=== design 1 ===
### PDN straps and rails, design 1

Pins as bars on the die edge. Tap cells in gray.
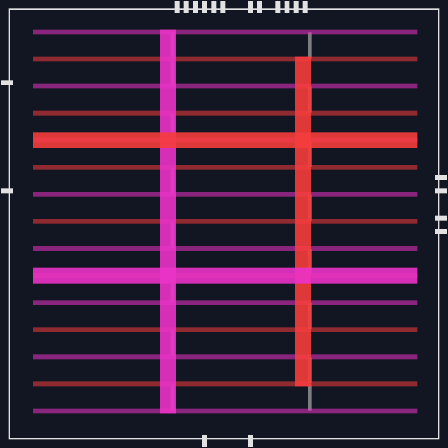

File: src/rtl/piso_pkg.sv
// piso_pkg -- shared definitions for the PISO round-robin scheduler.
//
// Contents:
//   state_t  : scheduler FSM states (idle/arbitrate, shift frame, forced gap)
//   PISO_W   : default word width
//   src_t    : requester index type (0 or 1)
//
// Optional feature macro used by piso_sched: PISO_PARITY_EN.
package piso_pkg;

  typedef enum logic [1:0] {
    ST_IDLE  = 2'd0,
    ST_SHIFT = 2'd1,
    ST_GAP   = 2'd2
  } state_t;

  localparam int PISO_W = 4;

  typedef logic src_t;

endpackage

File: src/rtl/piso_shreg.sv
// piso_shreg -- W-bit parallel-load / shift-left register with MSB output.
//
// Ports:
//   c    in   clock
//   r    in   asynchronous active-high reset (register cleared to 0)
//   en   in   synchronous enable for load or shift
//   m    in   mode: 0 = load d, 1 = shift toward MSB with zero fill
//   d    in   W-bit parallel load word
//   msb  out  current MSB of the register
module piso_shreg
  import piso_pkg::*;
#(
  parameter int W = PISO_W
) (
  input  logic         c,
  input  logic         r,
  input  logic         en,
  input  logic         m,
  input  logic [W-1:0] d,
  output logic         msb
);

  logic [W-1:0] sh_reg;

  always_ff @(posedge c or posedge r) begin
    if (r) begin
      sh_reg <= '0;
    end else if (en) begin
      if (m) begin
        sh_reg <= {sh_reg[W-2:0], 1'b0};
      end else begin
        sh_reg <= d;
      end
    end
  end

  assign msb = sh_reg[W-1];

endmodule

File: src/rtl/piso_sched.sv
// piso_sched -- round-robin scheduler sharing one PISO shift register
// between two valid/ready requesters. Each accepted word is sent MSB first
// as one frame with first/last/source markers.
//
// Parameters:
//   W    word width (2..16)
//   GAP  forced idle cycles after each frame (0..15)
//
// Ports:
//   c         in   clock
//   r         in   asynchronous active-high reset
//   v0, d0    in   requester 0 valid / word
//   rdy0      out  requester 0 accepted (combinational, IDLE only)
//   v1, d1    in   requester 1 valid / word
//   rdy1      out  requester 1 accepted (combinational, IDLE only)
//   so        out  serial data bit
//   so_v      out  so carries a frame bit
//   so_first  out  first bit of frame
//   so_last   out  last bit of frame
//   so_src    out  requester owning the current/last frame
//   busy      out  FSM not in IDLE
//
// Macro PISO_PARITY_EN: when defined, an even-parity bit (XOR of the
// accepted word) is appended after the LSB, making frames W+1 bits long.
module piso_sched
  import piso_pkg::*;
#(
  parameter int W   = PISO_W,
  parameter int GAP = 0
) (
  input  logic         c,
  input  logic         r,
  input  logic         v0,
  input  logic [W-1:0] d0,
  output logic         rdy0,
  input  logic         v1,
  input  logic [W-1:0] d1,
  output logic         rdy1,
  output logic         so,
  output logic         so_v,
  output logic         so_first,
  output logic         so_last,
  output logic         so_src,
  output logic         busy
);

`ifdef PISO_PARITY_EN
  localparam int L = W + 1;
`else
  localparam int L = W;
`endif

  // Counter index of the final frame bit, and of the final gap cycle.
  localparam logic [4:0] BIT_LAST = 5'(L - 1);
  localparam logic [3:0] GAP_LAST = 4'((GAP > 0) ? GAP - 1 : 0);

  state_t       state_reg;
  src_t         ptr_reg;
  src_t         src_reg;
  logic [4:0]   bit_cnt_reg;
  logic [3:0]   gap_cnt_reg;

  logic         any_valid;
  src_t         grant_idx;
  logic [W-1:0] grant_word;
  logic         in_idle;
  logic         in_shift;
  logic         transfer;
  logic         sh_en;
  logic         sh_msb;

  // Round-robin arbitration: on contention the pointer wins, otherwise the
  // single valid requester is granted.
  always_comb begin
    any_valid = v0 | v1;
    if (v0 & v1) begin
      grant_idx = ptr_reg;
    end else if (v1) begin
      grant_idx = 1'b1;
    end else begin
      grant_idx = 1'b0;
    end
    grant_word = grant_idx ? d1 : d0;
  end

  assign in_idle  = (state_reg == ST_IDLE);
  assign in_shift = (state_reg == ST_SHIFT);
  assign transfer = in_idle & any_valid;

  // Gated with r so that no handshake completes while reset is held.
  assign rdy0 = transfer & ~r & (grant_idx == 1'b0);
  assign rdy1 = transfer & ~r & (grant_idx == 1'b1);

  // Load on the accepting edge, shift on every SHIFT cycle.
  assign sh_en = transfer | in_shift;

  piso_shreg #(
    .W(W)
  ) u_shreg (
    .c  (c),
    .r  (r),
    .en (sh_en),
    .m  (in_shift),
    .d  (grant_word),
    .msb(sh_msb)
  );

  always_ff @(posedge c or posedge r) begin
    if (r) begin
      state_reg   <= ST_IDLE;
      ptr_reg     <= 1'b0;
      src_reg     <= 1'b0;
      bit_cnt_reg <= '0;
      gap_cnt_reg <= '0;
    end else begin
      case (state_reg)
        ST_IDLE: begin
          if (transfer) begin
            src_reg     <= grant_idx;
            ptr_reg     <= ~grant_idx;
            bit_cnt_reg <= '0;
            state_reg   <= ST_SHIFT;
          end
        end
        ST_SHIFT: begin
          if (bit_cnt_reg == BIT_LAST) begin
            bit_cnt_reg <= '0;
            gap_cnt_reg <= '0;
            state_reg   <= (GAP > 0) ? ST_GAP : ST_IDLE;
          end else begin
            bit_cnt_reg <= bit_cnt_reg + 5'd1;
          end
        end
        ST_GAP: begin
          if (gap_cnt_reg == GAP_LAST) begin
            gap_cnt_reg <= '0;
            state_reg   <= ST_IDLE;
          end else begin
            gap_cnt_reg <= gap_cnt_reg + 4'd1;
          end
        end
        default: state_reg <= ST_IDLE;
      endcase
    end
  end

`ifdef PISO_PARITY_EN
  logic parity_reg;

  always_ff @(posedge c or posedge r) begin
    if (r) begin
      parity_reg <= 1'b0;
    end else if (transfer) begin
      parity_reg <= ^grant_word;
    end
  end

  // The extra final bit comes from the parity flop; the shift register is
  // already drained to zero by then.
  assign so = in_shift & ((bit_cnt_reg == BIT_LAST) ? parity_reg : sh_msb);
`else
  assign so = in_shift & sh_msb;
`endif

  assign so_v     = in_shift;
  assign so_first = in_shift & (bit_cnt_reg == 5'd0);
  assign so_last  = in_shift & (bit_cnt_reg == BIT_LAST);
  assign so_src   = src_reg;
  assign busy     = ~in_idle;

endmodule

File: config.mk
export PLATFORM = sky130hd
export DESIGN_NAME = piso_sched
export DESIGN_NICKNAME = d
export VERILOG_FILES = /design/src/rtl/piso_pkg.sv /design/src/rtl/piso_shreg.sv /design/src/rtl/piso_sched.sv
export SDC_FILE = /design/constraint.sdc
export NUM_CORES = 1
export LEC_CHECK = 0
export CAP_MARGIN = 20
export CORE_MARGIN = 2
export CORE_UTILIZATION = 45
export CTS_CLUSTER_SIZE = 40
export DETAILED_ROUTE_END_ITERATION = 10
export PLACE_DENSITY = 0.77
export SLEW_MARGIN = 15
export SYNTH_ARGS = -nofsm -noshare
export SYNTH_HDL_FRONTEND = slang
export SYNTH_HIERARCHICAL = 1
export SYNTH_SLANG_ARGS = --single-unit
File: constraint.sdc
create_clock -name c -period 2.1 [get_ports c]
set_clock_uncertainty 0.05 [all_clocks]
set_input_delay 0.315 -clock c [delete_from_list [all_inputs] [get_ports c]]
set_output_delay 0.315 -clock c [all_outputs]
set_load 0.03 [all_outputs]
=== design 2 ===
===== config.mk =====
export PLATFORM = sky130hd
export DESIGN_NAME = prefetch_unit
export DESIGN_NICKNAME = d
export VERILOG_FILES = /design/src/rtl/cpu_pkg.sv /design/src/rtl/iq_fifo.sv /design/src/rtl/prefetch_unit.sv
export SDC_FILE = /design/constraint.sdc
export NUM_CORES = 1
export LEC_CHECK = 0
export CELL_PAD_IN_SITES_DETAIL_PLACEMENT = 0
export CELL_PAD_IN_SITES_GLOBAL_PLACEMENT = 2
export CORE_AREA = 8 8 127 129
export DETAILED_ROUTE_END_ITERATION = 12
export DIE_AREA = 0 0 135 137
export HOLD_SLACK_MARGIN = 0.08
export PLACE_DENSITY_LB_ADDON = 0.1
export REMOVE_ABC_BUFFERS = 1
export SYNTH_ARGS = -nofsm -noshare
export SYNTH_HDL_FRONTEND = slang
export SYNTH_SLANG_ARGS = --single-unit

===== constraint.sdc =====
create_clock -name clk -period 10.85 [get_ports clk]
set_clock_uncertainty 0.2 [all_clocks]
set_input_delay 1.6275 -clock clk [delete_from_list [all_inputs] [get_ports clk]]
set_output_delay 1.6275 -clock clk [all_outputs]
set_load 0.02 [all_outputs]

===== src/rtl/cpu_pkg.sv =====
// Shared types and constants for the instruction prefetch path.
package cpu_pkg;

    localparam int unsigned INSTR_W  = 32;
    // Widest supported program counter; queue entries carry this many pc bits.
    localparam int unsigned PC_W_MAX = 32;
    // funct3 encoding of a word-sized memory access.
    localparam logic [2:0]  FUNCT3_MEM_W = 3'b010;

    typedef enum logic [1:0] {
        IDLE,
        ISSUE,
        WAIT,
        DISCARD
    } fetch_state_t;

    typedef struct packed {
        logic [INSTR_W-1:0]  iword;
        logic [PC_W_MAX-1:0] pc;
    } iq_entry_t;

endpackage


===== src/rtl/iq_fifo.sv =====
// Synchronous FIFO of prefetched {iword, pc} entries with push/pop/flush.
// Flush wins over push and pop in the same cycle.
module iq_fifo
    import cpu_pkg::*;
#(
    parameter int unsigned DEPTH = 2
)(
    input  logic                         clk,
    input  logic                         reset,
    input  logic                         i_push,
    input  iq_entry_t                    i_data,
    input  logic                         i_pop,
    input  logic                         i_flush,
    output iq_entry_t                    o_head,
    output logic                         o_empty,
    output logic [$clog2(DEPTH+1)-1:0]   o_count
);

    localparam int unsigned PTR_W = (DEPTH > 1) ? $clog2(DEPTH) : 1;
    localparam int unsigned CNT_W = $clog2(DEPTH + 1);

    iq_entry_t        r_mem [DEPTH];
    logic [PTR_W-1:0] r_wr;
    logic [PTR_W-1:0] r_rd;
    logic [CNT_W-1:0] r_cnt;
    logic             w_push;
    logic             w_pop;

    function automatic logic [PTR_W-1:0] ptr_inc(input logic [PTR_W-1:0] p);
        if (p == PTR_W'(DEPTH - 1)) begin
            return '0;
        end
        return p + 1'b1;
    endfunction

    assign w_pop  = i_pop & (r_cnt != '0) & ~i_flush;
    assign w_push = i_push & ~i_flush & ((r_cnt != CNT_W'(DEPTH)) | w_pop);

    // Pointer and occupancy bookkeeping.
    always_ff @(posedge clk or negedge reset) begin
        if (!reset) begin
            r_wr  <= '0;
            r_rd  <= '0;
            r_cnt <= '0;
        end else if (i_flush) begin
            r_wr  <= '0;
            r_rd  <= '0;
            r_cnt <= '0;
        end else begin
            if (w_push) r_wr <= ptr_inc(r_wr);
            if (w_pop)  r_rd <= ptr_inc(r_rd);
            if (w_push && !w_pop) begin
                r_cnt <= r_cnt + 1'b1;
            end else if (w_pop && !w_push) begin
                r_cnt <= r_cnt - 1'b1;
            end
        end
    end

    // Entry storage; contents are only observed while the FIFO is non-empty.
    always_ff @(posedge clk) begin
        if (w_push) r_mem[r_wr] <= i_data;
    end

    assign o_head  = r_mem[r_rd];
    assign o_empty = (r_cnt == '0);
    assign o_count = r_cnt;

endmodule


===== src/rtl/prefetch_unit.sv =====
// Instruction prefetch unit: keeps a DEPTH-entry queue of fetched {iword, pc}, issues
// one word fetch at a time ahead of execution, yields the memory port to load/store
// traffic and flushes on control-flow redirects.
// Optional feature macro PREFETCH_BYPASS_EN: when defined, a word returning into an empty
// queue is presented on iq_* in the same cycle (zero-cycle latency).
module prefetch_unit
    import cpu_pkg::*;
#(
    parameter int unsigned    PC_W     = 16,
    parameter int unsigned    DEPTH    = 2,
    parameter logic [PC_W-1:0] RESET_PC = '0
)(
    input  logic               clk,
    input  logic               reset,
    input  logic               redirect,
    input  logic [PC_W-1:0]    redirect_pc,
    input  logic               data_req,
    output logic               fetch_idle,
    output logic               iq_valid,
    output logic [INSTR_W-1:0] iq_iword,
    output logic [PC_W-1:0]    iq_pc,
    input  logic               iq_ready,
    output logic               pc_misaligned,
    output logic               mem_ce,
    output logic [PC_W-1:0]    mem_addr,
    input  logic               mem_busy,
    input  logic               mem_valid,
    input  logic [INSTR_W-1:0] mem_dataout
);

    localparam int unsigned CNT_W = $clog2(DEPTH + 1);

    fetch_state_t     r_state;
    fetch_state_t     w_state_next;
    logic [PC_W-1:0]  r_fetch_pc;
    logic             r_misaligned;

    logic             w_empty;
    logic [CNT_W-1:0] w_count;
    logic             w_resp;
    logic             w_bypass;
    logic             w_push;
    logic             w_pop;
    logic             w_can_issue;
    iq_entry_t        w_head;
    iq_entry_t        w_push_entry;
    logic             w_unused_pc_hi;

    // A returning word is kept only if no redirect arrives alongside it.
    assign w_resp = (r_state == WAIT) & mem_valid & ~redirect;

`ifdef PREFETCH_BYPASS_EN
    assign w_bypass = w_resp & w_empty;
`else
    assign w_bypass = 1'b0;
`endif

    // A bypassed word consumed in the same cycle never enters the queue.
    assign w_push      = w_resp & ~(w_bypass & iq_ready);
    assign w_pop       = iq_ready & ~w_empty & ~redirect;
    assign w_can_issue = (w_count < CNT_W'(DEPTH)) & ~data_req & ~mem_busy
                         & ~r_misaligned & ~redirect;

    assign w_push_entry.iword = mem_dataout;
    assign w_push_entry.pc    = PC_W_MAX'(r_fetch_pc);

    iq_fifo #(
        .DEPTH (DEPTH)
    ) u_iq_fifo (
        .clk     (clk),
        .reset   (reset),
        .i_push  (w_push),
        .i_data  (w_push_entry),
        .i_pop   (w_pop),
        .i_flush (redirect),
        .o_head  (w_head),
        .o_empty (w_empty),
        .o_count (w_count)
    );

    // Upper pc bits of a queue entry are zero when PC_W < PC_W_MAX.
    assign w_unused_pc_hi = ^w_head.pc;

    // Fetch state register.
    always_ff @(posedge clk or negedge reset) begin
        if (!reset) begin
            r_state <= IDLE;
        end else begin
            r_state <= w_state_next;
        end
    end

    // Fetch sequencing: one outstanding access, 1-cycle strobe, late data dropped after redirect.
    always_comb begin
        w_state_next = r_state;
        mem_ce       = 1'b0;
        fetch_idle   = 1'b0;
        case (r_state)
            IDLE: begin
                fetch_idle = 1'b1;
                if (w_can_issue) w_state_next = ISSUE;
            end
            ISSUE: begin
                mem_ce       = 1'b1;
                w_state_next = redirect ? DISCARD : WAIT;
            end
            WAIT: begin
                if (mem_valid) begin
                    w_state_next = IDLE;
                end else if (redirect) begin
                    w_state_next = DISCARD;
                end
            end
            DISCARD: begin
                if (mem_valid) w_state_next = IDLE;
            end
            default: w_state_next = IDLE;
        endcase
    end

    // Fetch address and sticky misalignment flag; a redirect overrides a same-cycle advance.
    always_ff @(posedge clk or negedge reset) begin
        if (!reset) begin
            r_fetch_pc   <= RESET_PC;
            r_misaligned <= 1'b0;
        end else if (redirect) begin
            r_fetch_pc   <= redirect_pc;
            r_misaligned <= |redirect_pc[1:0];
        end else if (w_resp) begin
            r_fetch_pc   <= r_fetch_pc + PC_W'(4);
        end
    end

    // Head of queue, or the bypassed word when the queue is empty.
    always_comb begin
        iq_iword = '0;
        iq_pc    = '0;
        if (!w_empty) begin
            iq_iword = w_head.iword;
            iq_pc    = w_head.pc[PC_W-1:0];
        end else if (w_bypass) begin
            iq_iword = mem_dataout;
            iq_pc    = r_fetch_pc;
        end
    end

    assign iq_valid      = ~w_empty | w_bypass;
    assign mem_addr      = r_fetch_pc;
    assign pc_misaligned = r_misaligned;

endmodule


=== design 3 ===
--- config.mk ---
export PLATFORM = sky130hd
export DESIGN_NAME = serial_mag_comparator
export DESIGN_NICKNAME = d
export VERILOG_FILES = /design/src/rtl/mag_pkg.sv /design/src/rtl/bit_cmp_cell.sv /design/src/rtl/serial_mag_comparator.sv
export SDC_FILE = /design/constraint.sdc
export NUM_CORES = 1
export LEC_CHECK = 0
export CORE_AREA = 5 5 42 44
export DETAILED_ROUTE_END_ITERATION = 8
export DIE_AREA = 0 0 47 49
export HOLD_SLACK_MARGIN = 0.05
export PLACE_DENSITY = 0.7
export SLEW_MARGIN = 30
export SYNTH_ARGS = -nofsm -noshare
export SYNTH_HDL_FRONTEND = slang
export SYNTH_SLANG_ARGS = --single-unit
--- constraint.sdc ---
create_clock -name clk -period 1.6 [get_ports clk]
set_input_delay 0.48 -clock clk [delete_from_list [all_inputs] [get_ports clk]]
set_output_delay 0.48 -clock clk [all_outputs]
set_load 0.01 [all_outputs]
--- src/rtl/mag_pkg.sv ---
// ---------------------------------------------------------------------------
// mag_pkg : shared types and helpers for the bit-serial magnitude comparator
// Revision : 1.0
// ---------------------------------------------------------------------------
`default_nettype none

package mag_pkg;

  typedef enum logic [1:0] {
    IDLE  = 2'd0,
    SHIFT = 2'd1,
    DONE  = 2'd2
  } state_t;

  typedef enum logic [1:0] {
    REL_EQ = 2'd0,
    REL_GT = 2'd1,
    REL_LT = 2'd2
  } rel_t;

  // Returns {eq, isG, isS}; exactly one bit is set for any legal relation.
  function automatic logic [2:0] rel_to_flags(input rel_t r);
    logic [2:0] f;
    case (r)
      REL_GT:  f = 3'b010;
      REL_LT:  f = 3'b001;
      default: f = 3'b100;
    endcase
    return f;
  endfunction

endpackage

`default_nettype wire

--- src/rtl/bit_cmp_cell.sv ---
// ---------------------------------------------------------------------------
// bit_cmp_cell : combinational single-bit compare (a > b, a < b)
// Revision : 1.0
// ---------------------------------------------------------------------------
`default_nettype none

module bit_cmp_cell (
  input  logic a,
  input  logic b,
  output logic gt,
  output logic lt
);

  assign gt = a & ~b;
  assign lt = ~a & b;

endmodule

`default_nettype wire

--- src/rtl/serial_mag_comparator.sv ---
// ---------------------------------------------------------------------------
// serial_mag_comparator : bit-serial A/B magnitude compare with start/valid
// handshake; eq/isG/isS registered and held until the next completion.
// Revision : 1.0
// ---------------------------------------------------------------------------
`default_nettype none

module serial_mag_comparator
  import mag_pkg::*;
#(
  parameter int W         = 4,
  parameter bit MSB_FIRST = 1'b1
) (
  input  logic clk,
  input  logic rst,
  input  logic start,
  input  logic bit_valid,
  input  logic a_bit,
  input  logic b_bit,
  output logic busy,
  output logic done,
  output logic eq,
  output logic isG,
  output logic isS
);

  localparam int             CW     = $clog2(W + 1);
  localparam logic [CW-1:0]  c_LAST = CW'(W - 1);

  state_t        r_state;
  rel_t          r_rel;
  logic [CW-1:0] r_cnt;
  logic          r_eq;
  logic          r_isG;
  logic          r_isS;

  logic          w_gt;
  logic          w_lt;
  rel_t          w_next_rel;
  logic          w_last;

  bit_cmp_cell u_cell (
    .a  (a_bit),
    .b  (b_bit),
    .gt (w_gt),
    .lt (w_lt)
  );

  assign w_last = (r_cnt == c_LAST);

  // MSB-first: the first differing bit decides and freezes the relation.
  // LSB-first: each differing bit overwrites, so the most significant wins.
  generate
    if (MSB_FIRST) begin : g_msb_first
      always_comb begin
        w_next_rel = r_rel;
        if ((r_rel == REL_EQ) && (w_gt || w_lt))
          w_next_rel = w_gt ? REL_GT : REL_LT;
      end
    end else begin : g_lsb_first
      always_comb begin
        w_next_rel = r_rel;
        if (w_gt || w_lt)
          w_next_rel = w_gt ? REL_GT : REL_LT;
      end
    end
  endgenerate

  always_ff @(posedge clk) begin
    if (rst) begin
      r_state <= IDLE;
      r_rel   <= REL_EQ;
      r_cnt   <= '0;
      r_eq    <= 1'b0;
      r_isG   <= 1'b0;
      r_isS   <= 1'b0;
    end else begin
      case (r_state)
        IDLE: begin
          if (start) begin
            r_state <= SHIFT;
            r_cnt   <= '0;
            r_rel   <= REL_EQ;
          end
        end
        SHIFT: begin
          if (bit_valid) begin
            r_rel <= w_next_rel;
            r_cnt <= r_cnt + CW'(1);
            if (w_last) begin
              r_state                <= DONE;
              {r_eq, r_isG, r_isS}   <= rel_to_flags(w_next_rel);
            end
          end
        end
        DONE: begin
          if (start) begin
            r_state <= SHIFT;
            r_cnt   <= '0;
            r_rel   <= REL_EQ;
          end else begin
            r_state <= IDLE;
          end
        end
        default: r_state <= IDLE;
      endcase
    end
  end

  assign busy = (r_state == SHIFT);
  assign done = (r_state == DONE);
  assign eq   = r_eq;
  assign isG  = r_isG;
  assign isS  = r_isS;

endmodule

`default_nettype wire

### Placed cells, one color a class, design 2

The bar under the picture is 50 um long.
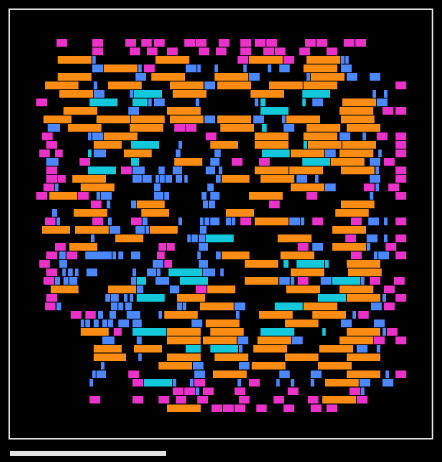
legend:
  clock drivers and dummy loads:
    color: cyan
    cells: 32
    share_of_their_area: 8.9%
  combinational and other logic:
    color: blue
    cells: 198
    share_of_their_area: 20%
  other buffers and delay cells:
    color: magenta
    cells: 129
    share_of_their_area: 19%
  flops:
    color: orange
    cells: 119
    share_of_their_area: 52%

==> flow_summary.ini, design 2 <==
; implementation run metrics
[finish]
largest_reg_flops = 96
fillerInstances = 1293
mostFrequentLayoutCells = 122 x clkdlybuf4s50_1, 96 x edfxtp_1, 55 x nor2_1
sh_seq_area_pct = 50.4

[floorplanning]
die-width_um = 135
initial_core_util_pct = 34.0

[critical_path]
endpoint = iq_pc[14]
crit_path_max_incr_delay_ps = 1010
reg2reg_slack_ps = 8540

[status]
status = complete, no violations

[synth]
synthTopLogicFamily = multiplexers
syn_area_per_cell_sq_um = 14.4
synth_cells = 334
xor_share_pct = 2.54
ys_sh_aoi_pct = 2.33
fa_ha_area_share_pct = 0.259

[drt]
dr.pass1.iters = 4
wire_per_inst_um = 16.6
route.met3.wl_um = 872

[power]
leakagePower_nw = 2.32

[clock_network]
cts_tree = built
hold_buffers = 0

[sta]
relSlewSlack_pct = 39.8

[hold_path]
hold_class = reg2reg
[design 2: cells in the mapped netlist (all sizes together)]
library cell  count
mux2              5
o21ai            12
o31a              2
nor2             56
mux2i            49
nand4             3
or3               1
dfrtp            23
nand3             5
xor2              7
o211ai            1
clkbuf           10
a21oi             4
nor3b             1
and3b             1
nand2b            3
nand2            18
inv               4
buf               7
nor3              7
a211oi            1
nor2b             2
nand3b            1
nand4b            1
nor4              6
edfxtp           96
xnor2             7
ha                1
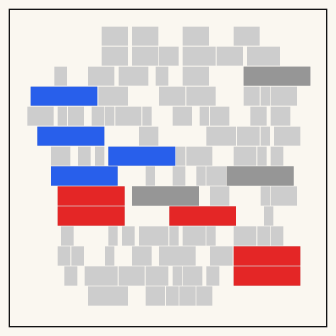
*Where the registers sit, design 1*
Other sequential cells in the stronger gray, the rest of the logic in the fainter gray.
legend:
  u_shreg/sh_reg:
    color: blue
    flops: 4
    where: left middle
  bit_cnt_reg:
    color: red
    flops: 5

### Placed cells, one color a class, design 1

The bar under the picture is 10 um long.
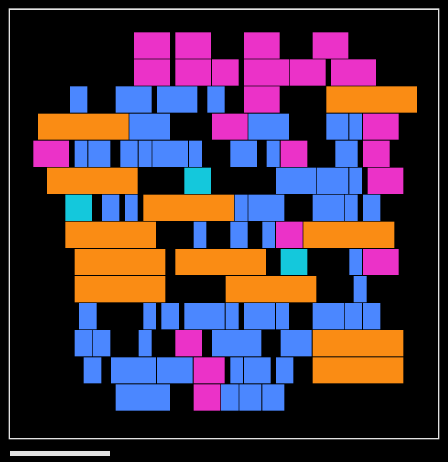
legend:
  flops:
    color: orange
    cells: 12
    share_of_their_area: 33%
  other buffers and delay cells:
    color: magenta
    cells: 22
    share_of_their_area: 23%
  combinational and other logic:
    color: blue
    cells: 57
    share_of_their_area: 41%
  clock drivers:
    color: cyan
    cells: 3
    share_of_their_area: 2.5%

## Picture notes: 'PDN straps and rails' of design 1
legend:
  VDD:
    color: red
  VSS:
    color: magenta
tap cells: 16
met1 rails: 15
met4 straps: 2

==> flow_summary.ini, design 1 <==
; implementation run metrics
[synth]
synth.distinct_cells = 31
xor_share_pct = 1.28
yosysWarnings = 6
synthTopLogicFamily = simple AND/OR/NAND/NOR gates

[critical_path]
crit_type = reg2out
endpoint_kind = output port
crit_start = bit_cnt_reg[1]
crit_cells = 4
crit_path_start_kind = register

[finish]
syn2layout_area_growth_pct = 34.7
dominant_cells = logic gates
clkbuf_count = 3
comb_cells = 48

[drt]
route.met3.wl_um = 52
num_vias = 561
routed_wirelength_um = 1380
via_per_inst = 5.10

[clock_network]
cts_tree = built
cts.root.buffer_cell = clkbuf_4
cts_sinks = 12
hold_buffers = 0

[power]
p_per_area_nw_per_um2 = 1200
switchingPower_mw = 0.447
p_int_mw = 0.658
vdd_ir_drop_max_uv = 586
powerComb_mw = 0.546

[global_routing]
gr-total-overflow = 0
met2_usage_pct = 27.6

[flow_run]
max-cap-violations = 0
tool_warnings = 27

[floorplanning]
rows = 14
die-width_um = 43
die_area_sq_um = 1850

[sta]
worst_pin_slew_ps = 328

[status]
status = complete, no violations
[design 1: timing repair]
item,CTS,global route
setup buffers,0,0
endpoints found under the setup margin,1,3
endpoints found under the hold margin,0,0
resized,1,3
[design 1: Yosys cell counts (all sizes together)]
library cell / instances
a21oi: 3
a22o: 1
a31oi: 1
a41oi: 1
and2: 1
and3: 1
and4b: 1
buf: 1
clkbuf: 2
dfrtp: 12
ha: 2
inv: 9
mux2: 4
mux2i: 3
nand2: 2
nand2b: 1
nand3: 5
nand3b: 1
nor2: 8
nor3: 2
o21ai: 6
o22a: 1
o22ai: 1
or2b: 1
or4b: 1
xor2: 1
### PDN straps and rails, design 3

Pins as bars on the die edge. Tap cells in gray.
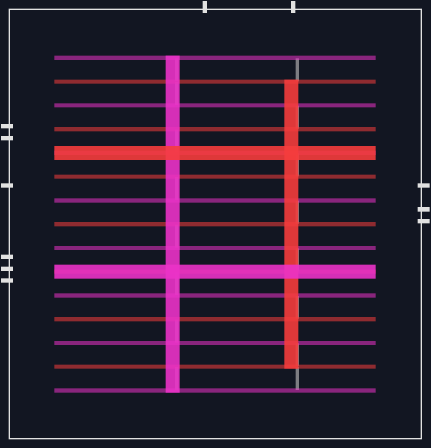
legend:
  VDD:
    color: red
  VSS:
    color: magenta
met4 straps: 2
tap cells: 16

==> flow_summary.ini, design 3 <==
; implementation run metrics
[status]
status = complete, no violations

[synth]
yosys_area_sq_um = 487
yosysWarnings = 0
top_cells_by_count = 10 x dfxtp_1, 6 x nor2_1, 5 x a21oi_1, 5 x ha_1

[floorplanning]
die-height_um = 49

[finish]
fillerInstances = 151
drive_gt1_share_pct = 27.1
nets = 82

[hold_path]
hold_path_end = r_cnt[2]

[critical_path]
crit_cells = 2
crit_start = r_state[1]
endpoint = busy

[global_routing]
grt_usage_pct = 8.83

[sta]
hold_slack_ps = 465

[drt]
wire_per_inst_um = 11.3
dr.pass1.iters = 4

[clock_network]
post_cts_buffers = 1
cts_buffer_depth = 2
[design 3: registers in the layout, summed over array words and instances (netlist names)]
name / cells
r_cnt: 3
r_rel: 2
r_state: 2
eq: 1
isG: 1
isS: 1
[design 3: per-layer routing]
layer	wire [um]	global-route usage (%)
met4	0	2.76
met2	465	12.9
met5	0	0
met3	65	3.32
met1	443	11.8
[design 3: worst register-to-register path, delay by kind of cell, from the launching register on]
family | cells | cell delay, ps
flip-flops | 1 | 330
adder cells (fa/ha/maj) | 2 | 390
AND/OR/NAND/NOR | 2 | 300
multiplexers | 1 | 240

=== design 4 ===
### Routed clock nets over the placement, design 4

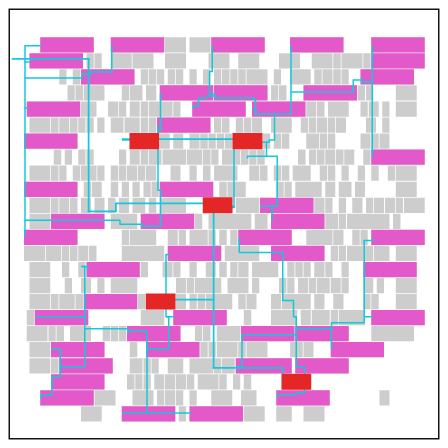

===== src/rtl/game_pkg.sv =====
// Shared game-level definitions: controller state encoding, colours and
// the fixed lane/row geometry of the player block.
package game_pkg;

   typedef enum logic [2:0] {
      ST_IDLE,
      ST_INPUT,
      ST_ERASE,
      ST_UPDATE,
      ST_SETTLE,
      ST_DRAW
   } state_e;

   localparam logic [2:0] COLOUR_PLAYER = 3'b111;
   localparam logic [2:0] COLOUR_BG     = 3'b000;

   localparam int         NUM_LANES = 4;
   localparam logic [7:0] LANE_X [NUM_LANES] = '{8'd14, 8'd54, 8'd94, 8'd134};
   localparam logic [6:0] PLAYER_Y = 7'd99;

endpackage


===== src/rtl/block_pixel_scanner.sv =====
// Raster-scans a BLOCK_W x BLOCK_H rectangle from a base point, emitting one
// registered pixel write per cycle; shared by player, enemy and bullet drawing.
module block_pixel_scanner
   import game_pkg::*;
#(
   parameter int BLOCK_W = 12,
   parameter int BLOCK_H = 8
) (
   input  logic       clk,
   input  logic       resetn,
   input  logic       start,
   input  logic [7:0] base_x,
   input  logic [6:0] base_y,
   input  logic [2:0] colour,
   output logic       plot,
   output logic [7:0] vga_x,
   output logic [6:0] vga_y,
   output logic [2:0] vga_colour,
   output logic       done
);

   logic [3:0] px_q, px_d;
   logic [3:0] py_q, py_d;
   logic [7:0] bx_q, bx_d;
   logic [6:0] by_q, by_d;
   logic       plot_q, plot_d;
   logic [7:0] vga_x_q, vga_x_d;
   logic [6:0] vga_y_q, vga_y_d;
   logic [2:0] vga_colour_q, vga_colour_d;
   logic       last_pixel;

   // High while the final pixel of the rectangle is on the bus.
   assign last_pixel = plot_q && (px_q == 4'(BLOCK_W - 1)) && (py_q == 4'(BLOCK_H - 1));

   always_comb begin
      // NOTE: every comb output gets a default first so no path infers a latch.
      px_d         = px_q;
      py_d         = py_q;
      bx_d         = bx_q;
      by_d         = by_q;
      plot_d       = plot_q;
      vga_x_d      = vga_x_q;
      vga_y_d      = vga_y_q;
      vga_colour_d = vga_colour_q;
      if (start) begin
         px_d         = '0;
         py_d         = '0;
         bx_d         = base_x;
         by_d         = base_y;
         plot_d       = 1'b1;
         vga_x_d      = base_x;
         vga_y_d      = base_y;
         vga_colour_d = colour;
      end else if (plot_q) begin
         if (last_pixel) begin
            plot_d = 1'b0;
            px_d   = '0;
            py_d   = '0;
         end else begin
            if (px_q == 4'(BLOCK_W - 1)) begin
               px_d = '0;
               py_d = py_q + 4'd1;
            end else begin
               px_d = px_q + 4'd1;
            end
            vga_x_d = bx_q + {4'b0000, px_d};
            vga_y_d = by_q + {3'b000, py_d};
         end
      end
   end

   // NOTE: sequential state uses non-blocking assignments only.
   always_ff @(posedge clk or negedge resetn) begin
      if (!resetn) begin
         px_q         <= '0;
         py_q         <= '0;
         bx_q         <= '0;
         by_q         <= '0;
         plot_q       <= 1'b0;
         vga_x_q      <= '0;
         vga_y_q      <= '0;
         vga_colour_q <= '0;
      end else begin
         px_q         <= px_d;
         py_q         <= py_d;
         bx_q         <= bx_d;
         by_q         <= by_d;
         plot_q       <= plot_d;
         vga_x_q      <= vga_x_d;
         vga_y_q      <= vga_y_d;
         vga_colour_q <= vga_colour_d;
      end
   end

   assign plot       = plot_q;
   assign vga_x      = vga_x_q;
   assign vga_y      = vga_y_q;
   assign vga_colour = vga_colour_q;
   assign done       = last_pixel;

endmodule


===== src/rtl/player_move_sequencer.sv =====
// Frame-rate player controller: samples A/D once per frame, erases the block,
// steps the position register and redraws the block at the new x.
module player_move_sequencer
   import game_pkg::*;
#(
   parameter int         BLOCK_W       = 12,
   parameter int         BLOCK_H       = 8,
   parameter logic [2:0] PLAYER_COLOUR = COLOUR_PLAYER,
   parameter logic [2:0] BG_COLOUR     = COLOUR_BG
) (
   input  logic       clk,
   input  logic       resetn,
   input  logic       frame_tick,
   input  logic       keyboardAPressed,
   input  logic       keyboardDPressed,
   input  logic [7:0] x_current,
   input  logic [6:0] y_current,
   output logic       inputState,
   output logic       setAState,
   output logic       setDState,
   output logic       updateState,
   output logic       plot,
   output logic [7:0] vga_x,
   output logic [6:0] vga_y,
   output logic [2:0] vga_colour,
   output logic       busy
);

   state_e     state_q, state_d;
   logic       need_draw_q, need_draw_d;
   logic       input_q, input_d;
   logic       set_a_q, set_a_d;
   logic       set_d_q, set_d_d;
   logic       update_q, update_d;
   logic       busy_q, busy_d;
   logic       move_req;
   logic       scan_start;
   logic [2:0] scan_colour;
   logic       scan_done;

   // The key sample taken on the tick is carried by the set pulses themselves.
   assign move_req    = set_a_q | set_d_q;
   assign scan_start  = ((state_q == ST_INPUT) && move_req) || (state_q == ST_SETTLE);
   assign scan_colour = (state_q == ST_SETTLE) ? PLAYER_COLOUR : BG_COLOUR;

   block_pixel_scanner #(
      .BLOCK_W (BLOCK_W),
      .BLOCK_H (BLOCK_H)
   ) u_scanner (
      .clk        (clk),
      .resetn     (resetn),
      .start      (scan_start),
      .base_x     (x_current),
      .base_y     (y_current),
      .colour     (scan_colour),
      .plot       (plot),
      .vga_x      (vga_x),
      .vga_y      (vga_y),
      .vga_colour (vga_colour),
      .done       (scan_done)
   );

   always_ff @(posedge clk or negedge resetn) begin
      if (!resetn) begin
         state_q     <= ST_IDLE;
         need_draw_q <= 1'b1;
         input_q     <= 1'b0;
         set_a_q     <= 1'b0;
         set_d_q     <= 1'b0;
         update_q    <= 1'b0;
         busy_q      <= 1'b0;
      end else begin
         state_q     <= state_d;
         need_draw_q <= need_draw_d;
         input_q     <= input_d;
         set_a_q     <= set_a_d;
         set_d_q     <= set_d_d;
         update_q    <= update_d;
         busy_q      <= busy_d;
      end
   end

   // Ticks outside IDLE are simply not looked at, so they are dropped.
   always_comb begin
      state_d     = state_q;
      need_draw_d = need_draw_q;
      unique case (state_q)
         ST_IDLE:   if (frame_tick) state_d = ST_INPUT;
         ST_INPUT: begin
            if (move_req)         state_d = ST_ERASE;
            else if (need_draw_q) state_d = ST_SETTLE;
            else                  state_d = ST_IDLE;
         end
         ST_ERASE:  if (scan_done) state_d = ST_UPDATE;
         ST_UPDATE: state_d = ST_SETTLE;
         ST_SETTLE: state_d = ST_DRAW;
         ST_DRAW: begin
            if (scan_done) begin
               state_d     = ST_IDLE;
               need_draw_d = 1'b0;
            end
         end
         default:   state_d = ST_IDLE;
      endcase
   end

   // Registered outputs are computed from the next state so they line up with it.
   always_comb begin
      input_d  = (state_d == ST_INPUT);
      set_a_d  = (state_q == ST_IDLE) && frame_tick && keyboardAPressed;
      set_d_d  = (state_q == ST_IDLE) && frame_tick && !keyboardAPressed && keyboardDPressed;
      update_d = (state_d == ST_UPDATE);
      busy_d   = (state_d != ST_IDLE);
   end

   assign inputState  = input_q;
   assign setAState   = set_a_q;
   assign setDState   = set_d_q;
   assign updateState = update_q;
   assign busy        = busy_q;

endmodule


===== config.mk =====
export PLATFORM = sky130hd
export DESIGN_NAME = player_move_sequencer
export DESIGN_NICKNAME = d
export VERILOG_FILES = /design/src/rtl/game_pkg.sv /design/src/rtl/block_pixel_scanner.sv /design/src/rtl/player_move_sequencer.sv
export SDC_FILE = /design/constraint.sdc
export NUM_CORES = 1
export LEC_CHECK = 0
export ABC_AREA = 1
export CAP_MARGIN = 20
export CORE_MARGIN = 2
export CORE_UTILIZATION = 58
export CTS_CLUSTER_SIZE = 40
export DETAILED_ROUTE_END_ITERATION = 8
export GPL_TIMING_DRIVEN = 0
export HOLD_SLACK_MARGIN = 0.12
export PLACE_DENSITY = 0.86
export SLEW_MARGIN = 20
export SYNTH_ARGS = -nofsm -noshare
export SYNTH_HDL_FRONTEND = slang
export SYNTH_SLANG_ARGS = --single-unit

===== constraint.sdc =====
create_clock -name clk -period 5.5 [get_ports clk]
set_input_delay 1.1 -clock clk [delete_from_list [all_inputs] [get_ports clk]]
set_output_delay 1.1 -clock clk [all_outputs]
set_load 0.1 [all_outputs]

=== design 5 ===
$ cat src/rtl/instr_encoder8_pkg.sv
// instr_encoder8_pkg: op codes, RV32I opcode/funct constants and FSM states
package instr_encoder8_pkg;
    typedef enum logic [2:0] {
        OP_ADDI = 3'd0,
        OP_ADD  = 3'd1,
        OP_SUB  = 3'd2,
        OP_AND  = 3'd3,
        OP_OR   = 3'd4,
        OP_BEQ  = 3'd5,
        OP_LUI  = 3'd6,
        OP_ILL  = 3'd7
    } op_e;
    localparam logic [6:0] OPC_OPIMM  = 7'b0010011;
    localparam logic [6:0] OPC_OP     = 7'b0110011;
    localparam logic [6:0] OPC_BRANCH = 7'b1100011;
    localparam logic [6:0] OPC_LUI    = 7'b0110111;
    localparam logic [6:0] F7_BASE    = 7'b0000000;
    localparam logic [6:0] F7_SUB     = 7'b0100000;
    localparam logic [2:0] F3_ADD     = 3'b000;
    localparam logic [2:0] F3_AND     = 3'b111;
    localparam logic [2:0] F3_OR      = 3'b110;
    typedef enum logic {S_IDLE = 1'b0, S_SEND = 1'b1} state_e;
endpackage

$ cat src/rtl/instr_encoder8_if.sv
// instr_encoder8_if: request side and byte-stream side of the encoder
interface instr_encoder8_if;
    logic        in_valid;
    logic        in_ready;
    logic [2:0]  op;
    logic [4:0]  rd;
    logic [4:0]  rs1;
    logic [4:0]  rs2;
    logic [19:0] imm;
    logic [7:0]  byte_out;
    logic        byte_valid;
    logic        byte_ready;
    logic        byte_last;
    logic        err;
    logic [7:0]  instr_count;
    modport slave (
        input  in_valid, op, rd, rs1, rs2, imm, byte_ready,
        output in_ready, byte_out, byte_valid, byte_last, err, instr_count
    );
    modport master (
        output in_valid, op, rd, rs1, rs2, imm, byte_ready,
        input  in_ready, byte_out, byte_valid, byte_last, err, instr_count
    );
endinterface

$ cat src/rtl/instr_encoder8_pack.sv
// rv_field_pack: combinational packing of request fields into an RV32I word
module rv_field_pack
    import instr_encoder8_pkg::*;
(
    input  logic [2:0]  op_i,
    input  logic [4:0]  rd_i,
    input  logic [4:0]  rs1_i,
    input  logic [4:0]  rs2_i,
    input  logic [19:0] imm_i,
    output logic [31:0] word_o,
    output logic        illegal_o
);
    always_comb begin
        word_o    = '0;
        illegal_o = 1'b0;
        case (op_i)
            OP_ADDI: word_o = {imm_i[11:0], rs1_i, F3_ADD, rd_i, OPC_OPIMM};
            OP_ADD:  word_o = {F7_BASE, rs2_i, rs1_i, F3_ADD, rd_i, OPC_OP};
            OP_SUB:  word_o = {F7_SUB, rs2_i, rs1_i, F3_ADD, rd_i, OPC_OP};
            OP_AND:  word_o = {F7_BASE, rs2_i, rs1_i, F3_AND, rd_i, OPC_OP};
            OP_OR:   word_o = {F7_BASE, rs2_i, rs1_i, F3_OR, rd_i, OPC_OP};
            OP_BEQ:  word_o = {imm_i[12], imm_i[10:5], rs2_i, rs1_i, F3_ADD,
                               imm_i[4:1], imm_i[11], OPC_BRANCH};
            OP_LUI:  word_o = {imm_i, rd_i, OPC_LUI};
            default: illegal_o = 1'b1;
        endcase
    end
endmodule

$ cat src/rtl/instr_encoder8.sv
// instr_encoder8: accepts an instruction request, packs it into a 32-bit word
// and streams it out as four bytes with a valid/ready handshake.
module instr_encoder8
    import instr_encoder8_pkg::*;
#(
    parameter bit BYTE_LE = 1'b1
) (
    input  logic               clk,
    input  logic               rst_n,
    instr_encoder8_if.slave    bus_if
);
    state_e      state_q, state_d;
    logic [1:0]  idx_q, idx_d;
    logic [31:0] word_q, word_d;
    logic [7:0]  cnt_q, cnt_d;
    logic        err_q, err_d;
    logic [31:0] pack_word;
    logic        illegal;
    logic        accept;
    logic        hs;
    logic [1:0]  sel;

    rv_field_pack u_pack (
        .op_i      (bus_if.op),
        .rd_i      (bus_if.rd),
        .rs1_i     (bus_if.rs1),
        .rs2_i     (bus_if.rs2),
        .imm_i     (bus_if.imm),
        .word_o    (pack_word),
        .illegal_o (illegal)
    );

    assign bus_if.in_ready    = (state_q == S_IDLE);
    assign bus_if.byte_valid  = (state_q == S_SEND);
    assign bus_if.byte_last   = bus_if.byte_valid & (idx_q == 2'd3);
    assign bus_if.err         = err_q;
    assign bus_if.instr_count = cnt_q;
    assign accept = bus_if.in_valid & bus_if.in_ready;
    assign hs     = bus_if.byte_valid & bus_if.byte_ready;
    // big-endian order walks the word from the top byte down
    assign sel    = BYTE_LE ? idx_q : ~idx_q;
    assign bus_if.byte_out = word_q[{sel, 3'b000} +: 8];

    always_comb begin
        state_d = state_q;
        idx_d   = idx_q;
        word_d  = word_q;
        cnt_d   = cnt_q;
        err_d   = accept & illegal;
        if (accept && !illegal) begin
            state_d = S_SEND;
            idx_d   = 2'd0;
            word_d  = pack_word;
        end
        if (hs) begin
            idx_d = idx_q + 2'd1;
            if (idx_q == 2'd3) begin
                state_d = S_IDLE;
                cnt_d   = cnt_q + 8'd1;
            end
        end
    end

    always_ff @(posedge clk) begin
        if (!rst_n) begin
            state_q <= S_IDLE;
            idx_q   <= 2'd0;
            word_q  <= '0;
            cnt_q   <= '0;
            err_q   <= 1'b0;
        end else begin
            state_q <= state_d;
            idx_q   <= idx_d;
            word_q  <= word_d;
            cnt_q   <= cnt_d;
            err_q   <= err_d;
        end
    end
endmodule

$ cat src/flat_wrapper.sv
// flat-port wrapper written by rule: the top's interface ports become plain ports
module instr_encoder8_flat import instr_encoder8_pkg::*;
#(
    parameter bit BYTE_LE = 1'b1
)
  (clk, rst_n, bus_if_in_valid, bus_if_op, bus_if_rd, bus_if_rs1, bus_if_rs2, bus_if_imm, bus_if_byte_ready, bus_if_in_ready, bus_if_byte_out, bus_if_byte_valid, bus_if_byte_last, bus_if_err, bus_if_instr_count);
  instr_encoder8_if bus_if_i ();
  input  logic clk;
  input  logic rst_n;
  input wire logic [$bits(bus_if_i.in_valid)-1:0] bus_if_in_valid;
  input wire logic [$bits(bus_if_i.op)-1:0] bus_if_op;
  input wire logic [$bits(bus_if_i.rd)-1:0] bus_if_rd;
  input wire logic [$bits(bus_if_i.rs1)-1:0] bus_if_rs1;
  input wire logic [$bits(bus_if_i.rs2)-1:0] bus_if_rs2;
  input wire logic [$bits(bus_if_i.imm)-1:0] bus_if_imm;
  input wire logic [$bits(bus_if_i.byte_ready)-1:0] bus_if_byte_ready;
  output wire logic [$bits(bus_if_i.in_ready)-1:0] bus_if_in_ready;
  output wire logic [$bits(bus_if_i.byte_out)-1:0] bus_if_byte_out;
  output wire logic [$bits(bus_if_i.byte_valid)-1:0] bus_if_byte_valid;
  output wire logic [$bits(bus_if_i.byte_last)-1:0] bus_if_byte_last;
  output wire logic [$bits(bus_if_i.err)-1:0] bus_if_err;
  output wire logic [$bits(bus_if_i.instr_count)-1:0] bus_if_instr_count;
  assign bus_if_i.in_valid = bus_if_in_valid;
  assign bus_if_i.op = bus_if_op;
  assign bus_if_i.rd = bus_if_rd;
  assign bus_if_i.rs1 = bus_if_rs1;
  assign bus_if_i.rs2 = bus_if_rs2;
  assign bus_if_i.imm = bus_if_imm;
  assign bus_if_i.byte_ready = bus_if_byte_ready;
  assign bus_if_in_ready = bus_if_i.in_ready;
  assign bus_if_byte_out = bus_if_i.byte_out;
  assign bus_if_byte_valid = bus_if_i.byte_valid;
  assign bus_if_byte_last = bus_if_i.byte_last;
  assign bus_if_err = bus_if_i.err;
  assign bus_if_instr_count = bus_if_i.instr_count;
  instr_encoder8 #(.BYTE_LE(BYTE_LE)) u_core (.clk(clk), .rst_n(rst_n), .bus_if(bus_if_i));
endmodule
$ cat config.mk
export PLATFORM = sky130hd
export DESIGN_NAME = instr_encoder8_flat
export DESIGN_NICKNAME = d
export VERILOG_FILES = /design/src/rtl/instr_encoder8_pkg.sv /design/src/rtl/instr_encoder8_if.sv /design/src/rtl/instr_encoder8_pack.sv /design/src/rtl/instr_encoder8.sv /design/src/flat_wrapper.sv
export SDC_FILE = /design/constraint.sdc
export NUM_CORES = 1
export LEC_CHECK = 0
export CORE_MARGIN = 8
export CORE_UTILIZATION = 45
export CTS_CLUSTER_DIAMETER = 30
export DETAILED_ROUTE_END_ITERATION = 6
export HOLD_SLACK_MARGIN = 0.02
export MAX_ROUTING_LAYER = met4
export PLACE_DENSITY = 0.74
export SYNTH_ARGS = -nofsm -noshare
export SYNTH_HDL_FRONTEND = slang
export SYNTH_SLANG_ARGS = --single-unit
$ cat constraint.sdc
create_clock -name clk -period 4.5 [get_ports clk]
set_input_delay 0.675 -clock clk [delete_from_list [all_inputs] [get_ports clk]]
set_output_delay 0.675 -clock clk [all_outputs]
set_load 0.01 [all_outputs]
=== design 6 ===
File: src/rtl/writeback_arbiter.sv
// Writeback arbiter: merges ALU results and FIFO-buffered long-latency results
// onto the register file write port, with a starvation guard and busy scoreboard.
module writeback_arbiter #(
   parameter int DATA_W       = 48,
   parameter int ADDR_W       = 5,
   parameter int FIFO_DEPTH   = 4,
   parameter int STARVE_LIMIT = 4
) (
   input  logic                          clk,
   input  logic                          reset_n,
   input  logic                          alu_valid,
   output logic                          alu_ready,
   input  logic [ADDR_W-1:0]             alu_rd,
   input  logic [DATA_W-1:0]             alu_data,
   input  logic                          mem_valid,
   output logic                          mem_ready,
   input  logic [ADDR_W-1:0]             mem_rd,
   input  logic [DATA_W-1:0]             mem_data,
   input  logic                          issue_valid,
   input  logic [ADDR_W-1:0]             issue_rd,
   input  logic [ADDR_W-1:0]             q_rs1,
   input  logic [ADDR_W-1:0]             q_rs2,
   output logic                          rs1_busy,
   output logic                          rs2_busy,
   output logic [ADDR_W-1:0]             rd_addr,
   output logic [DATA_W-1:0]             rd_data,
   output logic                          reg_write,
   output logic [$clog2(FIFO_DEPTH):0]   fifo_count
);
   localparam int PW   = $clog2(FIFO_DEPTH);
   localparam int CW   = PW + 1;
   localparam int SW   = $clog2(STARVE_LIMIT) + 1;
   localparam int NREG = 1 << ADDR_W;
   localparam logic [CW-1:0] DEPTH_C    = CW'(FIFO_DEPTH);
   localparam logic [SW-1:0] STARVE_PRE = SW'(STARVE_LIMIT - 2);

   logic [ADDR_W-1:0] r_fifo_rd   [FIFO_DEPTH];
   logic [DATA_W-1:0] r_fifo_data [FIFO_DEPTH];
   logic [PW-1:0]     r_wr_ptr;
   logic [PW-1:0]     r_rd_ptr;
   logic [CW-1:0]     r_count;
   logic [SW-1:0]     r_starve_cnt;
   logic              r_alu_ready;
   logic [ADDR_W-1:0] r_rd_addr;
   logic [DATA_W-1:0] r_rd_data;
   logic              r_reg_write;
   logic              r_wb_from_mem;
   logic [NREG-1:0]   r_busy;

   logic              w_fifo_empty;
   logic              w_push;
   logic              w_pop;
   logic              w_alu_take;
   logic              w_starve_hit;
   logic [ADDR_W-1:0] w_head_rd;
   logic [DATA_W-1:0] w_head_data;

   assign w_fifo_empty = (r_count == '0);
   assign mem_ready    = reset_n && (r_count < DEPTH_C);
   assign w_push       = mem_valid && mem_ready;
   assign w_alu_take   = alu_valid && r_alu_ready;
   assign w_pop        = !w_alu_take && !w_fifo_empty;
   assign w_head_rd    = r_fifo_rd[r_rd_ptr];
   assign w_head_data  = r_fifo_data[r_rd_ptr];
   // Head passed over for the (LIMIT-1)th time: hold the ALU off next cycle.
   assign w_starve_hit = !w_fifo_empty && !w_pop && (r_starve_cnt == STARVE_PRE);

   assign alu_ready  = r_alu_ready;
   assign rd_addr    = r_rd_addr;
   assign rd_data    = r_rd_data;
   assign reg_write  = r_reg_write;
   assign fifo_count = r_count;
   assign rs1_busy   = (q_rs1 != '0) && r_busy[q_rs1];
   assign rs2_busy   = (q_rs2 != '0) && r_busy[q_rs2];

   always_ff @(posedge clk) begin
      if (w_push) begin
         r_fifo_rd[r_wr_ptr]   <= mem_rd;
         r_fifo_data[r_wr_ptr] <= mem_data;
      end
   end

   always_ff @(posedge clk or negedge reset_n) begin
      if (!reset_n) begin
         r_wr_ptr      <= '0;
         r_rd_ptr      <= '0;
         r_count       <= '0;
         r_starve_cnt  <= '0;
         r_alu_ready   <= 1'b1;
         r_rd_addr     <= '0;
         r_rd_data     <= '0;
         r_reg_write   <= 1'b0;
         r_wb_from_mem <= 1'b0;
         r_busy        <= '0;
      end else begin
         if (w_push) r_wr_ptr <= r_wr_ptr + PW'(1);
         if (w_pop)  r_rd_ptr <= r_rd_ptr + PW'(1);

         case ({w_push, w_pop})
            2'b10:   r_count <= r_count + CW'(1);
            2'b01:   r_count <= r_count - CW'(1);
            default: r_count <= r_count;
         endcase

         if (w_pop || w_fifo_empty) r_starve_cnt <= '0;
         else                       r_starve_cnt <= r_starve_cnt + SW'(1);
         r_alu_ready <= !w_starve_hit;

         if (w_alu_take) begin
            r_rd_addr     <= alu_rd;
            r_rd_data     <= alu_data;
            r_reg_write   <= (alu_rd != '0);
            r_wb_from_mem <= 1'b0;
         end else if (w_pop) begin
            r_rd_addr     <= w_head_rd;
            r_rd_data     <= w_head_data;
            r_reg_write   <= (w_head_rd != '0);
            r_wb_from_mem <= 1'b1;
         end else begin
            r_reg_write   <= 1'b0;
            r_wb_from_mem <= 1'b0;
         end

         // Clear coincides with the register file capture; a new issue wins.
         for (int i = 1; i < NREG; i++) begin
            if (issue_valid && (issue_rd == ADDR_W'(i)))
               r_busy[i] <= 1'b1;
            else if (r_reg_write && r_wb_from_mem && (r_rd_addr == ADDR_W'(i)))
               r_busy[i] <= 1'b0;
         end
      end
   end
endmodule

File: config.mk
export PLATFORM = sky130hd
export DESIGN_NAME = writeback_arbiter
export DESIGN_NICKNAME = d
export VERILOG_FILES = /design/src/rtl/writeback_arbiter.sv
export SDC_FILE = /design/constraint.sdc
export NUM_CORES = 1
export LEC_CHECK = 0
export ABC_CLOCK_PERIOD_IN_PS = 2450
export CAP_MARGIN = 15
export CORE_MARGIN = 5
export CORE_UTILIZATION = 41
export DETAILED_ROUTE_END_ITERATION = 10
export DONT_BUFFER_PORTS = 1
export PLACE_DENSITY_LB_ADDON = 0.3
export SYNTH_ARGS = -nofsm -noshare
export SYNTH_HDL_FRONTEND = slang
export SYNTH_SLANG_ARGS = --single-unit
File: constraint.sdc
create_clock -name clk -period 2.45 [get_ports clk]
set_clock_uncertainty 0.15 [all_clocks]
set_input_delay 0.245 -clock clk [delete_from_list [all_inputs] [get_ports clk]]
set_output_delay 0.245 -clock clk [all_outputs]
set_load 0.005 [all_outputs]
=== design 7 ===
--- src/rtl/noc_output_port_allocator.sv ---
// Switch allocator for one router output port.
// Round-robin arbitration among head flits, wormhole locking until the
// packet's tail passes, and a downstream credit counter that gates every grant.
//
// Handshake: a flit moves (fire) only in a cycle where the selected input
// has req set, grant is asserted for it, and out_ready is high. A grant
// without fire changes nothing and is re-evaluated the next cycle.
module noc_output_port_allocator #(
    parameter int NUM_REQ      = 5,
    parameter int CREDIT_DEPTH = 4,
    localparam int CNT_W       = $clog2(CREDIT_DEPTH + 1),
    localparam int OWN_W       = (NUM_REQ > 1) ? $clog2(NUM_REQ) : 1
) (
    input  logic               noc_clk,
    input  logic               noc_rst_n,
    input  logic [NUM_REQ-1:0] req,
    input  logic [NUM_REQ-1:0] req_head,
    input  logic [NUM_REQ-1:0] req_tail,
    input  logic               out_ready,
    input  logic               credit_return,
    output logic [NUM_REQ-1:0] grant,
    output logic               fire,
    output logic               locked,
    output logic [OWN_W-1:0]   owner,
    output logic [CNT_W-1:0]   credit_count,
    output logic               credit_err
);

    localparam logic [0:0] ST_IDLE   = 1'b0;
    localparam logic [0:0] ST_LOCKED = 1'b1;

    localparam logic [CNT_W-1:0] CNT_FULL = CNT_W'(CREDIT_DEPTH);

    logic [0:0]         state;
    logic [OWN_W-1:0]   rr_ptr;
    logic [NUM_REQ-1:0] eligible;
    logic               win_found;
    logic [OWN_W-1:0]   win_idx;

    assign eligible = req & req_head;
    assign locked   = (state == ST_LOCKED);

    // Round-robin search for the first eligible head after rr_ptr, wrapping.
    always_comb begin
        int idx;
        idx       = 0;
        win_found = 1'b0;
        win_idx   = '0;
        for (int k = 1; k <= NUM_REQ; k++) begin
            idx = (int'(rr_ptr) + k) % NUM_REQ;
            if (!win_found && eligible[idx]) begin
                win_found = 1'b1;
                win_idx   = OWN_W'(idx);
            end
        end
    end

    // Grant selection: winner when idle, owner only when locked, none without credit.
    always_comb begin
        grant = '0;
        if (noc_rst_n && credit_count != '0) begin
            if (state == ST_IDLE) begin
                if (win_found) grant = NUM_REQ'(1) << win_idx;
            end else if (req[owner]) begin
                grant = NUM_REQ'(1) << owner;
            end
        end
    end

    assign fire = (|(grant & req)) & out_ready;

    // Ownership FSM and round-robin pointer; both advance only on a transfer.
    always_ff @(posedge noc_clk or negedge noc_rst_n) begin
        if (!noc_rst_n) begin
            state  <= ST_IDLE;
            owner  <= '0;
            rr_ptr <= OWN_W'(NUM_REQ - 1);
        end else if (fire) begin
            if (state == ST_IDLE) begin
                rr_ptr <= win_idx;
                // A single-flit packet (head and tail together) never locks.
                if (!req_tail[win_idx]) begin
                    state <= ST_LOCKED;
                    owner <= win_idx;
                end
            end else if (req_tail[owner]) begin
                state <= ST_IDLE;
                owner <= '0;
            end
        end
    end

    // Credit counter: spend on fire, refill on return, flag returns beyond capacity.
    always_ff @(posedge noc_clk or negedge noc_rst_n) begin
        if (!noc_rst_n) begin
            credit_count <= CNT_FULL;
            credit_err   <= 1'b0;
        end else begin
            case ({fire, credit_return})
                2'b10: credit_count <= credit_count - 1'b1;
                2'b01: begin
                    if (credit_count == CNT_FULL) credit_err <= 1'b1;
                    else credit_count <= credit_count + 1'b1;
                end
                default: credit_count <= credit_count;
            endcase
        end
    end

endmodule
--- config.mk ---
export PLATFORM = sky130hd
export DESIGN_NAME = noc_output_port_allocator
export DESIGN_NICKNAME = d
export VERILOG_FILES = /design/src/rtl/noc_output_port_allocator.sv
export SDC_FILE = /design/constraint.sdc
export NUM_CORES = 1
export LEC_CHECK = 0
export ABC_CLOCK_PERIOD_IN_PS = 8200
export CAP_MARGIN = 5
export CORE_MARGIN = 4
export CORE_UTILIZATION = 35
export DETAILED_ROUTE_END_ITERATION = 12
export SLEW_MARGIN = 10
export SYNTH_ARGS = -nofsm -noshare
export SYNTH_HDL_FRONTEND = slang
export SYNTH_SLANG_ARGS = --single-unit
--- constraint.sdc ---
create_clock -name noc_clk -period 8.2 [get_ports noc_clk]
set_input_delay 1.23 -clock noc_clk [delete_from_list [all_inputs] [get_ports noc_clk]]
set_output_delay 1.23 -clock noc_clk [all_outputs]
set_load 0.1 [all_outputs]

==> notes/layouts.md <==
Pictures saved along the way, in no particular order.

Placed cells, one color a class.
image #1
The bar under the picture is 20 um long.
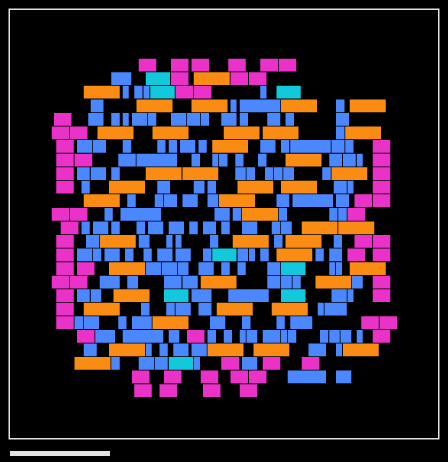
image #2
The bar under the picture is 50 um long.
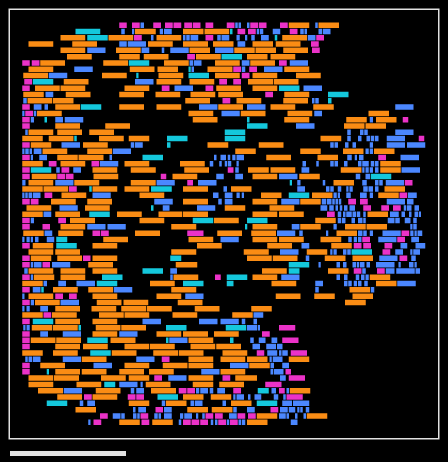
image #3
The bar under the picture is 20 um long.
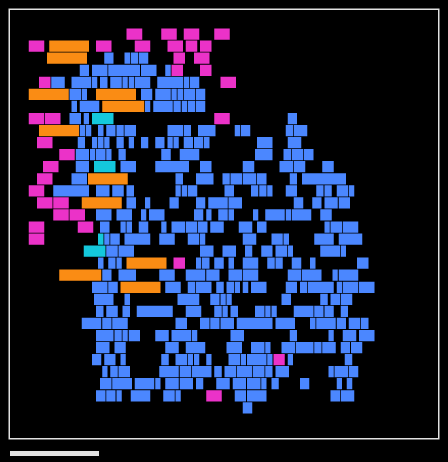
image #4
The bar under the picture is 20 um long.
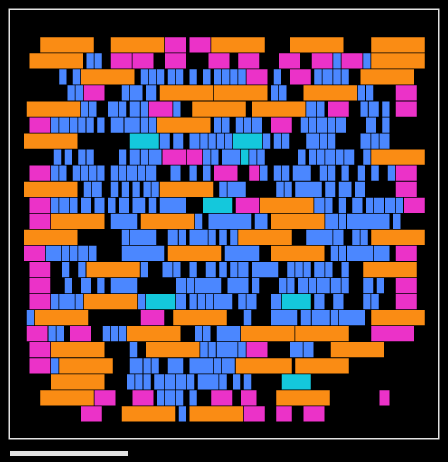
image #1 -> design 5
image #4 -> design 4
image #2 -> design 6
image #3 -> design 7
- fewest cells: image #1
- lowest utilization: image #3

Key to image #1:
legend:
  flops:
    color: orange
    cells: 42
    share_of_their_area: 30%
  clock drivers and dummy loads:
    color: cyan
    cells: 8
    share_of_their_area: 3.9%
  combinational and other logic:
    color: blue
    cells: 172
    share_of_their_area: 44%
  other buffers and delay cells:
    color: magenta
    cells: 61
    share_of_their_area: 22%

### Routed clock nets over the placement, design 7

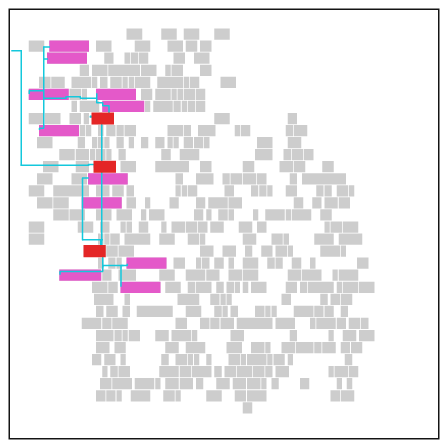
legend:
  clock wires:
    color: cyan
    length: 183 um
  flip-flops:
    color: magenta
    count: 11
  clock drivers:
    color: red
    count: 3
routed clock nets: 4

### M2 wires, design 7

The bar under the picture is 20 um long.
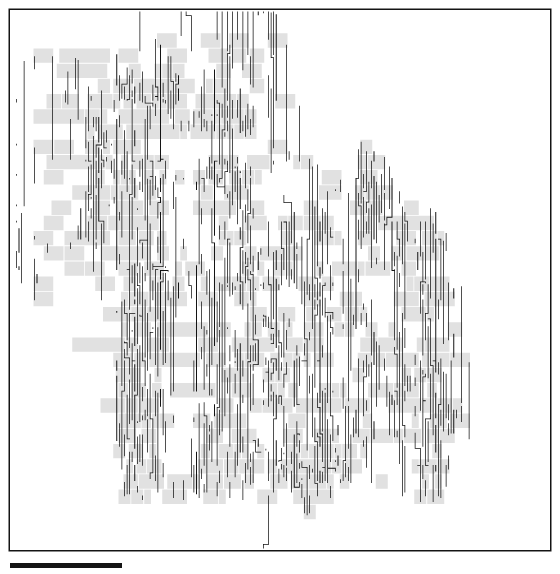
main direction: vertical
nets with wire on the layer: 348
longest straight run: 37.1 um
wire length on this layer: 3,890 um
share of all routed wire: 48%

==> flow_summary.ini, design 7 <==
; implementation run metrics
[flow_run]
tool_warnings = 39
max-cap-violations = 0

[global_routing]
grt_pass1_wl_um = 13100
grt_pass1_vias = 2754
grt_usage_pct = 17.5
met3_usage_pct = 0.930
met2_usage_pct = 29.8

[status]
status = complete, no violations

[finish]
design_area_sq_um = 3150

[clock_network]
clkLatencyLatePin_ps = 240
cts_sinks = 11
cts_buffer_depth = 2

[synth]
top_cell = nand2_1
syn_area_per_cell_sq_um = 7.71
yosysCellCount = 356
async_flop_share_pct = 100
yosys_area_sq_um = 2750
synth.distinct_cells = 89
synthesis.area_sq_um = 2750
synthFlopType = dfrtp_1
simple_gate_share_pct = 25.0
area_leaders = ha_1 9.6%, dfrtp_1 8.2%, mux2i_1 5.1%
syn_nets = 397

[placed_design]
globalplace.congestion = 0.864

[critical_path]
crit_type = reg2out
reg2reg_slack_ps = 1450

[sta]
finalClockPeriodUsage_pct = 89.5
fin_skew_ps = 2.28
final_max_slew_viol_count = 0
fin_tns_setup_ps = 0
hold_slack_ps = 477

[drt]
met1Wirelength_um = 3650
dr.pass1.iters = 5

[floorplanning]
die-height_um = 96.6
-- design 7: cell type report --
type                       instances  share of cell area, %
clock buffer                       4                   1.43
tap                              102                   4.05
inverter                          22                   2.70
timing repair buffer              34                   10.2
multi-input combinational        306                   72.8
sequential                        11                   8.81
-- design 7: critical path: cells and delay by family (launching register included) --
family,cells,cell delay [ps]
AND-OR/OR-AND,7,1710
XOR/XNOR,1,250
adder cells (fa/ha/maj),3,1090
buffers and inverters,4,550
flip-flops,1,620
AND/OR/NAND/NOR,7,1620
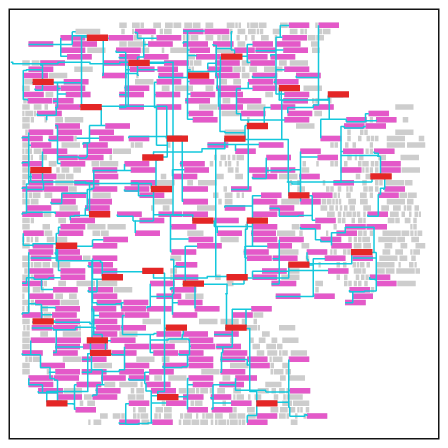
*Routed clock nets over the placement, design 6*
legend:
  clock drivers:
    color: red
    count: 34
  clock wires:
    color: cyan
    length: 3,680 um
  flip-flops:
    color: magenta
    count: 309
routed clock nets: 35

### Routing congestion map, design 6

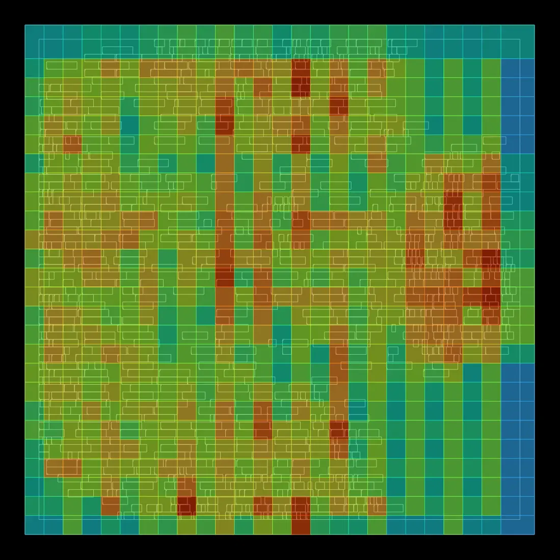
M1 GR Usage: 21.3%
Final Util: 50.6%
gr busiest metal: met2
met2 Usage GRT: 27.6%
Routed wire per std cell: 21.2 um

==> flow_summary.ini, design 6 <==
; implementation run metrics
[finish]
max_flop_register = r_fifo_data
fillerInstances = 2472
largest_reg_flops = 192

[global_routing]
grt_pass1_wl_um = 43200
grt_max_degree = 108

[status]
status = complete, but fails checks
violations = hold timing

[sta]
hold_violations = 97
hold_slack_ps = -694
fin_crit_ps = 2400

[synth]
synth.distinct_cells = 45

[critical_path]
crit_type = reg2out

[floorplanning]
ios = 187
die-width_um = 185

[placed_design]
dpl.hpwl_um = 16700

[drt]
via_per_inst = 5.38
num_vias = 7013

[flow_run]
max-cap-violations = 0
## design 6: kinds of logic (layout without fill, tap and decap cells)
family	Yosys count	count (layout)	share of synthesized area, %
DFF	309	309	70.3
xor gates and xnor gates	7	7	0.490
muxes	124	124	16.7
and+or+nand+nor	128	128	4.90
adders and majority gates	8	8	0.860
buffers and inverters	45	205	1.57
AOI/OAI and AO/OA	127	127	5.24
## design 6: worst max-delay path, delay by kind of cell, from the launching register on
family          cells  cell delay [ps]
compound gates      1              350
flops               1              400
simple gates        1               60
mux                 2              700
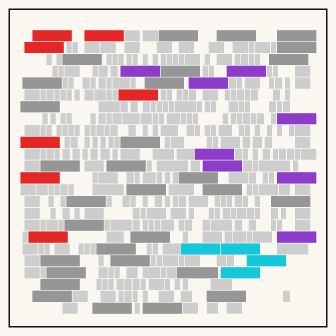
*Where the registers sit, design 4*
Other sequential cells in the stronger gray, the rest of the logic in the fainter gray.
legend:
  u_scanner.px_q:
    color: cyan
    flops: 4
    where: bottom right
  u_scanner.vga_y:
    color: red
    flops: 7
  u_scanner.bx_q:
    color: purple
    flops: 8
not colored: 30

About 'Routed clock nets over the placement' of design 4:
legend:
  clock wires:
    color: cyan
    length: 561 um
  flip-flops:
    color: magenta
    count: 49
  clock drivers:
    color: red
    count: 5
flops lie: spread over the die

==> flow_summary.ini, design 4 <==
; implementation run metrics
[status]
status = complete, no violations

[clock_network]
clk_pin_slew_worst_paths_ps = 80

[global_routing]
gr-total-overflow = 0
met3_usage_pct = 4.44
grt_pass1_vias = 2190

[floorplanning]
tap_cells = 52
initial_core_util_pct = 61.3
die_area_sq_um = 5260

[placed_design]
globalplace.congestion = 0.870
dpl.hpwl_um = 4340

[critical_path]
reg2reg_from = u_scanner.px_q[0]

[flow_run]
tool_warnings = 26

[sta]
hold_violations = 0
fin_tns_setup_ps = 0
worst_pin_slew_ps = 993
fmax_mhz = 325
fin_crit_ps = 3080

[drt]
met1Wirelength_um = 2510
via_per_inst = 5.22
dr_wl_met2_um = 2880

[finish]
antennaDiodeCount = 0
finalNonFillerCells = 447

[synth]
ys_seq_share_pct = 45.0
-- design 4: cell families after synthesis --
logic type,synth area share (%)
buf+inv,9.32
simple gates,30.8
fa+ha+maj,6.06
compound gates,7.48
xor+xnor,1.29
flops,45.0
### Where the registers sit, design 5

Other sequential cells in the stronger gray, the rest of the logic in the fainter gray.
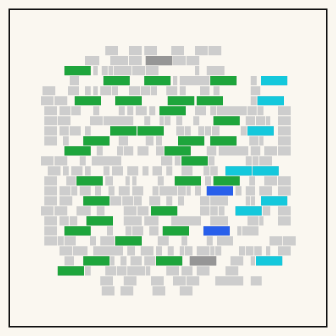
legend:
  u_core.word_q:
    color: green
    flops: 30
  u_core.idx_q:
    color: blue
    flops: 2
  u_core.bus_if.instr_count:
    color: cyan
    flops: 8
    where: right middle
not colored: 2

==> flow_summary.ini, design 5 <==
; implementation run metrics
[global_routing]
grt_usage_pct = 18.2
grt_antenna_before_repair = 0
grt_max_degree = 35

[critical_path]
worstPathRequired_ps = 3830
endpoint = bus_if_byte_out[4]
worstPathArrival_ps = 2150
crit_start = u_core.idx_q[1]

[clock_network]
cts.root.buffer_cell = clkbuf_8

[hold_path]
worstHoldStart = u_core.bus_if.instr_count[7]
hold_path_end = u_core.bus_if.instr_count[7]

[synth]
synthFlopType = dfxtp_1
top_cell = dfxtp_1
fa_ha_area_share_pct = 1.14
ys.flops = 42
edf_count = 0
area_leaders = dfxtp_1 38%, mux4_2 7.2%, a21oi_1 6.2%
synth.distinct_cells = 46
ys_sh_mux_pct = 8.15

[placed_design]
place_area_sq_um = 2770
dp.cells = 342
place_ws_ps = 1520

[floorplanning]
core_sq_um = 4720
initial_core_util_pct = 46.5

[finish]
dominant_cells = logic gates
mostFrequentLayoutCells = 61 x clkdlybuf4s50_1, 42 x dfxtp_1, 27 x a21oi_1
comb_area_sq_um = 1220
buf_share_pct = 21.2
flops = 42
clkbuf_count = 8

[sta]
setup_viol = 0
relSlewSlack_pct = 16.8
final_max_slew_viol_count = 0
rsz0062_at_grt = no

[drt]
drt-initial-drc-count = 198

[status]
status = complete, no violations
-- design 5: worst max-delay path: stages (launching register included) --
cell and delay [ps]:
dfxtp_1 740, mux4_2 600, clkdlybuf4s50_1 500
-- design 5: per-layer routing --
metal	track usage [%]	up-vias	routed length (um)
li1	-	1011	-
met1	22.5	1021	2930
met2	28.8	75	3140
met3	3.63	8	355
met4	6.21	0	106
met5	-	-	0


==> layout pictures side by side <==
Where the registers sit.
Other sequential cells in the stronger gray, the rest of the logic in the fainter gray.
Plate I
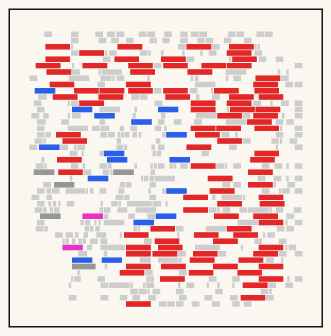
Plate II
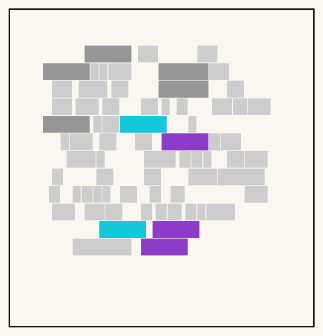
Plate III
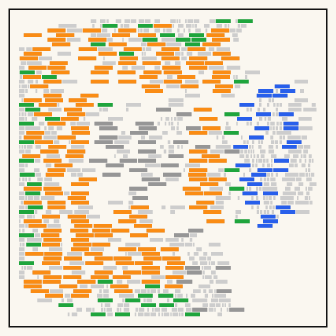
For design 6, see Plate III.
For design 2, see Plate I.
For design 3, see Plate II.

Key to Plate I:
legend:
  mem_addr:
    color: blue
    flops: 16
  u_iq_fifo.o_count:
    color: magenta
    flops: 2
  u_iq_fifo.r_mem:
    color: red
    flops: 96
not colored: 5


==> notes/layouts.md <==
Pictures saved along the way, in no particular order.

Routing congestion map.
(a)
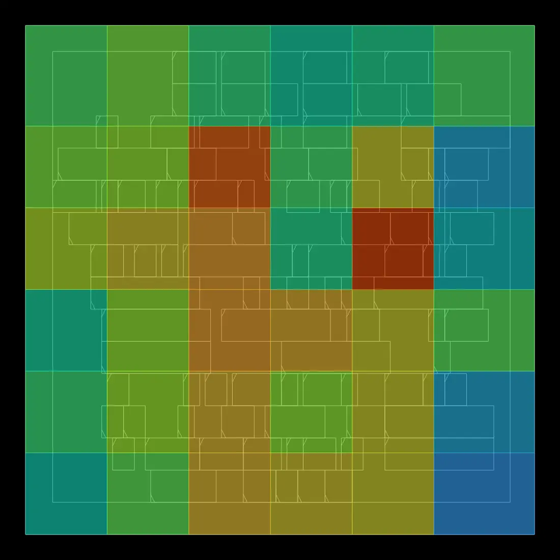
(b)
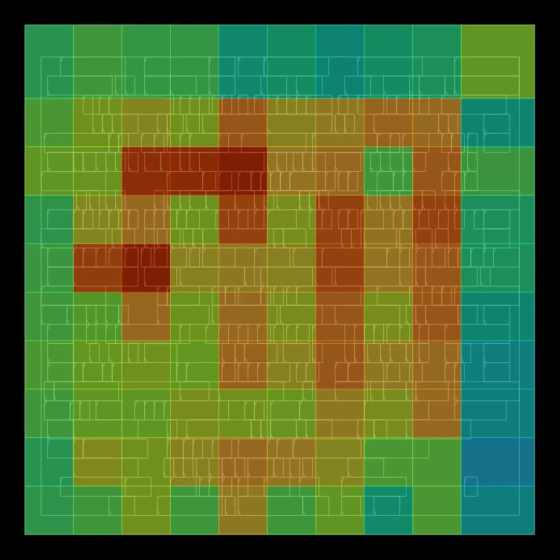
(c)
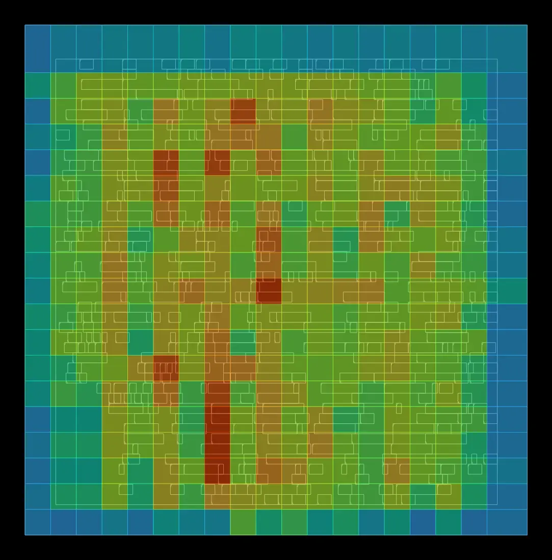
(d)
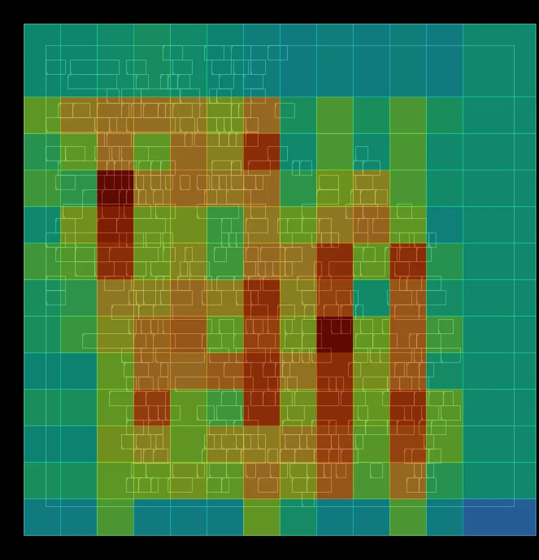
(e)
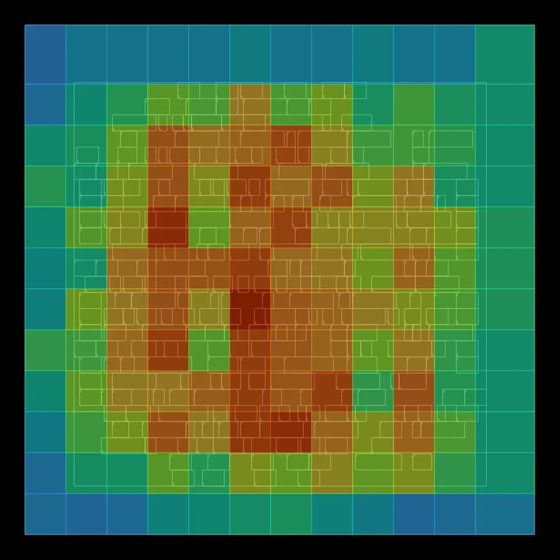
- design 2 = (c)
- design 5 = (e)
- design 4 = (b)
- design 1 = (a)
- design 7 = (d)

Power and IR drop assume default switching activity.
